==================== design 1
Design 1, sequential cells colored by netlist name:
Drawn at 8 px/µm. Other sequential cells in the stronger gray, the rest of the logic in the fainter gray.
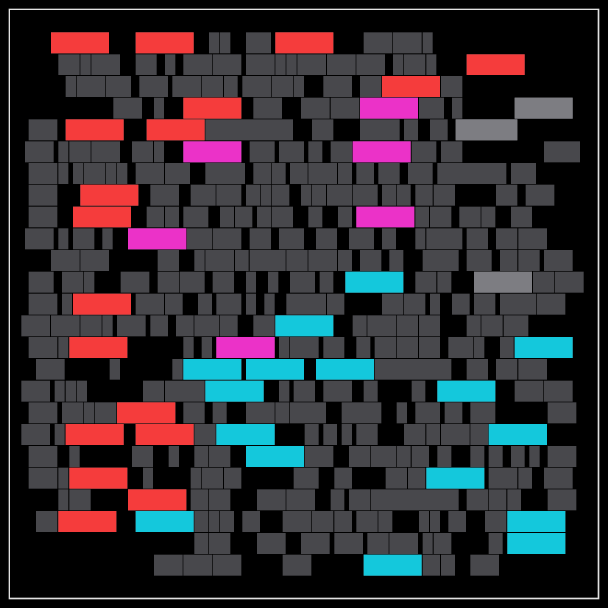

File: config.mk
export PLATFORM = sky130hd
export DESIGN_NAME = seq_ctrl
export DESIGN_NICKNAME = d
export VERILOG_FILES = /design/src/rtl/seq_ctrl_pkg.sv /design/src/rtl/seq_pc_next.sv /design/src/rtl/seq_ctrl.sv
export SDC_FILE = /design/constraint.sdc
export NUM_CORES = 1
export LEC_CHECK = 0
export ABC_CLOCK_PERIOD_IN_PS = 2180
export CAP_MARGIN = 20
export CORE_UTILIZATION = 48
export DETAILED_ROUTE_END_ITERATION = 8
export PLACE_DENSITY = 0.8
export SLEW_MARGIN = 15
export SYNTH_ARGS = -nofsm -noshare
export SYNTH_HDL_FRONTEND = slang
export SYNTH_SLANG_ARGS = --single-unit
File: constraint.sdc
create_clock -name clk -period 2.18 [get_ports clk]
set_input_delay 0.436 -clock clk [delete_from_list [all_inputs] [get_ports clk]]
set_output_delay 0.436 -clock clk [all_outputs]
set_load 0.005 [all_outputs]
File: src/rtl/seq_ctrl_pkg.sv
// Shared definitions for the program sequencer: field widths, opcode encodings
// and the control FSM state type.
package seq_ctrl_pkg;

    localparam int unsigned IW  = 18;
    localparam int unsigned AW  = 6;
    localparam int unsigned OPW = 4;

    localparam logic [OPW-1:0] OpNop        = 4'h0;
    localparam logic [OPW-1:0] OpInc        = 4'h1;
    localparam logic [OPW-1:0] OpDec        = 4'h2;
    localparam logic [OPW-1:0] OpAdd        = 4'h3;
    localparam logic [OPW-1:0] OpSub        = 4'h4;
    localparam logic [OPW-1:0] OpLoad       = 4'h5;
    localparam logic [OPW-1:0] OpStore      = 4'h6;
    localparam logic [OPW-1:0] OpCheck      = 4'h8;
    localparam logic [OPW-1:0] OpSuperCheck = 4'h9;
    localparam logic [OPW-1:0] OpJump       = 4'hA;

    typedef enum logic [2:0] {
        StIdle,
        StFetch,
        StLatch,
        StExec,
        StDone
    } state_e;

endpackage

File: src/rtl/seq_pc_next.sv
// Combinational next-pc selection and halt detection for the instruction in EXEC.
module seq_pc_next
    import seq_ctrl_pkg::*;
(
    input  logic [AW-1:0] pc,
    input  logic [IW-1:0] op,
    input  logic          flag,
    output logic [AW-1:0] next_pc,
    output logic          halt
);

    logic [OPW-1:0] opcode;
    logic [AW-1:0]  jump_tgt;
    logic [AW-1:0]  check_tgt;
    logic           unused_bits;

    assign opcode      = op[IW-1 -: OPW];
    assign jump_tgt    = op[13:8];
    assign check_tgt   = op[5:0];
    assign unused_bits = ^op[7:6];

    always_comb begin
        next_pc = pc + AW'(1);
        halt    = 1'b0;
        case (opcode)
            OpJump: begin
                next_pc = jump_tgt;
                halt    = (jump_tgt == pc);
            end
            OpCheck, OpSuperCheck: begin
                if (flag) begin
                    next_pc = check_tgt;
                end
            end
            default: ;
        endcase
    end

endmodule

File: src/rtl/seq_ctrl.sv
// Non-prefetching program sequencer: fetch, latch, execute, one instruction
// per three cycles, with hold stalls, abort and a saturating instruction counter.
module seq_ctrl
    import seq_ctrl_pkg::*;
(
    input  logic          clk,
    input  logic          rst_n,
    input  logic          start,
    input  logic          abort,
    input  logic          hold,
    input  logic          flag,
    output logic [AW-1:0] imem_addr,
    input  logic [IW-1:0] imem_rdata,
    output logic [IW-1:0] op,
    output logic          exec_en,
    output logic          busy,
    output logic          done,
    output logic [15:0]   instr_count
);

    state_e        state_q, state_d;
    logic [AW-1:0] pc_q, pc_d;
    logic [IW-1:0] op_q, op_d;
    logic [15:0]   cnt_q, cnt_d;
    logic [AW-1:0] next_pc;
    logic          halt;

    seq_pc_next u_pc_next (
        .pc      (pc_q),
        .op      (op_q),
        .flag    (flag),
        .next_pc (next_pc),
        .halt    (halt)
    );

    always_ff @(posedge clk) begin
        if (!rst_n) begin
            state_q <= StIdle;
            pc_q    <= '0;
            op_q    <= '0;
            cnt_q   <= '0;
        end else begin
            state_q <= state_d;
            pc_q    <= pc_d;
            op_q    <= op_d;
            cnt_q   <= cnt_d;
        end
    end

    always_comb begin
        state_d = state_q;
        pc_d    = pc_q;
        op_d    = op_q;
        cnt_d   = cnt_q;
        exec_en = 1'b0;
        done    = 1'b0;
        if (abort && state_q != StIdle) begin
            // Abort wins over hold and suppresses both exec_en and done.
            state_d = StIdle;
            pc_d    = '0;
        end else begin
            case (state_q)
                StIdle: begin
                    pc_d = '0;
                    if (start && !abort) begin
                        state_d = StFetch;
                        cnt_d   = '0;
                    end
                end
                StFetch: state_d = StLatch;
                StLatch: begin
                    op_d    = imem_rdata;
                    state_d = StExec;
                end
                StExec: begin
                    if (!hold) begin
                        exec_en = 1'b1;
                        pc_d    = next_pc;
                        if (cnt_q != 16'hFFFF) begin
                            cnt_d = cnt_q + 16'd1;
                        end
                        state_d = halt ? StDone : StFetch;
                    end
                end
                StDone: begin
                    done    = 1'b1;
                    pc_d    = '0;
                    state_d = StIdle;
                end
                default: state_d = StIdle;
            endcase
        end
    end

    assign imem_addr   = pc_q;
    assign op          = op_q;
    assign busy        = (state_q != StIdle);
    assign instr_count = cnt_q;

endmodule

==================== design 2
[config.mk]
export PLATFORM = sky130hd
export DESIGN_NAME = rgb_pix_assembler
export DESIGN_NICKNAME = d
export VERILOG_FILES = /design/src/rtl/rgb_pkg.sv /design/src/rtl/rgb_pix_fifo2.sv /design/src/rtl/rgb_pix_assembler.sv
export SDC_FILE = /design/constraint.sdc
export NUM_CORES = 1
export LEC_CHECK = 0
export CAP_MARGIN = 20
export CORE_UTILIZATION = 45
export CTS_CLUSTER_SIZE = 24
export DETAILED_ROUTE_END_ITERATION = 12
export GPL_TIMING_DRIVEN = 0
export HOLD_SLACK_MARGIN = 0.12
export SLEW_MARGIN = 20
export SYNTH_ARGS = -nofsm -noshare
export SYNTH_HDL_FRONTEND = slang
export SYNTH_SLANG_ARGS = --single-unit
[constraint.sdc]
create_clock -name clk -period 2.6 [get_ports clk]
set_input_delay 0.39 -clock clk [delete_from_list [all_inputs] [get_ports clk]]
set_output_delay 0.39 -clock clk [all_outputs]
set_load 0.01 [all_outputs]
[src/rtl/rgb_pkg.sv]
// rtl/rgb_pkg.sv - shared constants, field offsets and FSM encoding for the RGB pixel path
package rgb_pkg;

  localparam int BITS_PER_PIX_DEF = 24;

  // GRB word layout, MSB of each colour field
  localparam int G_MSB = 23;
  localparam int R_MSB = 15;
  localparam int B_MSB = 7;

  typedef enum logic [0:0] {
    S_IDLE  = 1'b0,
    S_SHIFT = 1'b1
  } state_t;

  // Serial line timing in ns, used by stimulus generators
  localparam int T0H_NS     = 400;
  localparam int T1H_NS     = 800;
  localparam int T1L_NS     = 450;
  localparam int T0L_NS     = 850;
  localparam int RGB_RST_NS = 50000;

endpackage

[src/rtl/rgb_pix_fifo2.sv]
// rtl/rgb_pix_fifo2.sv - 2-entry valid/ready buffer with registered head-of-queue output
module rgb_pix_fifo2 #(
  parameter int W = 8
) (
  input  logic         clk,
  input  logic         rst,
  input  logic [W-1:0] s_tdata,
  input  logic         s_tvalid,
  output logic         s_tready,
  output logic [W-1:0] m_tdata,
  output logic         m_tvalid,
  input  logic         m_tready
);

  logic [W-1:0] tail_data;
  logic         tail_valid;
  logic         pop;
  logic         push;

  // Pop is evaluated before push, so a full buffer still accepts when draining
  assign pop      = m_tvalid && m_tready;
  assign s_tready = !tail_valid || pop;
  assign push     = s_tvalid && s_tready;

  always_ff @(posedge clk or negedge rst) begin
    if (!rst) begin
      m_tdata    <= '0;
      m_tvalid   <= 1'b0;
      tail_data  <= '0;
      tail_valid <= 1'b0;
    end else if (pop) begin
      if (tail_valid) begin
        m_tdata    <= tail_data;
        tail_valid <= push;
        if (push) tail_data <= s_tdata;
      end else begin
        m_tvalid <= push;
        if (push) m_tdata <= s_tdata;
      end
    end else if (push) begin
      if (!m_tvalid) begin
        m_tdata  <= s_tdata;
        m_tvalid <= 1'b1;
      end else begin
        tail_data  <= s_tdata;
        tail_valid <= 1'b1;
      end
    end
  end

endmodule

[src/rtl/rgb_pix_assembler.sv]
// rtl/rgb_pix_assembler.sv - assembles serial bits into indexed GRB words; RGB_FRAME_COUNT_EN adds frame_pix_cnt
module rgb_pix_assembler
  import rgb_pkg::*;
#(
  parameter int BITS_PER_PIX = BITS_PER_PIX_DEF,
  parameter int PIX_IDX_W    = 10
) (
  input  logic                    clk,
  input  logic                    rst,
  input  logic                    strobe,
  input  logic                    sbit_value,
  input  logic                    stream_reset,
  output logic [BITS_PER_PIX-1:0] pix_grb,
  output logic [PIX_IDX_W-1:0]    pix_idx,
  output logic                    pix_valid,
  input  logic                    pix_ready,
  output logic                    frame_done,
  output logic                    frag_err,
  output logic                    overrun
`ifdef RGB_FRAME_COUNT_EN
  ,
  output logic [PIX_IDX_W:0]      frame_pix_cnt
`endif
);

  localparam int CNT_W  = $clog2(BITS_PER_PIX + 1);
  localparam int FIFO_W = BITS_PER_PIX + PIX_IDX_W;
  localparam logic [PIX_IDX_W-1:0] IDX_MAX = '1;

  state_t                  state, state_nxt;
  logic [BITS_PER_PIX-1:0] shreg, shreg_nxt, shifted;
  logic [CNT_W-1:0]        bit_cnt, bit_cnt_nxt;
  logic [PIX_IDX_W-1:0]    idx;
  logic                    word_done;
  logic                    done_seen;
  logic                    fifo_ready;
  logic                    drop;
  logic [FIFO_W-1:0]       head;

  assign shifted = {shreg[BITS_PER_PIX-2:0], sbit_value};

  always_ff @(posedge clk or negedge rst) begin
    if (!rst) begin
      state   <= S_IDLE;
      shreg   <= '0;
      bit_cnt <= '0;
    end else begin
      state   <= state_nxt;
      shreg   <= shreg_nxt;
      bit_cnt <= bit_cnt_nxt;
    end
  end

  // stream_reset overrides a coincident strobe; that bit is discarded
  always_comb begin
    state_nxt   = state;
    shreg_nxt   = shreg;
    bit_cnt_nxt = bit_cnt;
    word_done   = 1'b0;
    if (stream_reset) begin
      state_nxt   = S_IDLE;
      shreg_nxt   = '0;
      bit_cnt_nxt = '0;
    end else if (strobe) begin
      shreg_nxt = shifted;
      unique case (state)
        S_IDLE: begin
          bit_cnt_nxt = CNT_W'(1);
          state_nxt   = S_SHIFT;
        end
        S_SHIFT: begin
          if (bit_cnt == CNT_W'(BITS_PER_PIX - 1)) begin
            word_done   = 1'b1;
            bit_cnt_nxt = '0;
            state_nxt   = S_IDLE;
          end else begin
            bit_cnt_nxt = bit_cnt + CNT_W'(1);
          end
        end
        default: state_nxt = S_IDLE;
      endcase
    end
  end

  assign drop = word_done && !fifo_ready;

  always_ff @(posedge clk or negedge rst) begin
    if (!rst) begin
      idx        <= '0;
      done_seen  <= 1'b0;
      frame_done <= 1'b0;
      frag_err   <= 1'b0;
      overrun    <= 1'b0;
    end else begin
      frame_done <= stream_reset && done_seen;
      frag_err   <= stream_reset && (bit_cnt != '0);
      if (stream_reset) begin
        idx       <= '0;
        done_seen <= 1'b0;
        overrun   <= 1'b0;
      end else begin
        if (word_done) begin
          done_seen <= 1'b1;
          if (idx != IDX_MAX) idx <= idx + PIX_IDX_W'(1);
        end
        if (drop) overrun <= 1'b1;
      end
    end
  end

`ifdef RGB_FRAME_COUNT_EN
  logic [PIX_IDX_W:0] words_cnt;

  // Counts every completed word, dropped ones included
  always_ff @(posedge clk or negedge rst) begin
    if (!rst) begin
      words_cnt     <= '0;
      frame_pix_cnt <= '0;
    end else if (stream_reset) begin
      words_cnt <= '0;
      if (words_cnt != '0) frame_pix_cnt <= words_cnt;
    end else if (word_done && words_cnt != '1) begin
      words_cnt <= words_cnt + (PIX_IDX_W + 1)'(1);
    end
  end
`endif

  rgb_pix_fifo2 #(
    .W(FIFO_W)
  ) u_fifo (
    .clk     (clk),
    .rst     (rst),
    .s_tdata ({shifted, idx}),
    .s_tvalid(word_done),
    .s_tready(fifo_ready),
    .m_tdata (head),
    .m_tvalid(pix_valid),
    .m_tready(pix_ready)
  );

  assign pix_grb = head[FIFO_W-1:PIX_IDX_W];
  assign pix_idx = head[PIX_IDX_W-1:0];

endmodule
==================== design 3
===== config.mk =====
export PLATFORM = sky130hd
export DESIGN_NAME = instr_fetch_unit
export DESIGN_NICKNAME = d
export VERILOG_FILES = /design/src/rtl/instr_fetch_unit.sv
export SDC_FILE = /design/constraint.sdc
export NUM_CORES = 1
export LEC_CHECK = 0
export CAP_MARGIN = 20
export CORE_UTILIZATION = 30
export CTS_CLUSTER_DIAMETER = 60
export CTS_CLUSTER_SIZE = 28
export DETAILED_ROUTE_END_ITERATION = 12
export SYNTH_ARGS = -nofsm -noshare
export SYNTH_HDL_FRONTEND = slang
export SYNTH_SLANG_ARGS = --single-unit

===== constraint.sdc =====
create_clock -name clk -period 2.6 [get_ports clk]
set_clock_uncertainty 0.15 [all_clocks]
set_input_delay 0.39 -clock clk [delete_from_list [all_inputs] [get_ports clk]]
set_output_delay 0.39 -clock clk [all_outputs]
set_load 0.03 [all_outputs]

===== src/rtl/instr_fetch_unit.sv =====
// -----------------------------------------------------------------------------
// instr_fetch_unit
//
// Fetches instruction words from instruction memory and buffers them in a
// 2-entry {pc, instruction} FIFO for the decoder. It keeps at most one request
// outstanding. A redirect flushes the FIFO and restarts fetch at a new pc.
//
// Handshakes:
//   imem side : a request completes in the cycle imem_req=1 && imem_ack=1.
//               imem_rdata is valid in that same cycle. imem_req and
//               imem_addr hold steady while the request waits for its ack.
//   decoder   : the head entry transfers when instr_valid=1 && instr_ready=1.
//               instr_valid only depends on FIFO occupancy, never on
//               instr_ready.
//
// Ports:
//   clk, reset_n           clock and asynchronous active-low reset
//   imem_req / imem_addr   read request and its word-aligned address
//   imem_ack / imem_rdata  request accepted / returned instruction word
//   redirect_valid/_pc     flush the pipeline and restart fetch at redirect_pc
//   instr_valid/_ready     decoder handshake for the FIFO head
//   instrCode / instr_pc   head instruction word and its address
//   state_dbg              current FSM state, for observation only
// -----------------------------------------------------------------------------
module instr_fetch_unit #(
    parameter logic [31:0] RESET_PC = 32'h0000_0000
) (
    input  logic        clk,
    input  logic        reset_n,
    output logic        imem_req,
    output logic [31:0] imem_addr,
    input  logic        imem_ack,
    input  logic [31:0] imem_rdata,
    input  logic        redirect_valid,
    input  logic [31:0] redirect_pc,
    output logic        instr_valid,
    input  logic        instr_ready,
    output logic [31:0] instrCode,
    output logic [31:0] instr_pc,
    output logic [1:0]  state_dbg
);

    typedef enum logic [1:0] {
        IDLE    = 2'd0,
        FETCH   = 2'd1,
        STALL   = 2'd2,
        DISCARD = 2'd3
    } state_t;

    state_t      state;
    logic [31:0] pc;            // next address to fetch
    logic [31:0] discard_addr;  // address of the request being discarded
    logic [31:0] fifo_pc    [2];
    logic [31:0] fifo_instr [2];
    logic        rd_ptr;
    logic        wr_ptr;
    logic [1:0]  count;

    logic        push;
    logic        pop;
    logic [1:0]  count_after;
    logic [31:0] redirect_aligned;

    // Only a FETCH-state ack carries useful data. A redirect in the same
    // cycle makes that word stale.
    assign push = (state == FETCH) && imem_ack && !redirect_valid;
    assign pop  = instr_valid && instr_ready;

    assign count_after      = count + {1'b0, push} - {1'b0, pop};
    assign redirect_aligned = redirect_pc & ~32'h0000_0003;

    // While discarding, the old request is still on the bus. pc already holds
    // the redirect target, so the address comes from discard_addr instead.
    assign imem_req    = (state == FETCH) || (state == DISCARD);
    assign imem_addr   = (state == DISCARD) ? discard_addr : pc;
    assign instr_valid = (count != 2'd0);
    assign instrCode   = fifo_instr[rd_ptr];
    assign instr_pc    = fifo_pc[rd_ptr];
    assign state_dbg   = state;

    // FIFO storage and occupancy
    always_ff @(posedge clk or negedge reset_n) begin
        if (!reset_n) begin
            count  <= 2'd0;
            rd_ptr <= 1'b0;
            wr_ptr <= 1'b0;
            for (int i = 0; i < 2; i++) begin
                fifo_pc[i]    <= 32'h0;
                fifo_instr[i] <= 32'h0;
            end
        end else if (redirect_valid) begin
            // A pop in this cycle has already transferred the head.
            // Everything else is flushed.
            count  <= 2'd0;
            rd_ptr <= 1'b0;
            wr_ptr <= 1'b0;
        end else begin
            if (push) begin
                fifo_pc[wr_ptr]    <= pc;
                fifo_instr[wr_ptr] <= imem_rdata;
                wr_ptr             <= ~wr_ptr;
            end
            if (pop) begin
                rd_ptr <= ~rd_ptr;
            end
            count <= count_after;
        end
    end

    // Fetch FSM and fetch pc
    always_ff @(posedge clk or negedge reset_n) begin
        if (!reset_n) begin
            state        <= IDLE;
            pc           <= RESET_PC;
            discard_addr <= RESET_PC;
        end else begin
            case (state)
                IDLE: begin
                    state <= FETCH;
                    if (redirect_valid) begin
                        pc <= redirect_aligned;
                    end
                end
                FETCH: begin
                    if (redirect_valid) begin
                        pc <= redirect_aligned;
                        if (!imem_ack) begin
                            // The old request must still finish.
                            // Remember its address and drop its data.
                            state        <= DISCARD;
                            discard_addr <= pc;
                        end
                    end else if (imem_ack) begin
                        pc <= pc + 32'd4;
                        if (count_after == 2'd2) begin
                            state <= STALL;
                        end
                    end
                end
                STALL: begin
                    if (redirect_valid) begin
                        pc    <= redirect_aligned;
                        state <= FETCH;
                    end else if (count_after < 2'd2) begin
                        state <= FETCH;
                    end
                end
                DISCARD: begin
                    if (redirect_valid) begin
                        pc <= redirect_aligned;
                    end
                    if (imem_ack) begin
                        state <= FETCH;
                    end
                end
                default: state <= IDLE;
            endcase
        end
    end

endmodule


## Gallery

The metal 3 layer.
(a)
Drawn at 4 px/µm.
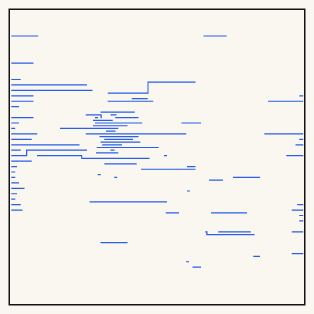
(b)
Drawn at 3 px/µm.
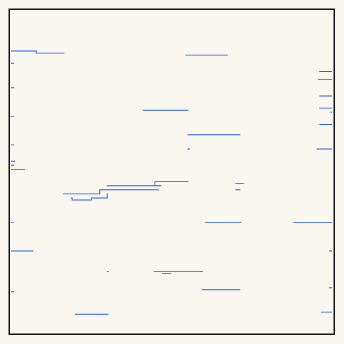
(c)
Drawn at 2 px/µm.
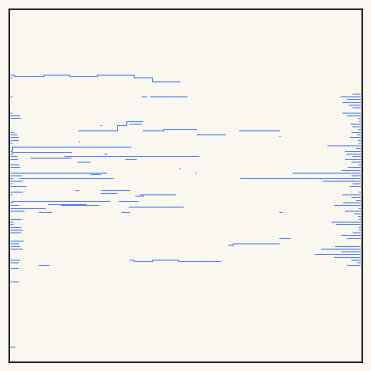
Of these, smallest die: (a)
Of these, largest die: (c)
design 3 -> (c)
design 1 -> (a)
design 2 -> (b)

Design 2, wiring by layer:
Drawn at 3 px/µm. Two of the layers only.
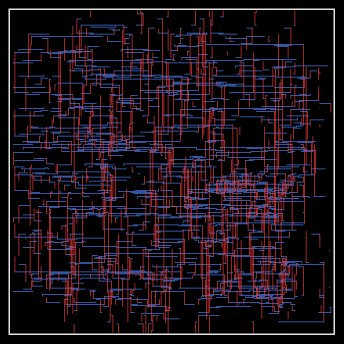
[metal 1] blue | wire length: 4610 µm
[metal 2] red | wire length: 4440 µm
GRT Resource Usage Total: 0.1855
routed length per placed instance: 15.63 µm
Routed Wire Length: 9407 µm

Design 2, cell classes on the final placement:
Drawn at 2 px/µm.
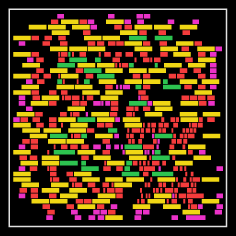
[clock drivers and dummy loads] green | cells: 32 | share of their area: 9.4%
[combinational and other logic] red | cells: 247 | share of their area: 34%
[flops] yellow | cells: 113 | share of their area: 46%
[other buffers and delay cells] magenta | cells: 70 | share of their area: 10%
Util after Layout: 0.5772
core area: 10890 µm²

==> flow_summary.ini, design 2 <==
; generated from flow reports
[yosys]
ys.flops = 113
most_common_cell = dfrtp_1
synth_area_um2 = 5044
topCellsByArea = dfrtp_1 56%, mux2_2 23%, mux2i_1 4.8%, nor2_1 2.5%, a21oi_1 0.99%
ys_cells = 382
ys_top_logic_family = multiplexers
syn_inst = 382
yosys.area_share.aoi = 0.04019
ys_sh_simple = 0.08112
post-synth-top-area-cell = dfrtp_1

[setup_path]
reg2reg_slack_ns = 0.18
critPathBufInv = 1
critPathLaunch = bit_cnt[1]
cp.depth = 6
regToRegStartpoint = bit_cnt[1]
endpoint = u_fifo.m_tdata[23]
path_max_fanout = 10
reg2reg_depth = 6

[pwr]
clockPowerShare = 0.542
powerSeq_mw = 1.77
power_density_nw_per_um2 = 652.9
powerComb_mw = 0.107

[routing]
drtIter0Drc = 115
met3_wirelength_um = 260
wl_met2_um = 4437

[clock_tree]
clkLatencyLatePin_ns = 0.51
cts_hold_buffers = 1
htree_levels = 4
tritoncts = yes
root_buffer = clkbuf_8
cts.sinks = 113
clk_path_buf_depth = 2

[timing]
finalCritPeriodShare = 0.9296
period_needed_ns = 2.417
fmax_ghz = 0.4138
grt_setup_unrepaired = false

[die]
fp_util = 0.4632
die_h_um = 107.9
row_count = 38
die_w_um = 107.9
die_area_um2 = 11630

[placed_design]
hpwlAfterDp_um = 6120
pre_cts_slack_ns = -0.07181
gp_congestion = 0.7438

[global_route]
grt_antenna_before_repair = 0
grtUsageMet3 = 0.05630
use_met2 = 0.2770

[layout]
final_common_cell = dfrtp_1
syn_to_final_growth_pct = 24.61
mostFrequentLayoutCells = 113 x dfrtp_1, 102 x mux2_2, 42 x clkdlybuf4s50_1

[outcome]
status = finished, final reports clean

[run]
warnings = 27
design 2: area by class of cell:
cell class	instances	area (µm²)
clock inverter	14	156.4
tap	140	175.2
timing repair buffer	48	491.7
clock buffer	18	417.9
multi-input combinational	240	2069
buffer	22	120.1
sequential	113	2828
inverter	7	26.28
fill	919	4603
design 2: stage by stage:
stage               instances  power (mW)
floorplan                 382       1.843
global placement          565       1.907
CTS                       599       4.168
detailed placement        566       1.912
global route              602       4.257
finish                    602       4.104
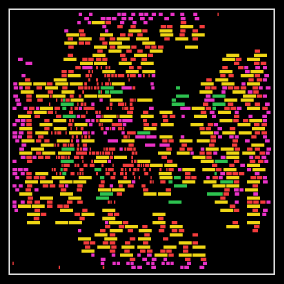
Design 3: cell classes on the final placement
Drawn at 1.5 px/µm.
[combinational and other logic] red | cells: 445 | share of their area: 36%
[flops] yellow | cells: 190 | share of their area: 42%
[other buffers and delay cells] magenta | cells: 197 | share of their area: 17%
[clock drivers and dummy loads] green | cells: 32 | share of their area: 5.1%
Rows: 63
Util after Layout: 0.3954
sequential share of cell area: 0.4060
fin area: 11720 µm²
core area: 29640 µm²

Design 3, wiring by layer:
Drawn at 2 px/µm. Two of the layers only.
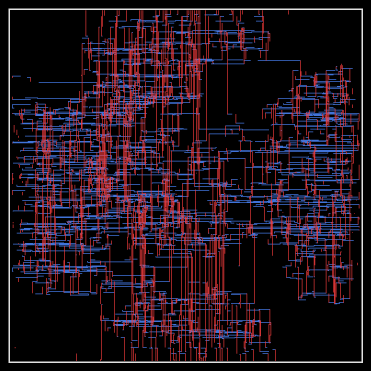
[metal 2] red | wire length: 10400 µm
[metal 1] blue | wire length: 10100 µm
routed length per placed instance: 17.64 µm
Routed Wire Length: 22120 µm
GRT Resource Usage Total: 0.1485

==> flow_summary.ini, design 3 <==
; generated from flow reports
[layout]
mostFrequentLayoutCells = 247 x mux2_2, 189 x dfrtp_1, 69 x clkdlybuf4s50_1
layout.nets = 923
num_antenna_cells = 0
seq_area_um2 = 4758

[timing]
layout_setup_ws_ns = 0.1292
worst_pin_slew_ns = 0.5523
fmax_ghz = 0.4047
grt_setup_unrepaired = false
fin_hold_ws_ns = 0.2872

[routing]
first_pass_iters = 4
viasPerCell = 4.737
via_count = 5940

[run]
cap_violations = 0
warnings = 28

[yosys]
ys_sh_adder = 0.004147
yosys.area_share.aoi = 0.03276
topCellsByArea = dfrtp_1 53%, mux2_2 31%, nand2_1 1.6%, xnor2_1 1.3%, o21ai_0 1.2%
ys_cells = 685
muxShareOfSynthArea = 0.3084
ys_seq_share = 0.5252
ys_chip_area_um2 = 9052
edf_count = 0
top_cells_by_count = 247 x mux2_2, 190 x dfrtp_1, 38 x nand2_1
ys_warn_count = 0
post-synth-top-area-cell = dfrtp_1
synth-xor-area-share = 0.02032
ys_sh_simple = 0.07491
flop_cell = dfrtp_1
ys_top_logic_family = multiplexers
postSynthAreaPerCell_um2 = 13.22

[setup_path]
critPathBufInv = 2
regToRegStartpoint = pc[7]
endpoint = imem_addr[19]
cp.depth = 4
end_kind = primary output
crit_required_ns = 2.06
critPathLaunch = state_dbg[1]
cp_data_arrival_time_ns = 1.93
critPathLaunchType = register
path_max_fanout = 19
r2r_end = pc[31]

[global_route]
use_met1 = 0.2018
grt_first_pass_wirelength_um = 35120
busiest_layer = met2
use_met2 = 0.2363
grtUsageMet3 = 0.03701
overflow = 0

[outcome]
status = finished, final reports clean

[pwr]
power-top-group = combinational cells
leakagePower_nw = 4.969
power_density_nw_per_um2 = 1164
powerSeq_mw = 4.89
powerComb_mw = 6.20

[clock_tree]
cts-resized-gates = 61
root_buffer = clkbuf_16
post-cts-setup-buffers = 1
clk_path_buf_depth = 2
cts.sinks = 190

[die]
ioPinCount = 169
die_area_um2 = 30870

[min_path]
hold_class = input pin to async pin

[placed_design]
dp.cells = 1220
[design 3: final cells by class]
cell class / instances / area share
Sequential cell: 190 / 0.4060
Multi-Input combinational cell: 438 / 0.3426
Timing Repair Buffer: 197 / 0.1589
Tap cell: 390 / 0.04164
Clock buffer: 21 / 0.03929
Clock inverter: 11 / 0.009289
Inverter: 7 / 0.002242
[design 3: registers in the layout, indices dropped and copies added, names as in the netlist]
register and flops:
count 2, discard_addr 30, fifo_instr 64, fifo_pc 60
pc 30, rd_ptr 1, state_dbg 2, wr_ptr 1
Design 1, cell classes on the final placement:
Drawn at 4 px/µm.
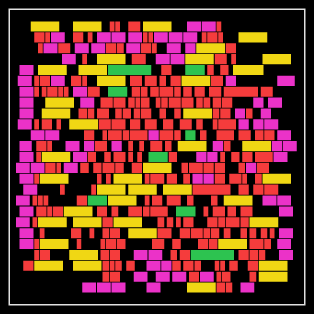
[flops] yellow | cells: 43 | share of their area: 26%
[combinational and other logic] red | cells: 236 | share of their area: 46%
[clock drivers and dummy loads] green | cells: 8 | share of their area: 4.1%
[other buffers and delay cells] magenta | cells: 84 | share of their area: 24%
fin area: 3400 µm²
sequential share of cell area: 0.2536

## Picture notes: 'sequential cells colored by netlist name' of design 1
[`instr_count`] cyan | flops: 16
[`imem_addr`] magenta | flops: 6
[`op`] red | flops: 18
not colored: 3
Util after Layout: 0.7057
Register Area: 862.1 µm²
Seq group: 0.796 mW

==> flow_summary.ini, design 1 <==
; generated from flow reports
[outcome]
status = finished, final reports clean

[routing]
drc = 0

[global_route]
overflow = 0
grt_antenna_before_repair = 0

[yosys]
synth_cell_type_count = 55
ys_sh_simple = 0.2878
syn_inst = 297
ys_seq_share = 0.3510
ys_chip_area_um2 = 2452
synth_area_um2 = 2452
ys_warn_count = 0
postSynthAreaPerCell_um2 = 8.257

[clock_tree]
cts-resized-gates = 2
cts_hold_buffers = 0
root_buffer = clkbuf_8

[setup_path]
endpoint = instr_count[13]
r2r_end = instr_count[13]
critPathLaunch = hold

[pwr]
pwr.group.clock_mw = 0.743
intPower_mw = 1.325
power-top-group = registers

[layout]
seq_cell_count = 43
final_common_cell = clkdlybuf4s50_1
comb_cells = 231
mostFrequentLayoutCells = 64 x clkdlybuf4s50_1, 51 x nand2_1, 42 x dfxtp_1

[timing]
grt_setup_unrepaired = false
slew_viol_final = 0
fmax_ghz = 0.4883

[placed_design]
port_buffers = 66
design 1: critical path: stages:
cell	delay [ns]
clkdlybuf4s50_1	0.44
buf_4	0.15
and3b_4	0.33
o2111ai_4	0.21
or4_1	0.54
a21oi_1	0.16
design 1: flip-flops by register name, indices dropped and copies added (netlist names):
signal and cells:
op 18, instr_count 16, imem_addr 6, state_q 3
design 1: layer usage:
layer / routed length [µm] / track usage / vias to the layer above
li1: - / - / 1250
met1: 3163 / 0.3609 / 1228
met2: 3230 / 0.4210 / 111
met3: 484 / 0.06310 / 16
met4: 119 / 0.07906 / 0
met5: 0 / 0 / -

==================== design 4
Design 4, wiring by layer:
Drawn at 6 px/µm. Two of the layers only.
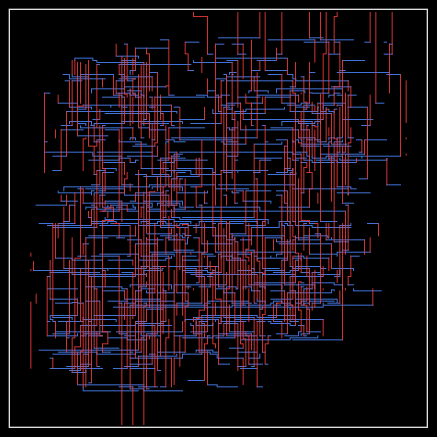

--- src/rtl/rr_hold_arb.sv ---
// rtl/rr_hold_arb.sv - round-robin arbiter with per-grant hold limit and a dead cycle between grants
// Registered one-hot grant; search starts one past the last grantee.

module rr_hold_arb #(
  parameter int N        = 8,
  parameter int MAX_HOLD = 16
) (
  input  logic                 CLK,
  input  logic                 RESET,
  input  logic [N-1:0]         REQ,
  output logic [N-1:0]         GRANT,
  output logic [$clog2(N)-1:0] GRANT_ID,
  output logic                 BUSY,
  output logic                 TIMEOUT
);

  localparam int IW = $clog2(N);
  localparam int CW = $clog2(MAX_HOLD + 1);

  typedef enum logic [1:0] {
    IDLE    = 2'd0,
    GRANTED = 2'd1,
    RELEASE = 2'd2
  } state_t;

  state_t          state_q, state_d;
  logic [N-1:0]    grant_q, grant_d;
  logic [IW-1:0]   grant_id_q, grant_id_d;
  logic            busy_q, busy_d;
  logic            timeout_q, timeout_d;
  logic [IW-1:0]   last_q, last_d;
  logic [CW-1:0]   cnt_q, cnt_d;

  logic            found;
  logic [IW-1:0]   pick;
  logic [IW-1:0]   cand;

  // First set request at or after last+1, wrapping modulo N.
  always_comb begin
    found = 1'b0;
    pick  = '0;
    cand  = '0;
    for (int k = 1; k <= N; k++) begin
      cand = IW'((int'(last_q) + k) % N);
      if (!found && REQ[cand]) begin
        found = 1'b1;
        pick  = cand;
      end
    end
  end

  always_comb begin
    state_d    = state_q;
    grant_d    = grant_q;
    grant_id_d = grant_id_q;
    last_d     = last_q;
    cnt_d      = cnt_q;
    timeout_d  = 1'b0;
    case (state_q)
      IDLE, RELEASE: begin
        if (found) begin
          grant_d    = N'(1) << pick;
          grant_id_d = pick;
          last_d     = pick;
          cnt_d      = CW'(1);
          state_d    = GRANTED;
        end else begin
          grant_d = '0;
          state_d = IDLE;
        end
      end
      GRANTED: begin
        if (!REQ[last_q]) begin
          grant_d = '0;
          state_d = RELEASE;
        end else if (cnt_q == CW'(MAX_HOLD)) begin
          grant_d   = '0;
          timeout_d = 1'b1;
          state_d   = RELEASE;
        end else begin
          cnt_d = cnt_q + 1'b1;
        end
      end
      default: begin
        grant_d = '0;
        state_d = IDLE;
      end
    endcase
    busy_d = |grant_d;
  end

  always_ff @(posedge CLK or negedge RESET) begin
    if (!RESET) begin
      state_q    <= IDLE;
      grant_q    <= '0;
      grant_id_q <= '0;
      busy_q     <= 1'b0;
      timeout_q  <= 1'b0;
      last_q     <= IW'(N - 1);
      cnt_q      <= '0;
    end else begin
      state_q    <= state_d;
      grant_q    <= grant_d;
      grant_id_q <= grant_id_d;
      busy_q     <= busy_d;
      timeout_q  <= timeout_d;
      last_q     <= last_d;
      cnt_q      <= cnt_d;
    end
  end

  assign GRANT    = grant_q;
  assign GRANT_ID = grant_id_q;
  assign BUSY     = busy_q;
  assign TIMEOUT  = timeout_q;

endmodule

--- config.mk ---
export PLATFORM = sky130hd
export DESIGN_NAME = rr_hold_arb
export DESIGN_NICKNAME = d
export VERILOG_FILES = /design/src/rtl/rr_hold_arb.sv
export SDC_FILE = /design/constraint.sdc
export NUM_CORES = 1
export LEC_CHECK = 0
export ABC_AREA = 0
export ABC_CLOCK_PERIOD_IN_PS = 3300
export CAP_MARGIN = 15
export CORE_MARGIN = 3
export CORE_UTILIZATION = 53
export CTS_BUF_LIST = sky130_fd_sc_hd__clkbuf_2
export DETAILED_ROUTE_END_ITERATION = 16
export PLACE_DENSITY = 0.77
export SYNTH_ARGS = -nofsm -noshare
export SYNTH_HDL_FRONTEND = slang
export SYNTH_SLANG_ARGS = --single-unit
--- constraint.sdc ---
create_clock -name CLK -period 3.3 [get_ports CLK]
set_input_delay 0.99 -clock CLK [delete_from_list [all_inputs] [get_ports CLK]]
set_output_delay 0.99 -clock CLK [all_outputs]
set_load 0.02 [all_outputs]
==================== design 5
[src/rtl/sync_fifo_mem.sv]
// Single-clock FIFO over a dual-port array with occupancy and programmable almost flags.
// Define SYNC_FIFO_ERR_EN to add registered overflow/underflow pulse outputs.
module sync_fifo_mem #(
   parameter int unsigned DATASIZE    = 8,
   parameter int unsigned ADDRSIZE    = 4,
   parameter string       FALLTHROUGH = "TRUE",
   parameter int unsigned AFULL_TH    = (1 << ADDRSIZE) - 1,
   parameter int unsigned AEMPTY_TH   = 1
) (
   input  logic                clk,
   input  logic                rst,
   input  logic [DATASIZE-1:0] wdata,
   input  logic                winc,
   output logic                wfull,
   output logic                awfull,
   input  logic                rinc,
   output logic [DATASIZE-1:0] rdata,
   output logic                rempty,
   output logic                arempty,
`ifdef SYNC_FIFO_ERR_EN
   output logic                overflow,
   output logic                underflow,
`endif
   output logic [ADDRSIZE:0]   level
);

   localparam int unsigned DEPTH = 1 << ADDRSIZE;
   localparam int unsigned PW    = ADDRSIZE + 1;
   localparam bit          FWFT  = (FALLTHROUGH == "TRUE");

   logic [DATASIZE-1:0] mem [DEPTH];
   logic [PW-1:0]       wptr, rptr;
   logic [PW-1:0]       wptr_nxt, rptr_nxt, level_nxt;
   logic                wr_ok, rd_ok;

   // Accept decisions use the flags registered at the start of the cycle.
   always_comb begin
      wr_ok     = winc && !wfull;
      rd_ok     = rinc && !rempty;
      wptr_nxt  = wptr + PW'(wr_ok);
      rptr_nxt  = rptr + PW'(rd_ok);
      level_nxt = wptr_nxt - rptr_nxt;
   end

   // Pointers, level and flags; flags follow the next level so they agree with level.
   always_ff @(posedge clk) begin
      if (rst) begin
         wptr    <= '0;
         rptr    <= '0;
         level   <= '0;
         wfull   <= 1'b0;
         rempty  <= 1'b1;
         awfull  <= (AFULL_TH == 0);
         arempty <= 1'b1;
      end else begin
         wptr    <= wptr_nxt;
         rptr    <= rptr_nxt;
         level   <= level_nxt;
         wfull   <= (level_nxt == PW'(DEPTH));
         rempty  <= (level_nxt == '0);
         awfull  <= (level_nxt >= PW'(AFULL_TH));
         arempty <= (level_nxt <= PW'(AEMPTY_TH));
      end
   end

   // Storage is never reset.
   always_ff @(posedge clk) begin
      if (wr_ok && !rst)
         mem[wptr[ADDRSIZE-1:0]] <= wdata;
   end

   if (FWFT) begin : g_fwft
      assign rdata = mem[rptr[ADDRSIZE-1:0]];
   end else begin : g_reg
      always_ff @(posedge clk) begin
         if (rst)
            rdata <= '0;
         else if (rd_ok)
            rdata <= mem[rptr[ADDRSIZE-1:0]];
      end
   end

`ifdef SYNC_FIFO_ERR_EN
   // One pulse per rejected request, back-to-back if requests repeat.
   always_ff @(posedge clk) begin
      if (rst) begin
         overflow  <= 1'b0;
         underflow <= 1'b0;
      end else begin
         overflow  <= winc && wfull;
         underflow <= rinc && rempty;
      end
   end
`endif

endmodule

[config.mk]
export PLATFORM = sky130hd
export DESIGN_NAME = sync_fifo_mem
export DESIGN_NICKNAME = d
export VERILOG_FILES = /design/src/rtl/sync_fifo_mem.sv
export SDC_FILE = /design/constraint.sdc
export NUM_CORES = 1
export LEC_CHECK = 0
export CORE_MARGIN = 5
export CORE_UTILIZATION = 32
export CTS_CLUSTER_SIZE = 40
export DETAILED_ROUTE_END_ITERATION = 10
export SYNTH_ARGS = -nofsm -noshare
export SYNTH_HDL_FRONTEND = slang
export SYNTH_SLANG_ARGS = --single-unit
[constraint.sdc]
create_clock -name clk -period 3.9 [get_ports clk]
set_input_delay 0.975 -clock clk [delete_from_list [all_inputs] [get_ports clk]]
set_output_delay 0.975 -clock clk [all_outputs]
set_load 0.02 [all_outputs]
Design 5, placed standard cells:
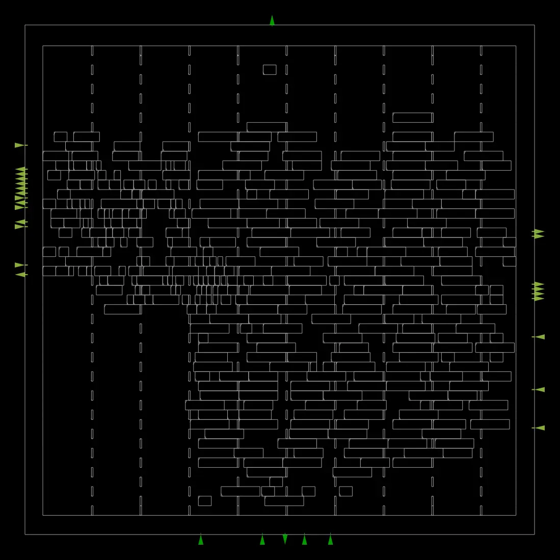
sequential share of cell area: 0.6015
final cell count without fillers: 591
TAP cells: 229
Rows: 49
core area: 17900 µm²

==> flow_summary.ini, design 5 <==
; generated from flow reports
[outcome]
status = finished, final reports clean

[placed_design]
hpwlAfterDp_um = 7254
gp_congestion = 0.7712

[global_route]
grtUsageMet3 = 0.04101
grt_antenna_before_repair = 0
grt_pass1_vias = 3069
grt_util_all_layers = 0.1225
grt_start_max_net_pins = 33

[layout]
seq_cell_count = 147
fin_area_um2 = 7024
sh_comb_area = 0.2111
buffer_area_frac = 0.06591
inv_count = 5
mostFrequentLayoutCells = 128 x edfxtp_1, 40 x mux4_2, 28 x clkdlybuf4s50_1

[yosys]
ys_sh_adder = 0.01294
ys_chip_area_um2 = 5801
synth-xor-area-share = 0.02437
synth_area_um2 = 5801
ys.flops = 147
edf_count = 128

[routing]
routed_wl_um = 11800
wire_per_inst_um = 19.97
drtIter0Drc = 210
via_count = 2864

[setup_path]
critPathLaunch = rptr[0]
slowest_stage = mux4_2
path_common_cell = mux4_2
regToRegStartpoint = wfull
reg2reg_slack_ns = 1.29

[timing]
finalClockSkew_ns = 0.01545
fmax_ghz = 0.2684

[min_path]
min_from = rptr[4]
hold-path-endpoint = rptr[4]

[clock_tree]
cts_hold_buffers = 0
post-cts-setup-buffers = 0
design 5: synth_stat cells, types with 2 or more instances:
master,count,area share
and2_1,3,0.0032
buf_2,3,0.0026
buf_4,4,0.0052
clkbuf_1,5,0.0032
dfxtp_1,19,0.066
edfxtp_1,128,0.66
ha_1,6,0.013
inv_1,3,0.0019
inv_2,2,0.0013
mux4_2,40,0.16
nand2_1,6,0.0039
nand2b_1,4,0.0043
nand3_1,5,0.0043
nor2_1,26,0.017
nor2b_1,6,0.0065
nor3_1,5,0.0043
o21ai_1,3,0.0026
xnor2_1,8,0.012
xor2_1,5,0.0075
Design 4, the metal 3 layer:
Drawn at 6 px/µm.
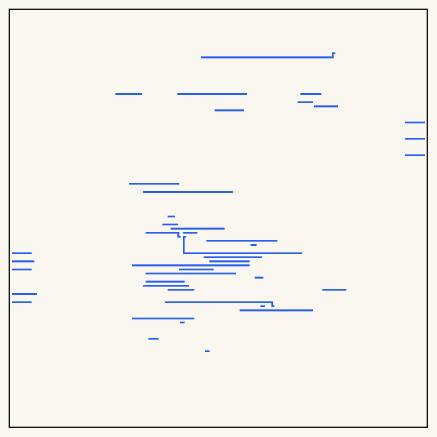
nets with wire on the layer: 33
main direction: horizontal
share of all routed wire: 5.3%
wire length on this layer: 276 µm
met3 usage: 0.03768
Routed Wire Length: 5247 µm
via count: 1863

## Picture notes: 'wiring by layer' of design 4
[metal 1] blue | wire length: 2280 µm
[metal 2] red | wire length: 2640 µm
GRT Resource Usage Total: 0.2241
routed length per placed instance: 17.37 µm

==> flow_summary.ini, design 4 <==
; generated from flow reports
[outcome]
status = finished, final reports clean

[clock_tree]
tritoncts = yes
htree_levels = 1
cts-resized-gates = 0
path_clk_slew_ns = 0.22

[yosys]
syn_inst = 201
synth-xor-area-share = 0.04108
top_cells_by_count = 20 x dfrtp_1, 15 x nor2_1, 14 x nand2_1
synth_cell_type_count = 69
ys_seq_share = 0.2717
ys_cells = 201
ys.flops = 23
ys_sh_simple = 0.1843
ys_warn_count = 0
postSynthAreaPerCell_um2 = 10.61
muxShareOfSynthArea = 0.2353
synth_area_um2 = 2132
most_common_cell = dfrtp_1

[global_route]
busiest_layer = met2
grt_antenna_before_repair = 0
grt_pass1_vias = 1785

[die]
die_w_um = 69.43
core_um2 = 3771
ioPinCount = 23

[layout]
clock_buffers = 3
final-clk-cell-share = 0.007544
comb_area_um2 = 1458
inv_count = 7
dominant_cells = multi-input combinational cells

[setup_path]
reg2reg_slack_ns = 0.15
path_class = input pin to register
critPathLaunchType = input pin
regToRegStartpoint = last_q[0]
crit_required_ns = 3.57

[min_path]
min_from = GRANT_ID[2]

[timing]
period_needed_ns = 3.157
worst_pin_slew_ns = 0.4030
grt_setup_unrepaired = false

[routing]
drtIter0Drc = 155
wl_met2_um = 2639

[run]
cap_violations = 0

[placed_design]
port_buffers = 22
design 4: per-stage QoR:
| stage | area, µm² | instances | hold WS [ns] | utilization | TNS, ns |
|---|---|---|---|---|---|
| after detailed placement | 2629 | 298 | 0.5023 | 0.6971 | -2.768 |
| final | 2654 | 302 | 0.5448 | 0.7037 | 0 |
| after CTS | 2649 | 302 | 0.5482 | 0.7024 | 0 |
| after floorplan | 2132 | 201 | 0.5042 | - | 0 |
| after global placement | 2629 | 298 | 0.4888 | 0.6971 | -1.472 |
| after global routing | 2654 | 302 | 0.5813 | 0.7037 | 0 |

==================== design 6
Design 6, sequential cells colored by netlist name:
Drawn at 6 px/µm. Other cells in gray.
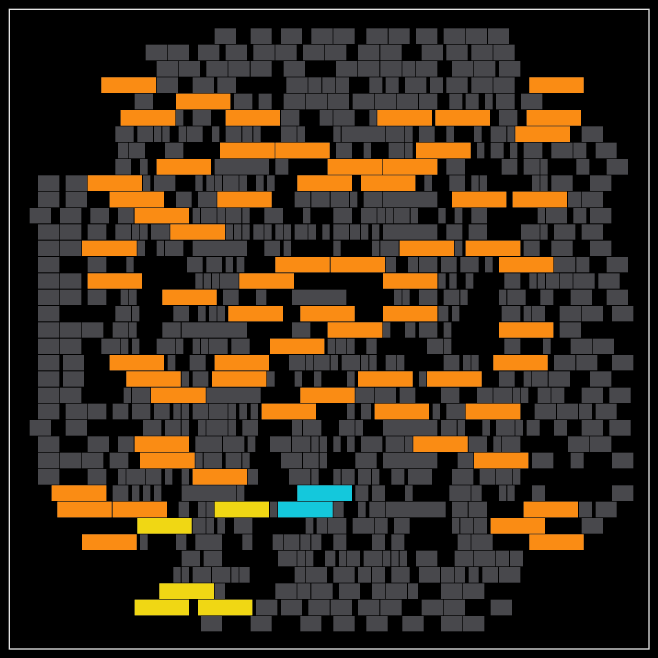

File: config.mk
export PLATFORM = sky130hd
export DESIGN_NAME = xalu_ise_seq
export DESIGN_NICKNAME = d
export VERILOG_FILES = /design/src/rtl/xalu_ise_seq.sv
export SDC_FILE = /design/constraint.sdc
export NUM_CORES = 1
export LEC_CHECK = 0
export ABC_AREA = 0
export CAP_MARGIN = 10
export CORE_MARGIN = 2
export CORE_UTILIZATION = 45
export CTS_BUF_LIST = sky130_fd_sc_hd__clkbuf_16
export DETAILED_ROUTE_END_ITERATION = 7
export GPL_ROUTABILITY_DRIVEN = 1
export GPL_TIMING_DRIVEN = 0
export HOLD_SLACK_MARGIN = 0.1
export PLACE_DENSITY = 0.75
export SLEW_MARGIN = 10
export SYNTH_ARGS = -nofsm -noshare
export SYNTH_HDL_FRONTEND = slang
export SYNTH_SLANG_ARGS = --single-unit
File: constraint.sdc
create_clock -name ise_clk -period 6.77 [get_ports ise_clk]
set_input_delay 1.6925 -clock ise_clk [delete_from_list [all_inputs] [get_ports ise_clk]]
set_output_delay 1.6925 -clock ise_clk [all_outputs]
set_load 0.02 [all_outputs]
File: src/rtl/xalu_ise_seq.sv
// xalu_ise_seq: iterative Jambu funnel-shift ISE ALU (FSRI / FSR_k), STEP bits per cycle.
// Optional busy-cycle counter port ise_busy_cnt enabled by defining XALU_ISE_PERF_EN.
module xalu_ise_seq #(
  parameter int         XLEN  = 32,
  parameter logic [2:0] ISE_V = 3'b110,
  parameter int         STEP  = 4
) (
  input  logic            ise_clk,
  input  logic            ise_rst,
  input  logic [4:0]      ise_fn,
  input  logic [6:0]      ise_imm,
  input  logic [XLEN-1:0] ise_in1,
  input  logic [XLEN-1:0] ise_in2,
  input  logic            ise_val,
  output logic            ise_rdy,
  output logic            ise_sel,
  output logic            ise_oval,
  input  logic            ise_ordy,
`ifdef XALU_ISE_PERF_EN
  output logic [XLEN-1:0] ise_out,
  output logic [31:0]     ise_busy_cnt
`else
  output logic [XLEN-1:0] ise_out
`endif
);
  localparam int SW = $clog2(XLEN);
  localparam int LS = $clog2(STEP);
  localparam logic [SW-1:0] SMASK = SW'(STEP - 1);
  localparam logic [1:0] IDLE = 2'd0, SHIFT = 2'd1, DONE = 2'd2;
  logic [1:0] state;
  logic [2*XLEN-1:0] win;
  logic [SW-1:0] cnt, shamt, steps;
  logic fsri, fsrk, acc, unused_fn;
  assign fsri = ISE_V[1] && ise_fn[1:0] == 2'b01 && ise_imm[6:SW] == '0;
  assign fsrk = ISE_V[2] && ise_fn[1:0] == 2'b11 && ise_imm < 7'd4;
  assign shamt = fsri ? ise_imm[SW-1:0] :
                 ise_imm == 7'd3 ? SW'(27) :
                 ise_imm == 7'd2 ? SW'(21) :
                 ise_imm == 7'd1 ? SW'(6) : SW'(15);
  assign steps = shamt >> LS;
  assign ise_sel = fsri | fsrk;
  assign ise_rdy = state == IDLE || (state == DONE && ise_ordy);
  assign acc = ise_val & ise_sel & ise_rdy;
  assign ise_oval = state == DONE;
  assign ise_out = ise_oval ? win[XLEN-1:0] : '0;
  assign unused_fn = ^{ise_fn[4:2], ISE_V[0]};
  // Load pre-aligned window on accept, then walk it down STEP bits per cycle
  always_ff @(posedge ise_clk or posedge ise_rst)
    if (ise_rst) begin
      state <= IDLE;
      win <= '0;
      cnt <= '0;
    end else if (acc) begin
      win <= {ise_in2, ise_in1} >> (shamt & SMASK);
      cnt <= steps;
      state <= steps != '0 ? SHIFT : DONE;
    end else if (state == SHIFT) begin
      win <= win >> STEP;
      cnt <= cnt - 1'b1;
      state <= cnt == SW'(1) ? DONE : SHIFT;
    end else if (state == DONE && ise_ordy)
      state <= IDLE;
`ifdef XALU_ISE_PERF_EN
  // Count every cycle spent outside IDLE, wrapping naturally
  always_ff @(posedge ise_clk or posedge ise_rst)
    if (ise_rst) ise_busy_cnt <= '0;
    else if (state != IDLE) ise_busy_cnt <= ise_busy_cnt + 32'd1;
`endif
endmodule
==================== design 7
### src/rtl/riscv_pkg.sv
// Shared definitions for the instruction-memory loader: state encoding,
// word geometry and the default load address.
package riscv_pkg;

  localparam int unsigned WORD_BYTES = 4;
  localparam int unsigned INSTR_W    = 32;

  localparam logic [63:0] DEFAULT_BASE_ADDR = 64'h0;

  typedef enum logic [2:0] {
    StLen0,
    StLen1,
    StAsm,
    StWrite,
    StDone,
    StErro
  } ld_state_e;

endpackage

### src/rtl/byte_assembler.sv
// Packs accepted bytes little-endian into a 32-bit word; o_word already
// contains the byte being accepted this cycle.
module byte_assembler
  import riscv_pkg::*;
(
  input  logic               clk,
  input  logic               rst_n,
  input  logic [7:0]         i_byte,
  input  logic               i_accept,
  input  logic               i_clear,
  output logic [INSTR_W-1:0] o_word,
  output logic               o_word_full
);

  logic [1:0]         r_k;
  logic [INSTR_W-1:0] r_word;

  always_comb begin
    o_word = r_word;
    if (i_accept) begin
      o_word[{r_k, 3'b000} +: 8] = i_byte;
    end
    o_word_full = i_accept && (r_k == 2'(WORD_BYTES - 1));
  end

  always_ff @(posedge clk or negedge rst_n) begin
    if (!rst_n) begin
      r_k    <= '0;
      r_word <= '0;
    end else if (i_clear) begin
      r_k <= '0;
    end else if (i_accept) begin
      r_k    <= r_k + 2'd1;
      r_word <= o_word;
    end
  end

endmodule

### src/rtl/mi_loader.sv
// Loads a length-prefixed byte stream into instruction memory one 32-bit
// word at a time and holds the core in reset until the image is complete.
module mi_loader
  import riscv_pkg::*;
#(
  parameter int unsigned        MI_DEPTH  = 1024,
  parameter int unsigned        ADDR_W    = 64,
  parameter logic [ADDR_W-1:0]  BASE_ADDR = ADDR_W'(DEFAULT_BASE_ADDR)
) (
  input  logic               clk,
  input  logic               rst_n,
  input  logic [7:0]         byte_in,
  input  logic               byte_valid,
  output logic               byte_ready,
  input  logic               start,
  output logic               we_mi,
  output logic [ADDR_W-1:0]  mi_addr,
  output logic [INSTR_W-1:0] mi_data,
  output logic               core_hold,
  output logic               done,
  output logic               erro
);

  ld_state_e          r_state, w_state_d;
  logic [ADDR_W-1:0]  r_addr, w_addr_d;
  logic [15:0]        r_words_left, w_words_left_d;
  logic [7:0]         r_len_lo, w_len_lo_d;
  logic [INSTR_W-1:0] r_mi_data, w_mi_data_d;
  // Keeps byte_ready low until the first edge after reset release.
  logic               r_armed;

  logic               w_hs;
  logic [15:0]        w_len;
  logic               w_asm_accept;
  logic               w_asm_clear;
  logic [INSTR_W-1:0] w_word;
  logic               w_word_full;

  assign w_hs    = byte_valid && r_armed;
  assign w_len   = {byte_in, r_len_lo};
  assign mi_addr = r_addr;
  assign mi_data = r_mi_data;

  byte_assembler u_asm (
    .clk        (clk),
    .rst_n      (rst_n),
    .i_byte     (byte_in),
    .i_accept   (w_asm_accept),
    .i_clear    (w_asm_clear),
    .o_word     (w_word),
    .o_word_full(w_word_full)
  );

  always_comb begin
    w_state_d       = r_state;
    w_addr_d        = r_addr;
    w_words_left_d  = r_words_left;
    w_len_lo_d      = r_len_lo;
    w_mi_data_d     = r_mi_data;
    w_asm_accept    = 1'b0;
    w_asm_clear     = 1'b0;
    byte_ready      = 1'b0;
    we_mi           = 1'b0;
    core_hold       = 1'b1;
    done            = 1'b0;
    erro            = 1'b0;
    unique case (r_state)
      StLen0: begin
        byte_ready = r_armed;
        if (w_hs) begin
          w_len_lo_d = byte_in;
          w_state_d  = StLen1;
        end
      end
      StLen1: begin
        byte_ready = r_armed;
        if (w_hs) begin
          if (w_len == 16'd0) begin
            w_state_d = StDone;
          end else if (32'(w_len) > MI_DEPTH) begin
            w_state_d = StErro;
          end else begin
            w_words_left_d = w_len;
            w_asm_clear    = 1'b1;
            w_state_d      = StAsm;
          end
        end
      end
      StAsm: begin
        byte_ready   = r_armed;
        w_asm_accept = w_hs;
        if (w_word_full) begin
          w_mi_data_d = w_word;
          w_state_d   = StWrite;
        end
      end
      StWrite: begin
        we_mi          = 1'b1;
        w_addr_d       = r_addr + ADDR_W'(WORD_BYTES);
        w_words_left_d = r_words_left - 16'd1;
        w_asm_clear    = 1'b1;
        w_state_d      = (r_words_left == 16'd1) ? StDone : StAsm;
      end
      StDone: begin
        core_hold = 1'b0;
        done      = 1'b1;
      end
      StErro: begin
        // Drain: bytes are accepted and discarded until re-armed.
        byte_ready = r_armed;
        erro       = 1'b1;
      end
      default: w_state_d = StLen0;
    endcase
    if (start && (r_state == StDone || r_state == StErro)) begin
      w_state_d   = StLen0;
      w_addr_d    = BASE_ADDR;
      w_asm_clear = 1'b1;
    end
  end

  always_ff @(posedge clk or negedge rst_n) begin
    if (!rst_n) begin
      r_state      <= StLen0;
      r_addr       <= BASE_ADDR;
      r_words_left <= '0;
      r_len_lo     <= '0;
      r_mi_data    <= '0;
      r_armed      <= 1'b0;
    end else begin
      r_state      <= w_state_d;
      r_addr       <= w_addr_d;
      r_words_left <= w_words_left_d;
      r_len_lo     <= w_len_lo_d;
      r_mi_data    <= w_mi_data_d;
      r_armed      <= 1'b1;
    end
  end

endmodule

### config.mk
export PLATFORM = sky130hd
export DESIGN_NAME = mi_loader
export DESIGN_NICKNAME = d
export VERILOG_FILES = /design/src/rtl/riscv_pkg.sv /design/src/rtl/byte_assembler.sv /design/src/rtl/mi_loader.sv
export SDC_FILE = /design/constraint.sdc
export NUM_CORES = 1
export LEC_CHECK = 0
export CAP_MARGIN = 5
export CELL_PAD_IN_SITES_DETAIL_PLACEMENT = 0
export CELL_PAD_IN_SITES_GLOBAL_PLACEMENT = 1
export CORE_MARGIN = 3
export CORE_UTILIZATION = 38
export DETAILED_ROUTE_END_ITERATION = 10
export PLACE_DENSITY_LB_ADDON = 0.1
export SLEW_MARGIN = 20
export SYNTH_ARGS = -nofsm -noshare
export SYNTH_HDL_FRONTEND = slang
export SYNTH_SLANG_ARGS = --single-unit
export TNS_END_PERCENT = 10
### constraint.sdc
create_clock -name clk -period 2 [get_ports clk]
set_input_delay 0.5 -clock clk [delete_from_list [all_inputs] [get_ports clk]]
set_output_delay 0.5 -clock clk [all_outputs]
set_load 0.005 [all_outputs]
==================== design 8
$ cat config.mk
export PLATFORM = sky130hd
export DESIGN_NAME = uart_tx_framer
export DESIGN_NICKNAME = d
export VERILOG_FILES = /design/src/rtl/uart_tx_framer.sv
export SDC_FILE = /design/constraint.sdc
export NUM_CORES = 1
export LEC_CHECK = 0
export ABC_AREA = 1
export CAP_MARGIN = 20
export CORE_UTILIZATION = 45
export DETAILED_ROUTE_END_ITERATION = 10
export PLACE_DENSITY_LB_ADDON = 0.3
export REMOVE_ABC_BUFFERS = 1
export SLEW_MARGIN = 20
export SYNTH_ARGS = -nofsm -noshare
export SYNTH_HDL_FRONTEND = slang
export SYNTH_SLANG_ARGS = --single-unit
$ cat constraint.sdc
create_clock -name clk -period 1.51 [get_ports clk]
set_clock_uncertainty 0.15 [all_clocks]
set_input_delay 0.2265 -clock clk [delete_from_list [all_inputs] [get_ports clk]]
set_output_delay 0.2265 -clock clk [all_outputs]
set_load 0.01 [all_outputs]
$ cat src/rtl/uart_tx_framer.sv
// uart_tx_framer: latches a selected byte of the sensor sum and serializes it as a UART frame
module uart_tx_framer #(
  parameter int CLKS_PER_BIT = 87,
  parameter int PARITY_EN    = 0,
  parameter int STOP_BITS    = 1
) (
  input  logic        clk,
  input  logic        reset,
  input  logic        tx_send,
  input  logic [1:0]  send_sel,
  input  logic [15:0] sum,
  output logic        tx,
  output logic        tx_busy,
  output logic        tx_done,
  output logic        tx_overrun
);
  typedef enum logic [2:0] {IDLE, START, DATA, PARITY, STOP} state_t;
  localparam logic [15:0] LAST      = 16'(CLKS_PER_BIT - 1);
  localparam logic [2:0]  STOP_LAST = 3'(STOP_BITS - 1);
  state_t      state_q;
  logic [15:0] baud_q;
  logic [2:0]  idx_q;
  logic [7:0]  shift_q;
  logic        par_q, tx_q, busy_q, done_q, ovr_q;
  logic [7:0]  byte_sel;
  logic        bit_end, done_next;
  always_comb begin
    byte_sel  = send_sel == 2'd0 ? sum[7:0] : send_sel == 2'd1 ? sum[15:8] : send_sel == 2'd2 ? 8'hA5 : 8'h00;
    bit_end   = baud_q == LAST;
    // done is registered, so it is raised one cycle ahead of the final stop cycle
    done_next = state_q == STOP && idx_q == STOP_LAST && baud_q == LAST - 16'd1;
  end
  always_ff @(posedge clk or posedge reset) begin
    if (reset) begin
      state_q <= IDLE;
      baud_q  <= '0;
      idx_q   <= '0;
      shift_q <= '0;
      par_q   <= 1'b0;
      tx_q    <= 1'b1;
      busy_q  <= 1'b0;
      done_q  <= 1'b0;
      ovr_q   <= 1'b0;
    end else begin
      ovr_q  <= ovr_q | (tx_send && state_q != IDLE);
      done_q <= done_next;
      baud_q <= (state_q == IDLE || bit_end) ? 16'd0 : baud_q + 16'd1;
      case (state_q)
        IDLE: if (tx_send) begin
          shift_q <= byte_sel;
          par_q   <= ^byte_sel;
          idx_q   <= '0;
          tx_q    <= 1'b0;
          busy_q  <= 1'b1;
          state_q <= START;
        end
        START: if (bit_end) begin
          tx_q    <= shift_q[0];
          state_q <= DATA;
        end
        DATA: if (bit_end) begin
          if (idx_q == 3'd7) begin
            idx_q   <= '0;
            tx_q    <= PARITY_EN != 0 ? par_q : 1'b1;
            state_q <= PARITY_EN != 0 ? PARITY : STOP;
          end else begin
            idx_q <= idx_q + 3'd1;
            tx_q  <= shift_q[idx_q + 3'd1];
          end
        end
        PARITY: if (bit_end) begin
          tx_q    <= 1'b1;
          state_q <= STOP;
        end
        STOP: if (bit_end) begin
          if (idx_q == STOP_LAST) begin
            busy_q  <= 1'b0;
            state_q <= IDLE;
          end else idx_q <= idx_q + 3'd1;
        end
        default: state_q <= IDLE;
      endcase
    end
  end
  assign tx         = tx_q;
  assign tx_busy    = busy_q;
  assign tx_done    = done_q;
  assign tx_overrun = ovr_q;
endmodule


==> notes/layouts.md <==
Pictures saved along the way, in no particular order.

The metal 3 layer.
Plate I
Drawn at 6 px/µm.
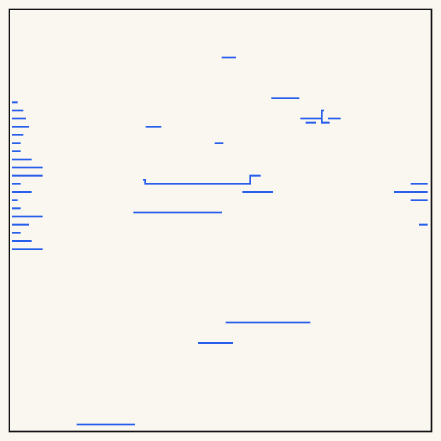
Plate II
Drawn at 2 px/µm.
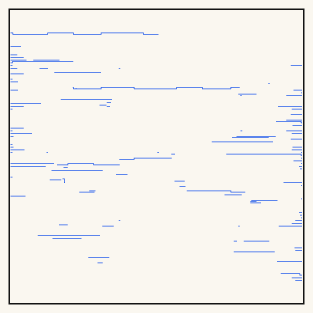
Plate III
Drawn at 4 px/µm.
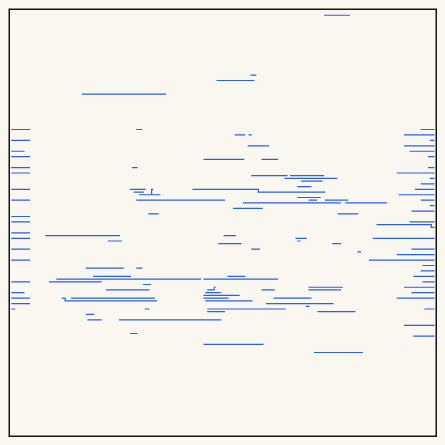
Of these, smallest die: Plate I
Of these, largest die: Plate II
design 6 -> Plate III
design 8 -> Plate I
design 7 -> Plate II

Key to Plate I:
wire length on this layer: 147 µm
longest straight run: 17.5 µm

Design 7, wiring by layer:
Drawn at 2 px/µm. Two of the layers only.
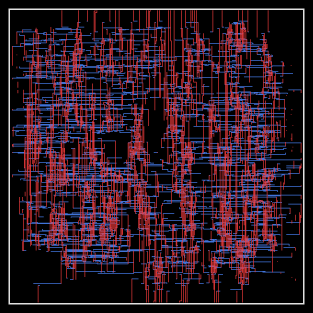
[metal 2] red | wire length: 11000 µm
[metal 1] blue | wire length: 9310 µm
GRT Resource Usage Total: 0.2037
via count: 6686
Routed Wire Length: 21480 µm

==> flow_summary.ini, design 7 <==
; generated from flow reports
[outcome]
status = finished with violations
violations = negative hold slack, negative setup slack

[die]
die_area_um2 = 21450
die_w_um = 146.5
die_h_um = 146.5

[pwr]
p_total_mw = 7.798
leakagePower_nw = 4.746

[layout]
buffer_area_frac = 0.2154
seq_area_um2 = 3705
inv_count = 22
final_util = 0.5672
instances_no_fill = 1254
final-clk-cell-share = 0.05394

[yosys]
ys_sh_adder = 0.01335
most_common_cell = dfrtp_1
flop_cell = dfrtp_1
ys_top_logic_family = simple AND/OR/NAND/NOR gates
muxShareOfSynthArea = 0.05640
edf_count = 0
ys_chip_area_um2 = 7498
yosys.area_share.aoi = 0.1236
post-synth-top-area-cell = dfrtp_1

[timing]
finalClockSkew_ns = 0.01285
layout_setup_ws_ns = -0.1641
hold_violations = 4
fmax_ghz = 0.4621
worst_pin_slew_ns = 0.5187
slew_viol_final = 0
setup_viol = 23
fin_hold_ws_ns = -0.004250

[setup_path]
endpoint = r_state[2]
path_delay_family = simple AND/OR/NAND/NOR gates
cpPeakStageDelay_ns = 0.54

[clock_tree]
tritoncts = yes

[routing]
drc = 0
antenna_left = 0
drtIter0Drc = 279

[global_route]
busiest_layer = met2

[placed_design]
pre_cts_slack_ns = -0.7324
design 7: power breakdown:
| part | internal, mW | total [mW] | switching [mW] |
|---|---|---|---|
| logic | 0.611 | 1.22 | 0.612 |
| registers | 3.21 | 3.44 | 0.234 |
| clock network | 1.69 | 3.13 | 1.45 |
| total | 5.51 | 7.80 | 2.29 |
design 7: routing by layer:
layer,up-vias,part of all wire
met5,-,0
met2,151,0.51
li1,3188,-
met4,0,0.012
met1,3330,0.43
met3,17,0.045
Design 6, wiring by layer:
Drawn at 4 px/µm. Two of the layers only.
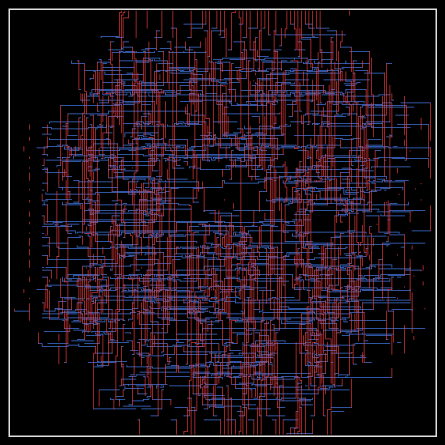
[metal 2] red | wire length: 6650 µm
[metal 1] blue | wire length: 5770 µm
routed length per placed instance: 16.99 µm
GRT Resource Usage Total: 0.2426
via count: 4608
Routed Wire Length: 13460 µm

Design 6, cell classes on the final placement:
Drawn at 2 px/µm.
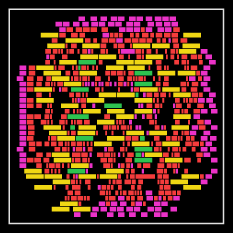
[combinational and other logic] red | cells: 414 | share of their area: 45%
[other buffers and delay cells] magenta | cells: 156 | share of their area: 21%
[flops] yellow | cells: 71 | share of their area: 29%
[clock drivers and dummy loads] green | cells: 15 | share of their area: 4.7%
core area: 10230 µm²
Util after Layout: 0.6165

About 'sequential cells colored by netlist name' of design 6:
[`win`] orange | flops: 64
[`cnt`] yellow | flops: 5 | where: south-west
[`state`] cyan | flops: 2
Seq group: 0.671 mW
sequential share of cell area: 0.2817

==> flow_summary.ini, design 6 <==
; generated from flow reports
[outcome]
status = finished, final reports clean

[setup_path]
reg2reg_depth = 6
path_common_cell = clkdlybuf4s50_1
endpoint = ise_sel
cp_data_arrival_time_ns = 3.41
critPathBufInv = 2
cp.depth = 4
critical_path.cell_chain = clkdlybuf4s50_1, or3_1, a21oi_1, clkdlybuf4s50_1
r2r_end = win[60]
path_delay_family = buffers and inverters

[layout]
seq_area_um2 = 1777
layout.nets = 734
mostFrequentLayoutCells = 126 x nand2_1, 111 x clkdlybuf4s50_1, 71 x dfrtp_1
largest_register_ffs = 64
fillCellCount = 890
fin_area_um2 = 6307
drive_above_1_share = 0.05335
instances_no_fill = 792

[yosys]
synth_top_area_share = 0.3768
synth_async_sr_flop_share = 1.000
ys_sh_simple = 0.1881
top_cells_by_count = 126 x nand2_1, 71 x dfrtp_1, 61 x mux2i_1, 61 x o221ai_1, 58 x a21o_1
synth_cell_type_count = 42
ys_top_logic_family = AND-OR/OR-AND gates
post-synth-top-area-cell = dfrtp_1
fp_nets = 611
synth_area_um2 = 4716
ys_warn_count = 0

[placed_design]
hpwlAfterDp_um = 10010
port_buffers = 111

[timing]
hold_violations = 0
slew_viol_final = 0
layout_setup_ws_ns = 1.667
worst_pin_slew_ns = 0.7107

[die]
die_h_um = 106.4
die_area_um2 = 11310
ioPinCount = 115

[clock_tree]
cts-resized-gates = 0
clk_path_buf_depth = 2
cts_buffers = 9
tritoncts = yes
root_buffer = clkbuf_16
clkLatencyLatePin_ns = 0.33
htree_levels = 3
path_clk_slew_ns = 0.06

[global_route]
grt_first_pass_wirelength_um = 22230
use_met1 = 0.3184
grt_start_max_net_pins = 40
overflow = 0

[run]
warnings = 30

[pwr]
power_density_nw_per_um2 = 288.5
leakagePower_nw = 2.487

[routing]
highest_layer = met4
m1WireLength_um = 5771
met3_wirelength_um = 840
[design 6: layout make-up]
| cell class | count | share of cell area |
|---|---|---|
| multi-input cells | 409 | 0.4340 |
| plain buffers | 44 | 0.02896 |
| inverters | 5 | 0.003372 |
| repair buffers | 112 | 0.1793 |
| clock buffers | 9 | 0.03571 |
| well taps | 136 | 0.02698 |
| clock inverters | 6 | 0.009919 |
| flip-flops and latches | 71 | 0.2817 |
[design 6: power breakdown]
group	switching (mW)	total [mW]	internal [mW]
Clock	0.179	0.461	0.282
Sequential	0.0991	0.671	0.572
Combinational	0.362	0.688	0.326
Design 8, cell classes on the final placement:
Drawn at 4 px/µm.
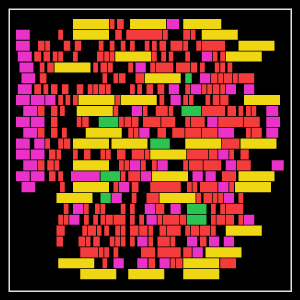
[flops] yellow | cells: 34 | share of their area: 30%
[other buffers and delay cells] magenta | cells: 64 | share of their area: 20%
[combinational and other logic] red | cells: 238 | share of their area: 47%
[clock drivers and dummy loads] green | cells: 8 | share of their area: 3.4%
Util after Layout: 0.6499
core area: 4414 µm²
fin area: 2869 µm²
Rows: 24
sequential share of cell area: 0.2970

==> flow_summary.ini, design 8 <==
; generated from flow reports
[timing]
setup_viol = 24
layout_setup_ws_ns = -0.1065
fin_hold_ws_ns = 0.1281
worst_pin_slew_ns = 0.4135

[setup_path]
cp.depth = 9
critPathLaunch = baud_q[0]
end_kind = register
critical_path.cell_chain = inv_1, ha_2, nand3_2, nor2_4, nand2_4, a21oi_4, nand2_2, nand2_1, nand2_1

[layout]
drive_above_1_share = 0.2762
final_common_cell = nand2_1
mostFrequentLayoutCells = 68 x nand2_1, 38 x buf_4, 33 x dfrtp_1
syn_to_final_growth_pct = 37.39
regMostFlops = baud_q

[die]
ioPinCount = 25
die_w_um = 70.12
die_h_um = 70.12

[routing]
antenna_left = 0
drc = 0

[outcome]
violations = negative setup slack
status = finished with violations

[clock_tree]
clkLatencyLatePin_ns = 0.28

[pwr]
intPower_mw = 2.284
pwr-share-comb = 0.474
sw_frac_of_total = 0.3987
p_total_mw = 3.799

[yosys]
ys_top_logic_family = simple AND/OR/NAND/NOR gates

[run]
cap_violations = 0

[global_route]
use_met2 = 0.3611
grt_util_all_layers = 0.2140
overflow = 0
grt_first_pass_wirelength_um = 8411

[placed_design]
dp.cells = 384
place_area_um2 = 2654
design 8: logic make-up (layout without fill, tap and decap cells):
logic type                 Yosys count  count (layout)
and+or+nand+nor                    161             161
buffers and inverters               41             109
DFF                                 34              34
AOI/OAI and AO/OA                   29              29
adders and majority gates            6               6
xor gates and xnor gates             5               5
design 8: layout make-up:
class,count,area [µm²],share of cell area
inverter,37,141.4,0.04928
timing repair buffer,64,551.8,0.1923
sequential,34,852.1,0.2970
clock buffer,6,82.58,0.02878
tap,52,65.06,0.02268
clock inverter,2,12.51,0.004361
multi-input combinational,201,1164,0.4056

==================== design 9
**config.mk**
```make
export PLATFORM = sky130hd
export DESIGN_NAME = fifo_rd_packer
export DESIGN_NICKNAME = d
export VERILOG_FILES = /design/src/rtl/fifo_rd_packer.sv
export SDC_FILE = /design/constraint.sdc
export NUM_CORES = 1
export LEC_CHECK = 0
export CAP_MARGIN = 25
export CORE_MARGIN = 2
export CORE_UTILIZATION = 56
export DETAILED_ROUTE_END_ITERATION = 12
export PLACE_DENSITY = 0.85
export SETUP_SLACK_MARGIN = 0.2
export SLEW_MARGIN = 20
export SYNTH_ARGS = -nofsm -noshare
export SYNTH_HDL_FRONTEND = slang
export SYNTH_SLANG_ARGS = --single-unit
```
**constraint.sdc**
```tcl
create_clock -name clk -period 5.1 [get_ports clk]
set_clock_uncertainty 0.05 [all_clocks]
set_input_delay 0.765 -clock clk [delete_from_list [all_inputs] [get_ports clk]]
set_output_delay 0.765 -clock clk [all_outputs]
set_load 0.005 [all_outputs]
```
**src/rtl/fifo_rd_packer.sv**
```systemverilog
// fifo_rd_packer: read-side consumer for the 8-bit async FIFO, running in the read clock domain.
// Pops bytes from the FIFO read port, absorbing its 1-cycle registered dout latency, and
// packs PACK_N bytes little-endian into one word on a valid/ready stream. A flush pulse
// drains a partial word with a byte-keep mask.
//
// Ports:
//   clk, rst            read clock; asynchronous active-high reset
//   fifo_empty          FIFO empty flag (read domain)
//   fifo_dout           FIFO data, valid the cycle after a pop
//   fifo_rd_en          pop request to the FIFO
//   m_data, m_keep      packed word (byte0 = first byte popped) and byte-valid mask
//   m_valid, m_ready    output stream handshake
//   flush               1-cycle request to emit the partial word
//   flush_busy          flush in progress
//   flush_done          1-cycle pulse when the flush completes
//   words_out           count of accepted words, wraps modulo 2^CNT_W
module fifo_rd_packer #(
    parameter int unsigned PACK_N = 4,
    parameter int unsigned CNT_W  = 16
) (
    input  logic                clk,
    input  logic                rst,
    input  logic                fifo_empty,
    input  logic [7:0]          fifo_dout,
    output logic                fifo_rd_en,
    output logic [8*PACK_N-1:0] m_data,
    output logic [PACK_N-1:0]   m_keep,
    output logic                m_valid,
    input  logic                m_ready,
    input  logic                flush,
    output logic                flush_busy,
    output logic                flush_done,
    output logic [CNT_W-1:0]    words_out
);

    localparam int unsigned      CntW       = $clog2(PACK_N + 1);
    localparam logic [CntW-1:0]  CntFull    = CntW'(PACK_N);
    localparam logic [CntW:0]    CntFullExt = (CntW + 1)'(PACK_N);

    typedef enum logic [1:0] {StFill, StFlush, StDone} state_e;

    state_e              state_q, state_d;
    logic [8*PACK_N-1:0] acc_q, acc_d;
    logic [CntW-1:0]     cnt_q, cnt_d;
    logic                inflight_q;
    logic [8*PACK_N-1:0] data_q, data_d;
    logic [PACK_N-1:0]   keep_q, keep_d;
    logic                valid_q, valid_d;
    logic [CNT_W-1:0]    words_q, words_d;

    logic [CntW:0] pending;
    logic          can_load;
    logic          full_xfer;
    logic          part_xfer;

    always_comb begin
        state_d = state_q;
        acc_d   = acc_q;
        cnt_d   = cnt_q;
        data_d  = data_q;
        keep_d  = keep_q;
        valid_d = valid_q;
        words_d = words_q;

        // Bytes already captured plus the one still on its way must fit in the word.
        pending    = {1'b0, cnt_q} + {{CntW{1'b0}}, inflight_q};
        fifo_rd_en = !rst && !fifo_empty && (state_q == StFill) && (pending < CntFullExt);

        can_load  = !valid_q || m_ready;
        full_xfer = (cnt_q == CntFull) && can_load;
        part_xfer = (state_q == StFlush) && !inflight_q && (cnt_q != '0)
                    && (cnt_q != CntFull) && can_load;

        // A capture never coincides with a transfer: inflight implies cnt < PACK_N.
        if (inflight_q) begin
            for (int i = 0; i < int'(PACK_N); i++) begin
                if (cnt_q == CntW'(i)) begin
                    acc_d[8*i +: 8] = fifo_dout;
                end
            end
            cnt_d = cnt_q + 1'b1;
        end

        if (valid_q && m_ready) begin
            valid_d = 1'b0;
            words_d = words_q + 1'b1;
        end

        if (full_xfer) begin
            data_d  = acc_q;
            keep_d  = '1;
            valid_d = 1'b1;
            cnt_d   = '0;
        end else if (part_xfer) begin
            // Stale bytes above cnt are zeroed rather than exposed.
            for (int i = 0; i < int'(PACK_N); i++) begin
                if (CntW'(i) < cnt_q) begin
                    data_d[8*i +: 8] = acc_q[8*i +: 8];
                    keep_d[i]        = 1'b1;
                end else begin
                    data_d[8*i +: 8] = 8'h00;
                    keep_d[i]        = 1'b0;
                end
            end
            valid_d = 1'b1;
            cnt_d   = '0;
        end

        unique case (state_q)
            StFill: begin
                if (flush) begin
                    state_d = StFlush;
                end
            end
            StFlush: begin
                if (!inflight_q && ((cnt_q == '0) || full_xfer || part_xfer)) begin
                    state_d = StDone;
                end
            end
            StDone: begin
                state_d = flush ? StFlush : StFill;
            end
            default: state_d = StFill;
        endcase
    end

    always_ff @(posedge clk or posedge rst) begin
        if (rst) begin
            state_q    <= StFill;
            acc_q      <= '0;
            cnt_q      <= '0;
            inflight_q <= 1'b0;
            data_q     <= '0;
            keep_q     <= '0;
            valid_q    <= 1'b0;
            words_q    <= '0;
        end else begin
            state_q    <= state_d;
            acc_q      <= acc_d;
            cnt_q      <= cnt_d;
            inflight_q <= fifo_rd_en;
            data_q     <= data_d;
            keep_q     <= keep_d;
            valid_q    <= valid_d;
            words_q    <= words_d;
        end
    end

    assign m_data     = data_q;
    assign m_keep     = keep_q;
    assign m_valid    = valid_q;
    assign words_out  = words_q;
    assign flush_busy = (state_q == StFlush);
    assign flush_done = (state_q == StDone);

endmodule
```
==================== design 10
File: config.mk
export PLATFORM = sky130hd
export DESIGN_NAME = avrpp_seq_flat
export DESIGN_NICKNAME = d
export VERILOG_FILES = /design/src/rtl/avrpp_pkg.sv /design/src/rtl/avrpp_seq_if.sv /design/src/rtl/avrpp_tick.sv /design/src/rtl/avrpp_seq.sv /design/src/flat_wrapper.sv
export SDC_FILE = /design/constraint.sdc
export NUM_CORES = 1
export LEC_CHECK = 0
export ABC_AREA = 1
export CAP_MARGIN = 20
export CORE_ASPECT_RATIO = 0.75
export CORE_MARGIN = 2
export CORE_UTILIZATION = 44
export CTS_CLUSTER_SIZE = 25
export DETAILED_ROUTE_END_ITERATION = 8
export MAX_ROUTING_LAYER = met4
export PLACE_DENSITY = 0.77
export SYNTH_ARGS = -nofsm -noshare
export SYNTH_HDL_FRONTEND = slang
export SYNTH_SLANG_ARGS = --single-unit
export TNS_END_PERCENT = 1
File: constraint.sdc
create_clock -name osc -period 3.8 [get_ports osc]
set_clock_uncertainty 0.15 [all_clocks]
set_input_delay 0.57 -clock osc [delete_from_list [all_inputs] [get_ports osc]]
set_output_delay 0.57 -clock osc [all_outputs]
set_load 0.02 [all_outputs]
File: src/rtl/avrpp_pkg.sv
// Shared op codes, sequencer state encoding, select bit positions and the command struct.
package avrpp_pkg;

    typedef enum logic [1:0] {
        OP_LOAD  = 2'd0,
        OP_WRITE = 2'd1,
        OP_READ  = 2'd2,
        OP_PAGEL = 2'd3
    } op_t;

    typedef enum logic [2:0] {
        ST_IDLE,
        ST_SETUP,
        ST_PULSE,
        ST_HOLD,
        ST_WAIT_RDY,
        ST_DONE
    } state_t;

    // Bit positions inside cmd_sel = {bs2, bs1, xa1, xa0}
    localparam int SEL_XA0 = 0;
    localparam int SEL_XA1 = 1;
    localparam int SEL_BS1 = 2;
    localparam int SEL_BS2 = 3;

    typedef struct packed {
        op_t        op;
        logic [3:0] sel;
    } cmd_t;

    // Bits needed to hold a down-counter start value of max_load
    function automatic int tick_width(input int max_load);
        return (max_load < 1) ? 1 : $clog2(max_load + 1);
    endfunction

endpackage

File: src/rtl/avrpp_seq_if.sv
// Host-side command/response bus of the HV programming sequencer.
interface avrpp_seq_if;

    logic       cmd_valid;
    logic       cmd_ready;
    logic [1:0] cmd_op;
    logic [3:0] cmd_sel;
    logic [7:0] cmd_data;
    logic       rsp_valid;
    logic [7:0] rsp_data;
    logic       rsp_err;

    modport master (
        output cmd_valid, cmd_op, cmd_sel, cmd_data,
        input  cmd_ready, rsp_valid, rsp_data, rsp_err
    );

    modport slave (
        input  cmd_valid, cmd_op, cmd_sel, cmd_data,
        output cmd_ready, rsp_valid, rsp_data, rsp_err
    );

endinterface

File: src/rtl/avrpp_tick.sv
// Loadable down-counter; done is high while the count sits at zero, so a load of N-1 spans N cycles.
module avrpp_tick #(
    parameter int W = 3
) (
    input  logic         osc,
    input  logic         rst_n,
    input  logic         load,
    input  logic [W-1:0] load_val,
    output logic         done
);

    logic [W-1:0] cnt;

    always_ff @(posedge osc or negedge rst_n) begin
        if (!rst_n) begin
            cnt <= '0;
        end else if (load) begin
            cnt <= load_val;
        end else if (cnt != '0) begin
            cnt <= cnt - W'(1);
        end
    end

    assign done = (cnt == '0);

endmodule

File: src/rtl/avrpp_seq.sv
// ATmega8 HV parallel-programming strobe sequencer: accept -> rsp_valid in 3*HALF_TICKS+1 cycles (+RDY wait on WRITE);
// cmd_ready is low for the whole command. Define AVRPP_TIMEOUT_EN to bound the RDY wait and flag rsp_err.
module avrpp_seq
    import avrpp_pkg::*;
#(
    parameter int HALF_TICKS  = 4,
    parameter int RDY_TIMEOUT = 65535
) (
    input  logic       osc,
    input  logic       rst_n,
    avrpp_seq_if.slave bus,
    input  logic [7:0] dut_q,
    input  logic       dut_rdy,
    output logic [7:0] dut_data,
    output logic       dut_data_oe,
    output logic       dut_oe_n,
    output logic       dut_wr_n,
    output logic       dut_xtal,
    output logic       dut_pagel,
    output logic       dut_bs1,
    output logic       dut_bs2,
    output logic       dut_xa0,
    output logic       dut_xa1
);

`ifdef AVRPP_TIMEOUT_EN
    localparam int TICK_W = tick_width(((HALF_TICKS > RDY_TIMEOUT) ? HALF_TICKS : RDY_TIMEOUT) - 1);
    localparam logic [TICK_W-1:0] WAIT_LOAD = TICK_W'(RDY_TIMEOUT - 1);
`else
    localparam int TICK_W = tick_width(HALF_TICKS - 1);
`endif
    localparam logic [TICK_W-1:0] PHASE_LOAD = TICK_W'(HALF_TICKS - 1);

    if (HALF_TICKS < 1 || RDY_TIMEOUT < 1) begin : g_param_check
        $error("avrpp_seq: HALF_TICKS and RDY_TIMEOUT must be at least 1");
    end

    state_t            state, state_nxt;
    cmd_t              cmd_q;
    logic [7:0]        data_q;
    logic              data_oe_q;
    logic [7:0]        rsp_data_q;
    logic              accept;
    logic              tick_load, tick_done;
    logic [TICK_W-1:0] tick_val;
    logic              rdy_meta, rdy_sync;
    logic              read_window;

    assign accept        = bus.cmd_valid && (state == ST_IDLE);
    assign bus.cmd_ready = (state == ST_IDLE);

    avrpp_tick #(.W(TICK_W)) u_tick (
        .osc      (osc),
        .rst_n    (rst_n),
        .load     (tick_load),
        .load_val (tick_val),
        .done     (tick_done)
    );

    always_ff @(posedge osc or negedge rst_n) begin
        if (!rst_n) begin
            state <= ST_IDLE;
        end else begin
            state <= state_nxt;
        end
    end

    always_comb begin
        state_nxt = state;
        tick_load = 1'b0;
        tick_val  = PHASE_LOAD;
        case (state)
            ST_IDLE: begin
                if (accept) begin
                    state_nxt = ST_SETUP;
                    tick_load = 1'b1;
                end
            end
            ST_SETUP: begin
                if (tick_done) begin
                    state_nxt = ST_PULSE;
                    tick_load = 1'b1;
                end
            end
            ST_PULSE: begin
                if (tick_done) begin
                    state_nxt = ST_HOLD;
                    tick_load = 1'b1;
                end
            end
            ST_HOLD: begin
                if (tick_done) begin
                    if (cmd_q.op == OP_WRITE) begin
                        state_nxt = ST_WAIT_RDY;
                        tick_load = 1'b1;
`ifdef AVRPP_TIMEOUT_EN
                        tick_val  = WAIT_LOAD;
`endif
                    end else begin
                        state_nxt = ST_DONE;
                    end
                end
            end
            ST_WAIT_RDY: begin
                if (rdy_sync) begin
                    state_nxt = ST_DONE;
                end
`ifdef AVRPP_TIMEOUT_EN
                else if (tick_done) begin
                    state_nxt = ST_DONE;
                end
`endif
            end
            ST_DONE: state_nxt = ST_IDLE;
            default: state_nxt = ST_IDLE;
        endcase
    end

    // /OE is gated by the registered bus-drive enable so the two can never overlap
    assign read_window = (cmd_q.op == OP_READ) && !data_oe_q &&
                         ((state == ST_SETUP) || (state == ST_PULSE) || (state == ST_HOLD));

    always_comb begin
        dut_oe_n      = !read_window;
        dut_wr_n      = 1'b1;
        dut_xtal      = 1'b0;
        dut_pagel     = 1'b0;
        bus.rsp_valid = 1'b0;
        case (state)
            ST_PULSE: begin
                dut_xtal  = (cmd_q.op == OP_LOAD);
                dut_wr_n  = (cmd_q.op != OP_WRITE);
                dut_pagel = (cmd_q.op == OP_PAGEL);
            end
            ST_DONE: bus.rsp_valid = 1'b1;
            default: ;
        endcase
    end

    always_ff @(posedge osc or negedge rst_n) begin
        if (!rst_n) begin
            cmd_q      <= '0;
            data_q     <= 8'h00;
            data_oe_q  <= 1'b0;
            rsp_data_q <= 8'h00;
        end else begin
            if (accept) begin
                cmd_q      <= '{op: op_t'(bus.cmd_op), sel: bus.cmd_sel};
                rsp_data_q <= 8'h00;
                case (op_t'(bus.cmd_op))
                    OP_LOAD: begin
                        data_q    <= bus.cmd_data;
                        data_oe_q <= 1'b1;
                    end
                    OP_READ: data_oe_q <= 1'b0;
                    default: ;
                endcase
            end
            if (state == ST_HOLD && tick_done && cmd_q.op == OP_READ) begin
                rsp_data_q <= dut_q;
            end
        end
    end

    always_ff @(posedge osc or negedge rst_n) begin
        if (!rst_n) begin
            rdy_meta <= 1'b0;
            rdy_sync <= 1'b0;
        end else begin
            rdy_meta <= dut_rdy;
            rdy_sync <= rdy_meta;
        end
    end

`ifdef AVRPP_TIMEOUT_EN
    logic rsp_err_q;

    always_ff @(posedge osc or negedge rst_n) begin
        if (!rst_n) begin
            rsp_err_q <= 1'b0;
        end else if (accept) begin
            rsp_err_q <= 1'b0;
        end else if (state == ST_WAIT_RDY && !rdy_sync && tick_done) begin
            rsp_err_q <= 1'b1;
        end
    end

    assign bus.rsp_err = rsp_err_q;
`else
    assign bus.rsp_err = 1'b0;
`endif

    assign bus.rsp_data = rsp_data_q;
    assign dut_data     = data_q;
    assign dut_data_oe  = data_oe_q;
    // Mode selects stay on the pins after DONE; the DUT latches BS/XA levels asynchronously
    assign dut_bs2      = cmd_q.sel[SEL_BS2];
    assign dut_bs1      = cmd_q.sel[SEL_BS1];
    assign dut_xa1      = cmd_q.sel[SEL_XA1];
    assign dut_xa0      = cmd_q.sel[SEL_XA0];

endmodule

File: src/flat_wrapper.sv
// flat-port wrapper written by rule: the top's interface ports become plain ports
module avrpp_seq_flat import avrpp_pkg::*;
#(
    parameter int HALF_TICKS  = 4,
    parameter int RDY_TIMEOUT = 65535
)
  (osc, rst_n, dut_q, dut_rdy, dut_data, dut_data_oe, dut_oe_n, dut_wr_n, dut_xtal, dut_pagel, dut_bs1, dut_bs2, dut_xa0, dut_xa1, bus_cmd_valid, bus_cmd_op, bus_cmd_sel, bus_cmd_data, bus_cmd_ready, bus_rsp_valid, bus_rsp_data, bus_rsp_err);
  avrpp_seq_if bus_i ();
  input  logic osc;
  input  logic rst_n;
  input  logic [7:0] dut_q;
  input  logic dut_rdy;
  output logic [7:0] dut_data;
  output logic dut_data_oe;
  output logic dut_oe_n;
  output logic dut_wr_n;
  output logic dut_xtal;
  output logic dut_pagel;
  output logic dut_bs1;
  output logic dut_bs2;
  output logic dut_xa0;
  output logic dut_xa1;
  input wire logic [$bits(bus_i.cmd_valid)-1:0] bus_cmd_valid;
  input wire logic [$bits(bus_i.cmd_op)-1:0] bus_cmd_op;
  input wire logic [$bits(bus_i.cmd_sel)-1:0] bus_cmd_sel;
  input wire logic [$bits(bus_i.cmd_data)-1:0] bus_cmd_data;
  output wire logic [$bits(bus_i.cmd_ready)-1:0] bus_cmd_ready;
  output wire logic [$bits(bus_i.rsp_valid)-1:0] bus_rsp_valid;
  output wire logic [$bits(bus_i.rsp_data)-1:0] bus_rsp_data;
  output wire logic [$bits(bus_i.rsp_err)-1:0] bus_rsp_err;
  assign bus_i.cmd_valid = bus_cmd_valid;
  assign bus_i.cmd_op = bus_cmd_op;
  assign bus_i.cmd_sel = bus_cmd_sel;
  assign bus_i.cmd_data = bus_cmd_data;
  assign bus_cmd_ready = bus_i.cmd_ready;
  assign bus_rsp_valid = bus_i.rsp_valid;
  assign bus_rsp_data = bus_i.rsp_data;
  assign bus_rsp_err = bus_i.rsp_err;
  avrpp_seq #(.HALF_TICKS(HALF_TICKS), .RDY_TIMEOUT(RDY_TIMEOUT)) u_core (.osc(osc), .rst_n(rst_n), .bus(bus_i), .dut_q(dut_q), .dut_rdy(dut_rdy), .dut_data(dut_data), .dut_data_oe(dut_data_oe), .dut_oe_n(dut_oe_n), .dut_wr_n(dut_wr_n), .dut_xtal(dut_xtal), .dut_pagel(dut_pagel), .dut_bs1(dut_bs1), .dut_bs2(dut_bs2), .dut_xa0(dut_xa0), .dut_xa1(dut_xa1));
endmodule
Design 9, wiring by layer:
Drawn at 4 px/µm. Two of the layers only.
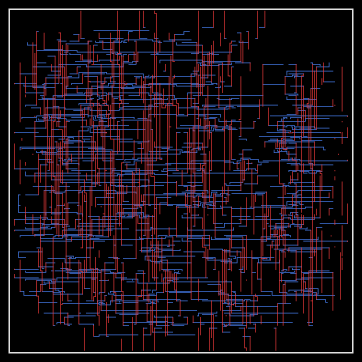
[metal 1] blue | wire length: 3480 µm
[metal 2] red | wire length: 3530 µm
Routed Wire Length: 7498 µm
via count: 2517
routed length per placed instance: 16.06 µm

Design 9, cell classes on the final placement:
Drawn at 3 px/µm.
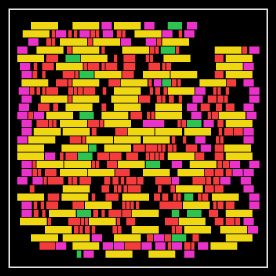
[combinational and other logic] red | cells: 212 | share of their area: 30%
[clock drivers and dummy loads] green | cells: 16 | share of their area: 4.1%
[other buffers and delay cells] magenta | cells: 71 | share of their area: 16%
[flops] yellow | cells: 91 | share of their area: 50%
sequential share of cell area: 0.4894
Util after Layout: 0.7286
fin area: 4653 µm²
core area: 6386 µm²
Rows: 29

==> flow_summary.ini, design 9 <==
; generated from flow reports
[outcome]
status = finished, final reports clean

[yosys]
synth_cell_type_count = 33
ys_warn_count = 0
postSynthAreaPerCell_um2 = 11.76
ys_sh_simple = 0.1387
yosys.area_share.aoi = 0.05251
muxShareOfSynthArea = 0.1188
top_cells_by_count = 91 x dfrtp_1, 75 x nand2_1, 33 x mux2_2
synth-xor-area-share = 0.04005

[layout]
num_antenna_cells = 0
instances_no_fill = 467
inv_count = 6
final-clk-cell-share = 0.04060
buffer_area_frac = 0.1538
fillCellCount = 443
syn_to_final_growth_pct = 25.18
seq_area_um2 = 2277
final_common_cell = dfrtp_1
layout.nets = 402

[placed_design]
dp.cells = 450
pre_cts_slack_ns = 2.029

[pwr]
power_density_nw_per_um2 = 513.8
net-switching-power_mw = 0.7877
powerSeq_mw = 1.14
pwr-share-seq = 0.475
power-top-group = registers
clockPowerShare = 0.193
intPower_mw = 1.603
powerComb_mw = 0.793

[setup_path]
end_kind = primary output
endpoint = fifo_rd_en
critPathBufInv = 3
reg2reg_depth = 5
cpPeakStageDelay_ns = 0.48
cp_data_arrival_time_ns = 2.22
critPathLaunchType = input pin
regToRegStartpoint = cnt_q[0]
reg2reg_slack_ns = 2.96
cp.depth = 4
path_delay_family = buffers and inverters

[timing]
totalNegativeSetupSlack_ns = 0
worst_pin_slew_ns = 0.6274
setup_viol = 0
hold_violations = 0
fin_hold_ws_ns = 0.4214
period_needed_ns = 3.037

[routing]
drtIter0Drc = 116
wl_met2_um = 3532
highest_layer = met4
met3_wirelength_um = 312
first_pass_iters = 4

[clock_tree]
tritoncts = yes
post-cts-setup-buffers = 0
cts.sinks = 91
cts_hold_buffers = 0
path_clk_slew_ns = 0.10
clkLatencyLatePin_ns = 0.37

[global_route]
busiest_layer = met2
grt_antenna_before_repair = 0
grtUsageMet3 = 0.03988
overflow = 0
grt_start_max_net_pins = 76
grt_util_all_layers = 0.2225
use_met2 = 0.3459

[die]
ioPinCount = 69
die_w_um = 85.48
tapCellCount = 77

[min_path]
min_path_cells = 1
hold-path-endpoint = words_out[15]

[run]
cap_violations = 0
==> design 9: cell families (layout without fill, tap and decap cells) <==
logic type / Yosys count / in the layout
AND/OR/NAND/NOR: 112 / 112
flip-flops: 91 / 91
multiplexers: 38 / 38
AND-OR/OR-AND: 35 / 35
buffers and inverters: 19 / 93
XOR/XNOR: 17 / 17
adder cells (fa/ha/maj): 4 / 4
==> design 9: registers in the layout (all words and copies together), names as in the netlist <==
signal	cells
acc_q	32
inflight_q	1
words_out	16
cnt_q	3
m_data	32
m_valid	1
m_keep	4
state_q	2
Design 10, sequential cells colored by netlist name:
Drawn at 8 px/µm. Other sequential cells in the stronger gray, the rest of the logic in the fainter gray.
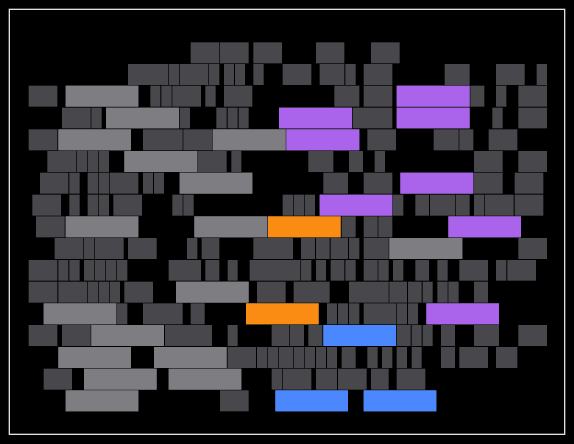
[`u_core.state`] blue | flops: 3
[`u_core.bus.rsp_data`] purple | flops: 8
[`u_core.u_tick.cnt`] orange | flops: 2
not colored: 17
sequential share of cell area: 0.3670
Register Area: 750.7 µm²
Seq group: 0.491 mW
Util after Layout: 0.6821

==> flow_summary.ini, design 10 <==
; generated from flow reports
[outcome]
status = finished, final reports clean

[yosys]
most_common_cell = nand2_1
top_cells_by_count = 50 x nand2_1, 30 x dfrtp_1, 22 x inv_1
ys_sh_adder = 0.008905
post-synth-top-area-cell = dfrtp_1
flop_cell = dfrtp_1

[global_route]
grt_antenna_before_repair = 0
overflow = 0

[die]
core_um2 = 2999

[timing]
finalCritPeriodShare = 0.7130

[setup_path]
critical_path.cell_chain = inv_1, nor2_1, nand2_1, nor3_1, clkdlybuf4s50_1
r2r_end = u_core.dut_data[3]
path_class = register to primary output
critPathLaunchType = register

[layout]
mostFrequentLayoutCells = 52 x clkdlybuf4s50_1, 50 x nand2_1, 30 x dfrtp_1

[clock_tree]
tritoncts = yes
cts-resized-gates = 0
root_buffer = clkbuf_8

[pwr]
clockPowerShare = 0.195
pwr-share-comb = 0.441
p_total_mw = 1.350
leakagePower_nw = 1.006
net-switching-power_mw = 0.5339

[placed_design]
port_buffers = 52
pre_cts_slack_ns = 1.443

[routing]
met3_wirelength_um = 211
first_pass_iters = 4
design 10: area by class of cell:
cell class,instances,area [µm²]
clock buffers,7,86.33
clock inverters,1,5.005
fillers,242,953.4
inverters,23,86.33
multi-input cells,102,541.8
flip-flops and latches,30,750.7
well taps,38,47.55
repair buffers,53,528.0
design 10: flip-flops by register name (all words and copies together), names as in the netlist, 2 cells and up:
name	flops
u_core.bus.rsp_data	8
u_core.dut_data	8
u_core.state	3
u_core.cmd_q	2
u_core.u_tick.cnt	2

==================== design 11
Design 11, cell classes on the final placement:
Drawn at 2 px/µm.
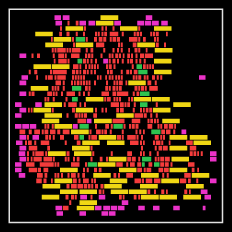

`src/rtl/fp16_pkg.sv`:
```
// Shared half-precision constants and encodings.
// The multiplier and the adder use the same definitions.
package fp16_pkg;
  localparam int EXP_W    = 5;
  localparam int FRAC_W   = 10;
  localparam int EXP_BIAS = 15;

  localparam logic [15:0] FP16_POS_INF = 16'h7C00;
  localparam logic [15:0] FP16_ZERO    = 16'h0000;

  typedef enum logic [1:0] {
    IDLE   = 2'd0,
    DIVIDE = 2'd1,
    NORM   = 2'd2
  } state_t;

  // Operand class captured at the accepting edge
  typedef enum logic [1:0] {
    K_NORMAL  = 2'd0,
    K_DIVZERO = 2'd1,
    K_ZERO    = 2'd2
  } kind_t;
endpackage

```
`src/rtl/fp16_divide_if.sv`:
```
// Operand/result bundle of the fp16 divider with its start/ready handshake.
interface fp16_divide_if;
  logic [15:0] in_A;
  logic [15:0] in_B;
  logic        in_En;
  logic [15:0] out_Out;
  logic        out_Ready;
  logic        out_Busy;
  logic        out_DivZero;

  modport master (
    output in_A, in_B, in_En,
    input  out_Out, out_Ready, out_Busy, out_DivZero
  );

  modport slave (
    input  in_A, in_B, in_En,
    output out_Out, out_Ready, out_Busy, out_DivZero
  );
endinterface

```
`src/rtl/fp16_div_mantissa.sv`:
```
// Restoring mantissa divider: one quotient bit per clock, 12 bits in 12 clocks.
// o_done is high during the cycle whose closing edge produces q[0].
module fp16_div_mantissa
  import fp16_pkg::*;
(
  input  logic                clk,
  input  logic                rst,
  input  logic                i_start,
  input  logic [FRAC_W-1:0]   i_a_frac,
  input  logic [FRAC_W-1:0]   i_b_frac,
  output logic                o_done,
  output logic [FRAC_W+1:0]   o_q
);
  localparam int MW = FRAC_W + 2;

  logic [MW-1:0]     r_rem;
  logic [FRAC_W:0]   r_div;
  logic [MW-1:0]     r_q;
  logic [3:0]        r_cnt;
  logic              r_run;

  logic              w_ge;
  logic [MW-1:0]     w_diff;
  logic [MW-1:0]     w_keep;

  assign w_ge   = (r_rem >= {1'b0, r_div});
  assign w_diff = r_rem - {1'b0, r_div};
  // The remainder stays below 2*D, so the shift never drops a set bit
  assign w_keep = w_ge ? w_diff : r_rem;

  always_ff @(posedge clk or negedge rst) begin
    if (!rst) begin
      r_rem <= '0;
      r_div <= '0;
      r_q   <= '0;
      r_cnt <= '0;
      r_run <= 1'b0;
    end else if (i_start) begin
      r_rem <= {1'b0, 1'b1, i_a_frac};
      r_div <= {1'b1, i_b_frac};
      r_q   <= '0;
      r_cnt <= 4'(MW - 1);
      r_run <= 1'b1;
    end else if (r_run) begin
      r_q[r_cnt] <= w_ge;
      r_rem      <= w_keep << 1;
      if (r_cnt == 4'd0) begin
        r_run <= 1'b0;
      end else begin
        r_cnt <= r_cnt - 4'd1;
      end
    end
  end

  assign o_done = r_run && (r_cnt == 4'd0);
  assign o_q    = r_q;
endmodule

```
`src/rtl/fp16_divide.sv`:
```
// Half-precision divider top: sign/exponent path, special-operand decode,
// normalisation of the mantissa quotient and the En/Ready handshake.
module fp16_divide
  import fp16_pkg::*;
(
  input  logic          clk,
  input  logic          rst,
  fp16_divide_if.slave  bus
);
  state_t             r_state, w_state_nxt;
  kind_t              r_kind, w_kind;
  logic               r_sign;
  logic [EXP_W-1:0]   r_exp;
  logic [15:0]        r_out;
  logic               r_ready;
  logic               r_dz;

  logic [EXP_W-1:0]   w_a_exp, w_b_exp;
  logic               w_accept, w_start, w_done, w_complete;
  logic [FRAC_W+1:0]  w_q;
  logic [FRAC_W-1:0]  w_frac;
  logic [EXP_W-1:0]   w_exp_n;
  logic [15:0]        w_result;

  assign w_a_exp  = bus.in_A[14:10];
  assign w_b_exp  = bus.in_B[14:10];
  assign w_accept = (r_state == IDLE) && bus.in_En;
  // A zero divisor wins over a zero dividend
  assign w_kind   = (w_b_exp == '0) ? K_DIVZERO :
                    (w_a_exp == '0) ? K_ZERO : K_NORMAL;
  assign w_start  = w_accept && (w_kind == K_NORMAL);

  fp16_div_mantissa u_mant (
    .clk      (clk),
    .rst      (rst),
    .i_start  (w_start),
    .i_a_frac (bus.in_A[FRAC_W-1:0]),
    .i_b_frac (bus.in_B[FRAC_W-1:0]),
    .o_done   (w_done),
    .o_q      (w_q)
  );

  always_comb begin
    w_state_nxt = r_state;
    w_complete  = 1'b0;
    case (r_state)
      IDLE:    if (w_accept) w_state_nxt = (w_kind == K_NORMAL) ? DIVIDE : NORM;
      DIVIDE:  if (w_done) w_state_nxt = NORM;
      NORM: begin
        w_state_nxt = IDLE;
        w_complete  = 1'b1;
      end
      default: w_state_nxt = IDLE;
    endcase
  end

  // Quotient lies in (0.5, 2): shift left once when the integer bit is clear
  assign w_frac  = w_q[FRAC_W+1] ? w_q[FRAC_W:1] : w_q[FRAC_W-1:0];
  assign w_exp_n = w_q[FRAC_W+1] ? r_exp : r_exp - 5'd1;

  always_comb begin
    w_result = {r_sign, w_exp_n, w_frac};
    case (r_kind)
      K_DIVZERO: w_result = {r_sign, FP16_POS_INF[14:0]};
      K_ZERO:    w_result = {r_sign, FP16_ZERO[14:0]};
      default:   w_result = {r_sign, w_exp_n, w_frac};
    endcase
  end

  always_ff @(posedge clk or negedge rst) begin
    if (!rst) begin
      r_state <= IDLE;
      r_kind  <= K_NORMAL;
      r_sign  <= 1'b0;
      r_exp   <= '0;
      r_out   <= FP16_ZERO;
      r_ready <= 1'b0;
      r_dz    <= 1'b0;
    end else begin
      r_state <= w_state_nxt;
      r_ready <= w_complete;
      if (w_accept) begin
        r_kind <= w_kind;
        r_sign <= bus.in_A[15] ^ bus.in_B[15];
        r_exp  <= w_a_exp - w_b_exp + 5'(EXP_BIAS);
      end
      if (w_complete) begin
        r_out <= w_result;
        r_dz  <= (r_kind == K_DIVZERO);
      end
    end
  end

  assign bus.out_Out     = r_out;
  assign bus.out_Ready   = r_ready;
  assign bus.out_Busy    = (r_state != IDLE);
  assign bus.out_DivZero = r_dz;
endmodule

```
`src/flat_wrapper.sv`:
```
// flat-port wrapper written by rule: the top's interface ports become plain ports
module fp16_divide_flat import fp16_pkg::*;
  (clk, rst, bus_in_A, bus_in_B, bus_in_En, bus_out_Out, bus_out_Ready, bus_out_Busy, bus_out_DivZero);
  fp16_divide_if bus_i ();
  input  logic clk;
  input  logic rst;
  input wire logic [$bits(bus_i.in_A)-1:0] bus_in_A;
  input wire logic [$bits(bus_i.in_B)-1:0] bus_in_B;
  input wire logic [$bits(bus_i.in_En)-1:0] bus_in_En;
  output wire logic [$bits(bus_i.out_Out)-1:0] bus_out_Out;
  output wire logic [$bits(bus_i.out_Ready)-1:0] bus_out_Ready;
  output wire logic [$bits(bus_i.out_Busy)-1:0] bus_out_Busy;
  output wire logic [$bits(bus_i.out_DivZero)-1:0] bus_out_DivZero;
  assign bus_i.in_A = bus_in_A;
  assign bus_i.in_B = bus_in_B;
  assign bus_i.in_En = bus_in_En;
  assign bus_out_Out = bus_i.out_Out;
  assign bus_out_Ready = bus_i.out_Ready;
  assign bus_out_Busy = bus_i.out_Busy;
  assign bus_out_DivZero = bus_i.out_DivZero;
  fp16_divide u_core (.clk(clk), .rst(rst), .bus(bus_i));
endmodule
```
`config.mk`:
```
export PLATFORM = sky130hd
export DESIGN_NAME = fp16_divide_flat
export DESIGN_NICKNAME = d
export VERILOG_FILES = /design/src/rtl/fp16_pkg.sv /design/src/rtl/fp16_divide_if.sv /design/src/rtl/fp16_div_mantissa.sv /design/src/rtl/fp16_divide.sv /design/src/flat_wrapper.sv
export SDC_FILE = /design/constraint.sdc
export NUM_CORES = 1
export LEC_CHECK = 0
export ABC_AREA = 1
export CORE_MARGIN = 2
export CORE_UTILIZATION = 40
export DETAILED_ROUTE_END_ITERATION = 7
export PLACE_DENSITY_LB_ADDON = 0.3
export SETUP_SLACK_MARGIN = 0.1
export SYNTH_ARGS = -nofsm -noshare
export SYNTH_HDL_FRONTEND = slang
export SYNTH_SLANG_ARGS = --single-unit
```
`constraint.sdc`:
```
create_clock -name clk -period 3.5 [get_ports clk]
set_input_delay 0.7 -clock clk [delete_from_list [all_inputs] [get_ports clk]]
set_output_delay 0.7 -clock clk [all_outputs]
set_load 0.03 [all_outputs]
```
==================== design 12
### src/rtl/data_stall_bridge_pkg.sv
// rtl/data_stall_bridge_pkg.sv - shared types and constants for the CPU data stall bridge
package data_stall_bridge_pkg;

  typedef enum logic [1:0] {
    IDLE   = 2'd0,
    ACCESS = 2'd1,
    DONE   = 2'd2
  } bridge_state_t;

  localparam logic [3:0]  BYTEENABLE_ALL       = 4'b1111;
  localparam logic [31:0] ERR_READDATA_DEFAULT = 32'hDEAD_BEEF;

endpackage

### src/rtl/data_stall_bridge_wait_timer.sv
// rtl/data_stall_bridge_wait_timer.sv - saturating waitrequest cycle counter
module wait_timer #(
  parameter int TIMEOUT_CYCLES = 64
) (
  input  logic clk,
  input  logic reset,
  input  logic clear,
  input  logic count,
  output logic expired
);

  localparam int W = $clog2(TIMEOUT_CYCLES + 1);
  localparam logic [W-1:0] LIMIT    = W'(TIMEOUT_CYCLES);
  localparam logic [W-1:0] LIMIT_M1 = W'(TIMEOUT_CYCLES - 1);

  logic [W-1:0] cnt_q, cnt_d;

  always_comb begin
    cnt_d = cnt_q;
    if (clear) begin
      cnt_d = '0;
    end else if (count && (cnt_q != LIMIT)) begin
      cnt_d = cnt_q + W'(1);
    end
  end

  // Fires on the stalled cycle whose count brings the timer up to the limit.
  assign expired = count && (cnt_q >= LIMIT_M1);

  always_ff @(posedge clk or posedge reset) begin
    if (reset) begin
      cnt_q <= '0;
    end else begin
      cnt_q <= cnt_d;
    end
  end

endmodule

### src/rtl/data_stall_bridge.sv
// rtl/data_stall_bridge.sv - stalls the CPU data port across multi-cycle waitrequest bus accesses
module data_stall_bridge
  import data_stall_bridge_pkg::*;
#(
  parameter int          TIMEOUT_CYCLES = 64,
  parameter logic [31:0] ERR_READDATA   = ERR_READDATA_DEFAULT
) (
  input  logic        clk,
  input  logic        reset,
  input  logic        run_enable,
  output logic        cpu_clk_enable,
  input  logic [31:0] cpu_data_address,
  input  logic        cpu_data_read,
  input  logic        cpu_data_write,
  input  logic [31:0] cpu_data_writedata,
  output logic [31:0] cpu_data_readdata,
  output logic [31:0] avm_address,
  output logic        avm_read,
  output logic        avm_write,
  output logic [31:0] avm_writedata,
  output logic [3:0]  avm_byteenable,
  input  logic        avm_waitrequest,
  input  logic [31:0] avm_readdata,
  output logic        bus_error
);

  bridge_state_t state_q, state_d;
  logic [31:0]   addr_q, addr_d, wdata_q, wdata_d, rdata_q, rdata_d;
  logic          read_q, read_d, write_q, write_d, err_q, err_d;
  logic          req, clk_en, timer_clear, timer_count, timer_expired;

  assign req = cpu_data_read | cpu_data_write;

  always_comb begin
    state_d     = state_q;
    addr_d      = addr_q;
    wdata_d     = wdata_q;
    rdata_d     = rdata_q;
    read_d      = read_q;
    write_d     = write_q;
    err_d       = err_q;
    clk_en      = 1'b0;
    timer_clear = 1'b0;
    timer_count = 1'b0;
    unique case (state_q)
      IDLE: begin
        clk_en = run_enable & ~req;
        if (req && run_enable) begin
          addr_d      = cpu_data_address & ~32'h3;
          wdata_d     = cpu_data_writedata;
          // A dual strobe is treated as a store.
          write_d     = cpu_data_write;
          read_d      = ~cpu_data_write;
          timer_clear = 1'b1;
          state_d     = ACCESS;
        end
      end
      ACCESS: begin
        if (!avm_waitrequest) begin
          read_d  = 1'b0;
          write_d = 1'b0;
          if (read_q) begin
            rdata_d = avm_readdata;
          end
          state_d = DONE;
        end else begin
          timer_count = 1'b1;
          if (timer_expired) begin
            read_d  = 1'b0;
            write_d = 1'b0;
            err_d   = 1'b1;
            rdata_d = ERR_READDATA;
            state_d = DONE;
          end
        end
      end
      DONE: begin
        clk_en = run_enable;
        if (run_enable) begin
          state_d = IDLE;
        end
      end
      default: state_d = IDLE;
    endcase
  end

  always_ff @(posedge clk or posedge reset) begin
    if (reset) begin
      state_q <= IDLE;
      addr_q  <= '0;
      wdata_q <= '0;
      rdata_q <= '0;
      read_q  <= 1'b0;
      write_q <= 1'b0;
      err_q   <= 1'b0;
    end else begin
      state_q <= state_d;
      addr_q  <= addr_d;
      wdata_q <= wdata_d;
      rdata_q <= rdata_d;
      read_q  <= read_d;
      write_q <= write_d;
      err_q   <= err_d;
    end
  end

  wait_timer #(
    .TIMEOUT_CYCLES(TIMEOUT_CYCLES)
  ) u_wait_timer (
    .clk    (clk),
    .reset  (reset),
    .clear  (timer_clear),
    .count  (timer_count),
    .expired(timer_expired)
  );

  assign cpu_clk_enable    = clk_en & ~reset;
  assign cpu_data_readdata = rdata_q;
  assign avm_address       = addr_q;
  assign avm_read          = read_q;
  assign avm_write         = write_q;
  assign avm_writedata     = wdata_q;
  assign avm_byteenable    = BYTEENABLE_ALL;
  assign bus_error         = err_q;

endmodule

### config.mk
export PLATFORM = sky130hd
export DESIGN_NAME = data_stall_bridge
export DESIGN_NICKNAME = d
export VERILOG_FILES = /design/src/rtl/data_stall_bridge_pkg.sv /design/src/rtl/data_stall_bridge_wait_timer.sv /design/src/rtl/data_stall_bridge.sv
export SDC_FILE = /design/constraint.sdc
export NUM_CORES = 1
export LEC_CHECK = 0
export ABC_AREA = 1
export CORE_MARGIN = 3
export CORE_UTILIZATION = 36
export CTS_BUF_LIST = sky130_fd_sc_hd__clkbuf_8
export DETAILED_ROUTE_END_ITERATION = 10
export PLACE_DENSITY = 0.71
export SLEW_MARGIN = 20
export SYNTH_ARGS = -nofsm -noshare
export SYNTH_HDL_FRONTEND = slang
export SYNTH_SLANG_ARGS = --single-unit
### constraint.sdc
create_clock -name clk -period 4.7 [get_ports clk]
set_input_delay 0.94 -clock clk [delete_from_list [all_inputs] [get_ports clk]]
set_output_delay 0.94 -clock clk [all_outputs]
set_load 0.005 [all_outputs]

==> notes/layouts.md <==
Pictures saved along the way, in no particular order.

The metal 3 layer.
shot_01.png
Drawn at 4 px/µm.
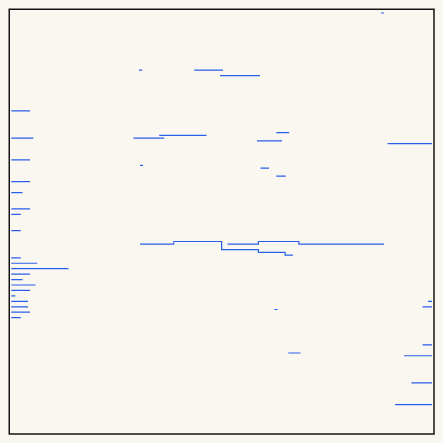
shot_02.png
Drawn at 3 px/µm.
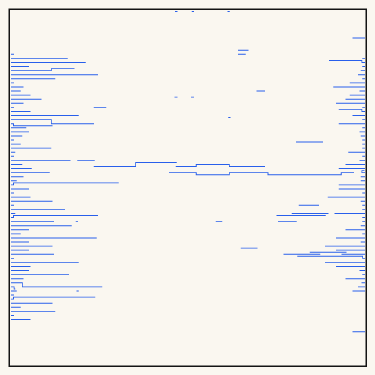
- largest die: shot_02.png
shot_02.png: design 12
shot_01.png: design 11

Design 12, cell classes on the final placement:
Drawn at 2 px/µm.
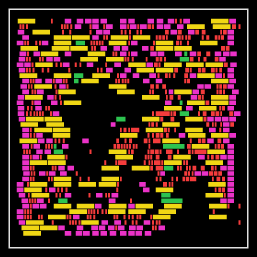
[other buffers and delay cells] magenta | cells: 200 | share of their area: 30%
[clock drivers and dummy loads] green | cells: 15 | share of their area: 3.1%
[combinational and other logic] red | cells: 391 | share of their area: 26%
[flops] yellow | cells: 106 | share of their area: 40%
core area: 12210 µm²
sequential share of cell area: 0.3901
Rows: 40
fin area: 6799 µm²
Util after Layout: 0.5568

Design 12, sequential cells colored by netlist name:
Drawn at 4 px/µm. Other sequential cells in the stronger gray, the rest of the logic in the fainter gray.
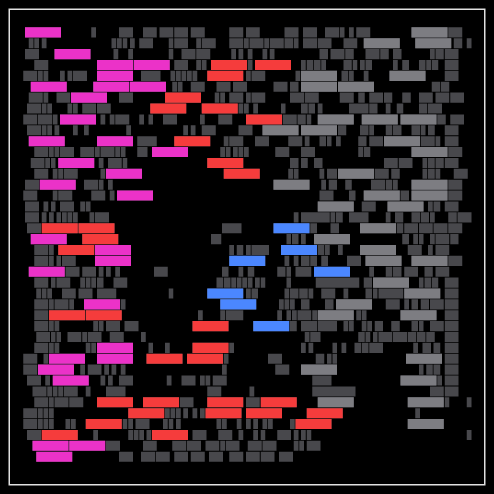
[`avm_address`] magenta | flops: 30 | where: a vertical strip on the left
[`avm_writedata`] red | flops: 32
[`u_wait_timer.cnt_q`] blue | flops: 7 | where: center
not colored: 37
Seq group: 1.54 mW
Register Area: 2653 µm²

==> flow_summary.ini, design 12 <==
; generated from flow reports
[routing]
first_pass_iters = 4
drc = 0
routed_wl_um = 12310

[pwr]
power_density_nw_per_um2 = 540.0
pwr-share-seq = 0.420
irDropWorstVdd_uv = 275.4
p_total_mw = 3.671
clockPowerShare = 0.160
intPower_mw = 2.521
leakagePower_nw = 3.337

[yosys]
synth_async_sr_flop_share = 1.000
ys_sh_simple = 0.3451
yosys.area_share.aoi = 0.01099
ys_warn_count = 0
flop_cell = dfrtp_1
ys_cells = 524
top_cells_by_count = 252 x nand2_1, 106 x dfrtp_1, 37 x nand3_1
edf_count = 0
syn_inst = 524
synth_area_um2 = 4554
ys.flops = 106
most_common_cell = nand2_1
ys_top_logic_family = simple AND/OR/NAND/NOR gates

[layout]
buffer_area_frac = 0.2933
layout.nets = 812
fillCellCount = 1134
comb_area_um2 = 1669
inv_count = 17
drive_above_1_share = 0.09551
syn_to_final_growth_pct = 49.29
final-clk-cell-share = 0.03036
final_common_cell = nand2_1

[global_route]
grt_antenna_before_repair = 0
grt_pass1_vias = 4133
grt_util_all_layers = 0.1791
grt_first_pass_wirelength_um = 20440

[clock_tree]
cts.sinks = 106
path_clk_slew_ns = 0.08
post-cts-setup-buffers = 0
cts_buffers = 9
clkLatencyLatePin_ns = 0.37
cts_hold_buffers = 0

[timing]
setup_viol = 0
period_needed_ns = 3.290
worst_pin_slew_ns = 1.018
hold_violations = 0
fin_hold_ws_ns = 0.4731
slew_headroom = 0.3213

[die]
die_h_um = 118.5
fp_util = 0.3730
die_area_um2 = 14040
die_w_um = 118.5

[setup_path]
path_max_fanout = 3
critPathLaunchType = input pin
cp_data_arrival_time_ns = 2.35
endpoint = cpu_clk_enable
reg2reg_depth = 5

[placed_design]
place_area_um2 = 6593
gp_congestion = 0.8617
port_buffers = 197
hpwlAfterDp_um = 8752

[min_path]
hold_class = register to register
min_from = bus_error

[run]
warnings = 29

[outcome]
status = finished, final reports clean
[design 12: per-layer routing]
layer / vias up / global-route usage / part of all wire / routed length (µm)
met4: 0 / 0.07386 / 0.020 / 247
li1: 1972 / - / - / -
met2: 162 / 0.2794 / 0.46 / 5606
met1: 1881 / 0.2223 / 0.43 / 5282
met5: - / 0 / 0 / 0
met3: 17 / 0.07081 / 0.095 / 1172
[design 12: worst max-delay path, stage by stage]
cell and delay, ns:
clkdlybuf4s50_1 0.51, inv_1 0.07, nor4_1 0.27, clkdlybuf4s50_1 0.57
Design 11, sequential cells colored by netlist name:
Drawn at 6 px/µm. Other sequential cells in the stronger gray, the rest of the logic in the fainter gray.
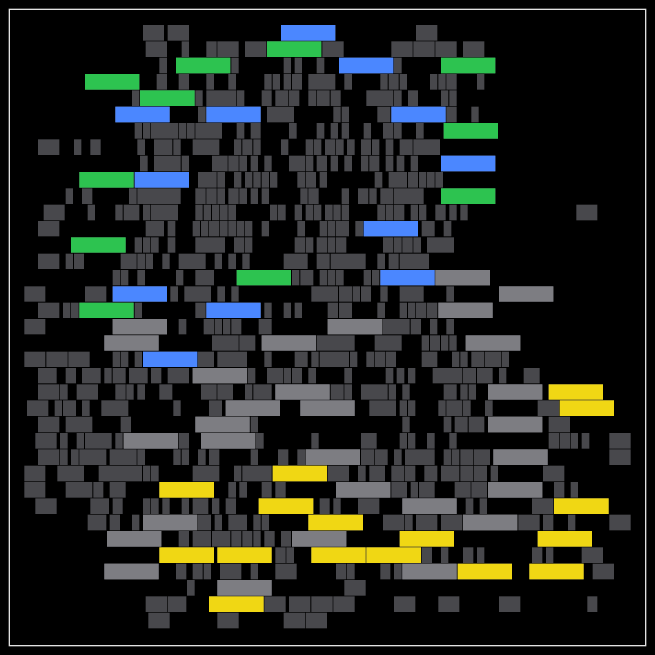
[`u_core.u_mant.r_rem`] blue | flops: 12
[`u_core.u_mant.r_div`] green | flops: 11
[`u_core.bus.out_Out`] yellow | flops: 16
Util after Layout: 0.4881
Seq group: 1.41 mW

Notes on 'cell classes on the final placement' of design 11 above:
[other buffers and delay cells] magenta | cells: 57 | share of their area: 12%
[flops] yellow | cells: 68 | share of their area: 35%
[clock drivers and dummy loads] green | cells: 16 | share of their area: 3.8%
[combinational and other logic] red | cells: 450 | share of their area: 49%
Rows: 37
fin area: 4971 µm²
sequential share of cell area: 0.3423
core area: 10180 µm²

==> flow_summary.ini, design 11 <==
; generated from flow reports
[yosys]
ys_sh_simple = 0.2438
edf_count = 0
ys_warn_count = 0
topCellsByArea = dfrtp_1 41%, nand2_1 12%, inv_1 8.2%, ha_1 7.2%, o21ai_0 4.5%
ys.flops = 68
ys_chip_area_um2 = 4146
ys_seq_share = 0.4104
fp_nets = 594
muxShareOfSynthArea = 0.02414
synth_cell_type_count = 38

[timing]
fmax_ghz = 0.4180
layout_setup_ws_ns = 1.107
grt_setup_unrepaired = false

[clock_tree]
root_buffer = clkbuf_8
cts_hold_buffers = 0
htree_levels = 3
tritoncts = yes
clk_path_buf_depth = 2

[pwr]
leakagePower_nw = 2.549
intPower_mw = 2.512
powerComb_mw = 2.89
net-switching-power_mw = 2.396
sw_frac_of_total = 0.4881
p_total_mw = 4.908

[global_route]
use_met2 = 0.2857
grt_pass1_vias = 3491
grt_util_all_layers = 0.1737
grt_start_max_net_pins = 39
grt_antenna_before_repair = 0

[setup_path]
path_delay_family = buffers and inverters
reg2reg_depth = 9
endpoint = u_core.u_mant.r_rem[5]
critPathLaunch = bus_in_En
critPathBufInv = 5
path_common_cell = inv_1

[routing]
wire_per_inst_um = 12.45
antenna_left = 0
drc = 0
drtIter0Drc = 174
first_pass_iters = 4

[outcome]
status = finished, final reports clean

[min_path]
hold_class = input pin to async pin

[run]
warnings = 29

[layout]
inv_count = 94
final-clk-cell-share = 0.03650
layout.nets = 647
dominant_cells = multi-input combinational cells
comb_cells = 356
buffer_area_frac = 0.1118
sh_comb_area = 0.4042

[die]
die_area_um2 = 11200
tapCellCount = 136
ioPinCount = 54
[design 11: routing by layer]
layer,part of all wire,up-vias
met5,0,-
met4,0.016,0
met3,0.028,9
met2,0.47,52
met1,0.49,1656
li1,-,1830
[design 11: flip-flops by register name (all words and copies together) (netlist names)]
name and cells:
u_core.bus.out_DivZero 1, u_core.bus.out_Out 16, u_core.bus.out_Ready 1, u_core.r_exp 5, u_core.r_kind 2, u_core.r_sign 1, u_core.r_state 2, u_core.u_mant.o_q 12
u_core.u_mant.r_cnt 4, u_core.u_mant.r_div 11, u_core.u_mant.r_rem 12, u_core.u_mant.r_run 1


==> gallery <==
Sequential cells colored by netlist name.
picture 1
Drawn at 8 px/µm. Other sequential cells in the stronger gray, the rest of the logic in the fainter gray.
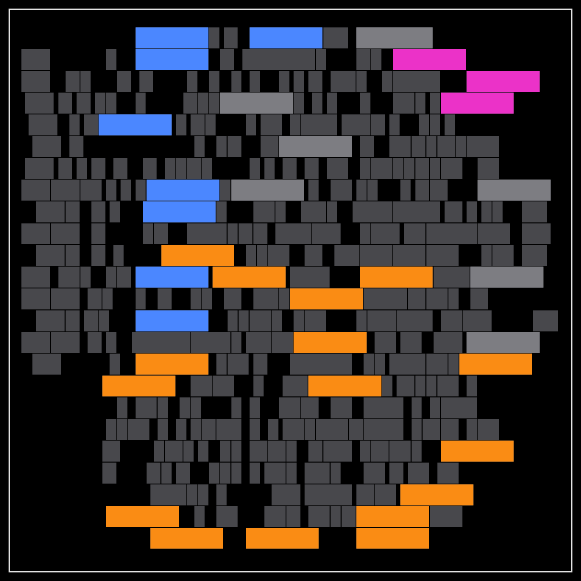
picture 2
Drawn at 3 px/µm. Other sequential cells in the stronger gray, the rest of the logic in the fainter gray.
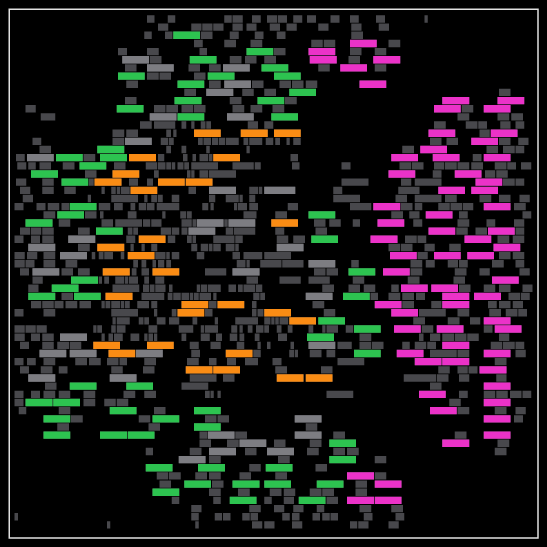
picture 3
Drawn at 4 px/µm. Other sequential cells in the stronger gray, the rest of the logic in the fainter gray.
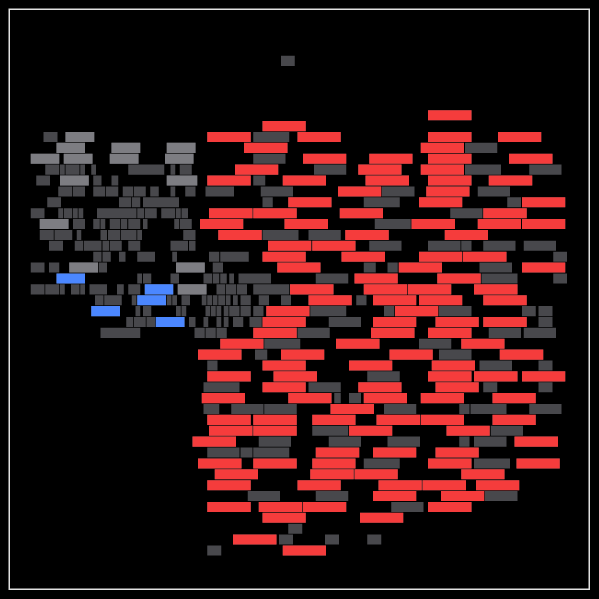
picture 4
Drawn at 6 px/µm. Other sequential cells in the stronger gray, the rest of the logic in the fainter gray.
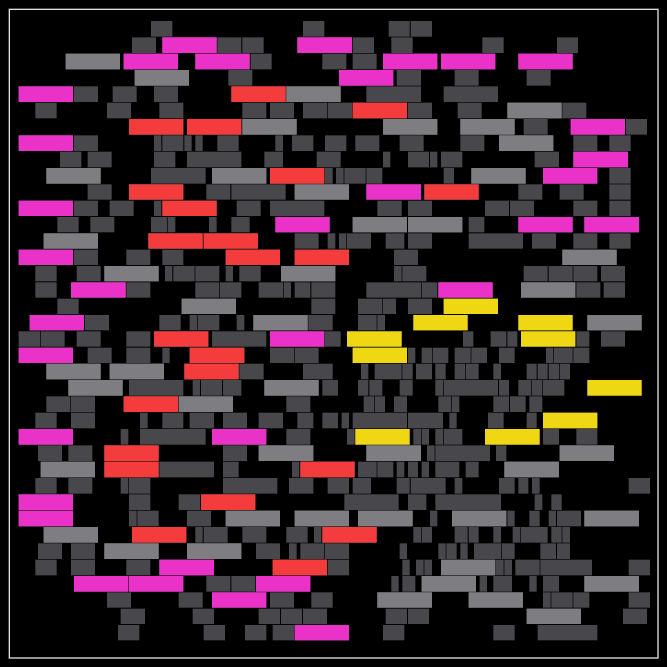
picture 5
Drawn at 4 px/µm. Other sequential cells in the stronger gray, the rest of the logic in the fainter gray.
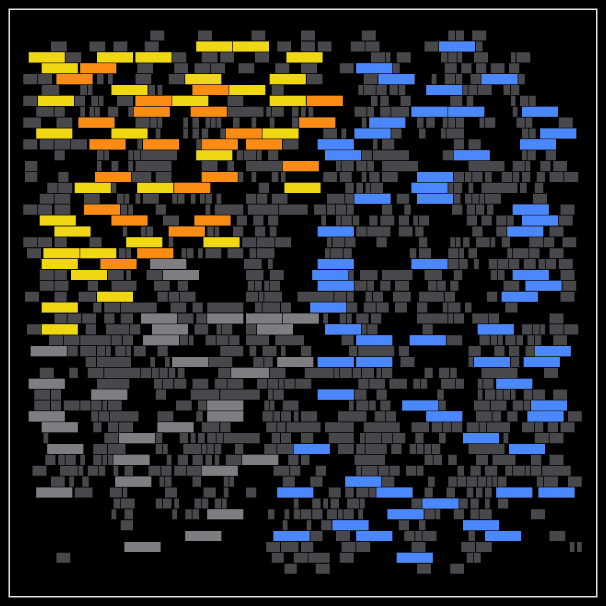
picture 6
Drawn at 6 px/µm. Other sequential cells in the stronger gray, the rest of the logic in the fainter gray.
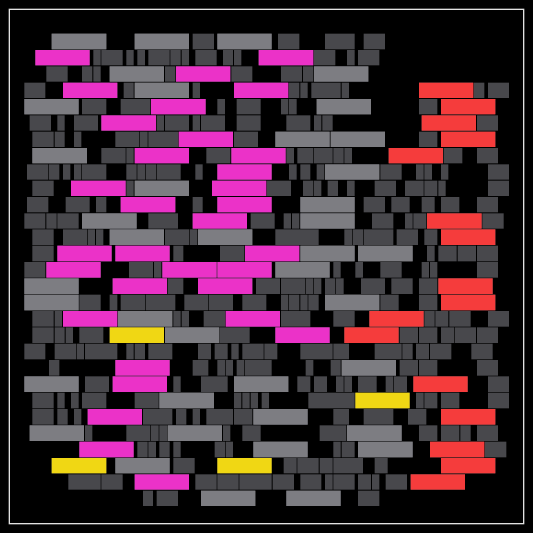
design 3: picture 2
design 9: picture 6
design 8: picture 1
design 7: picture 5
design 5: picture 3
design 2: picture 4
The one with the largest die is picture 2.
The one with the smallest die is picture 1.


==> layout pictures side by side <==
Cell classes on the final placement.
panel A
Drawn at 2 px/µm.
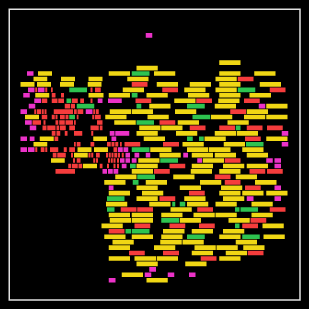
panel B
Drawn at 2 px/µm.
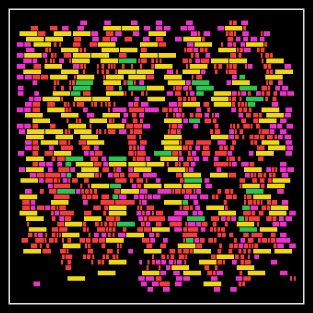
panel C
Drawn at 4 px/µm.
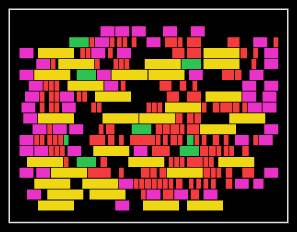
panel D
Drawn at 4 px/µm.
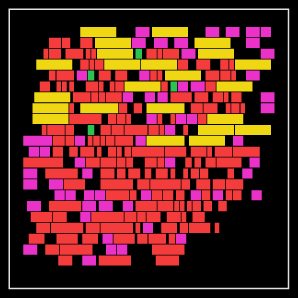
panel A: design 5
panel C: design 10
panel D: design 4
panel B: design 7

Key to panel A:
[combinational and other logic] red | cells: 134 | share of their area: 22%
[clock drivers and dummy loads] green | cells: 32 | share of their area: 8.1%
[other buffers and delay cells] magenta | cells: 49 | share of their area: 6.9%
[flops] yellow | cells: 147 | share of their area: 63%

Power is estimated from default activity; no workload was simulated.
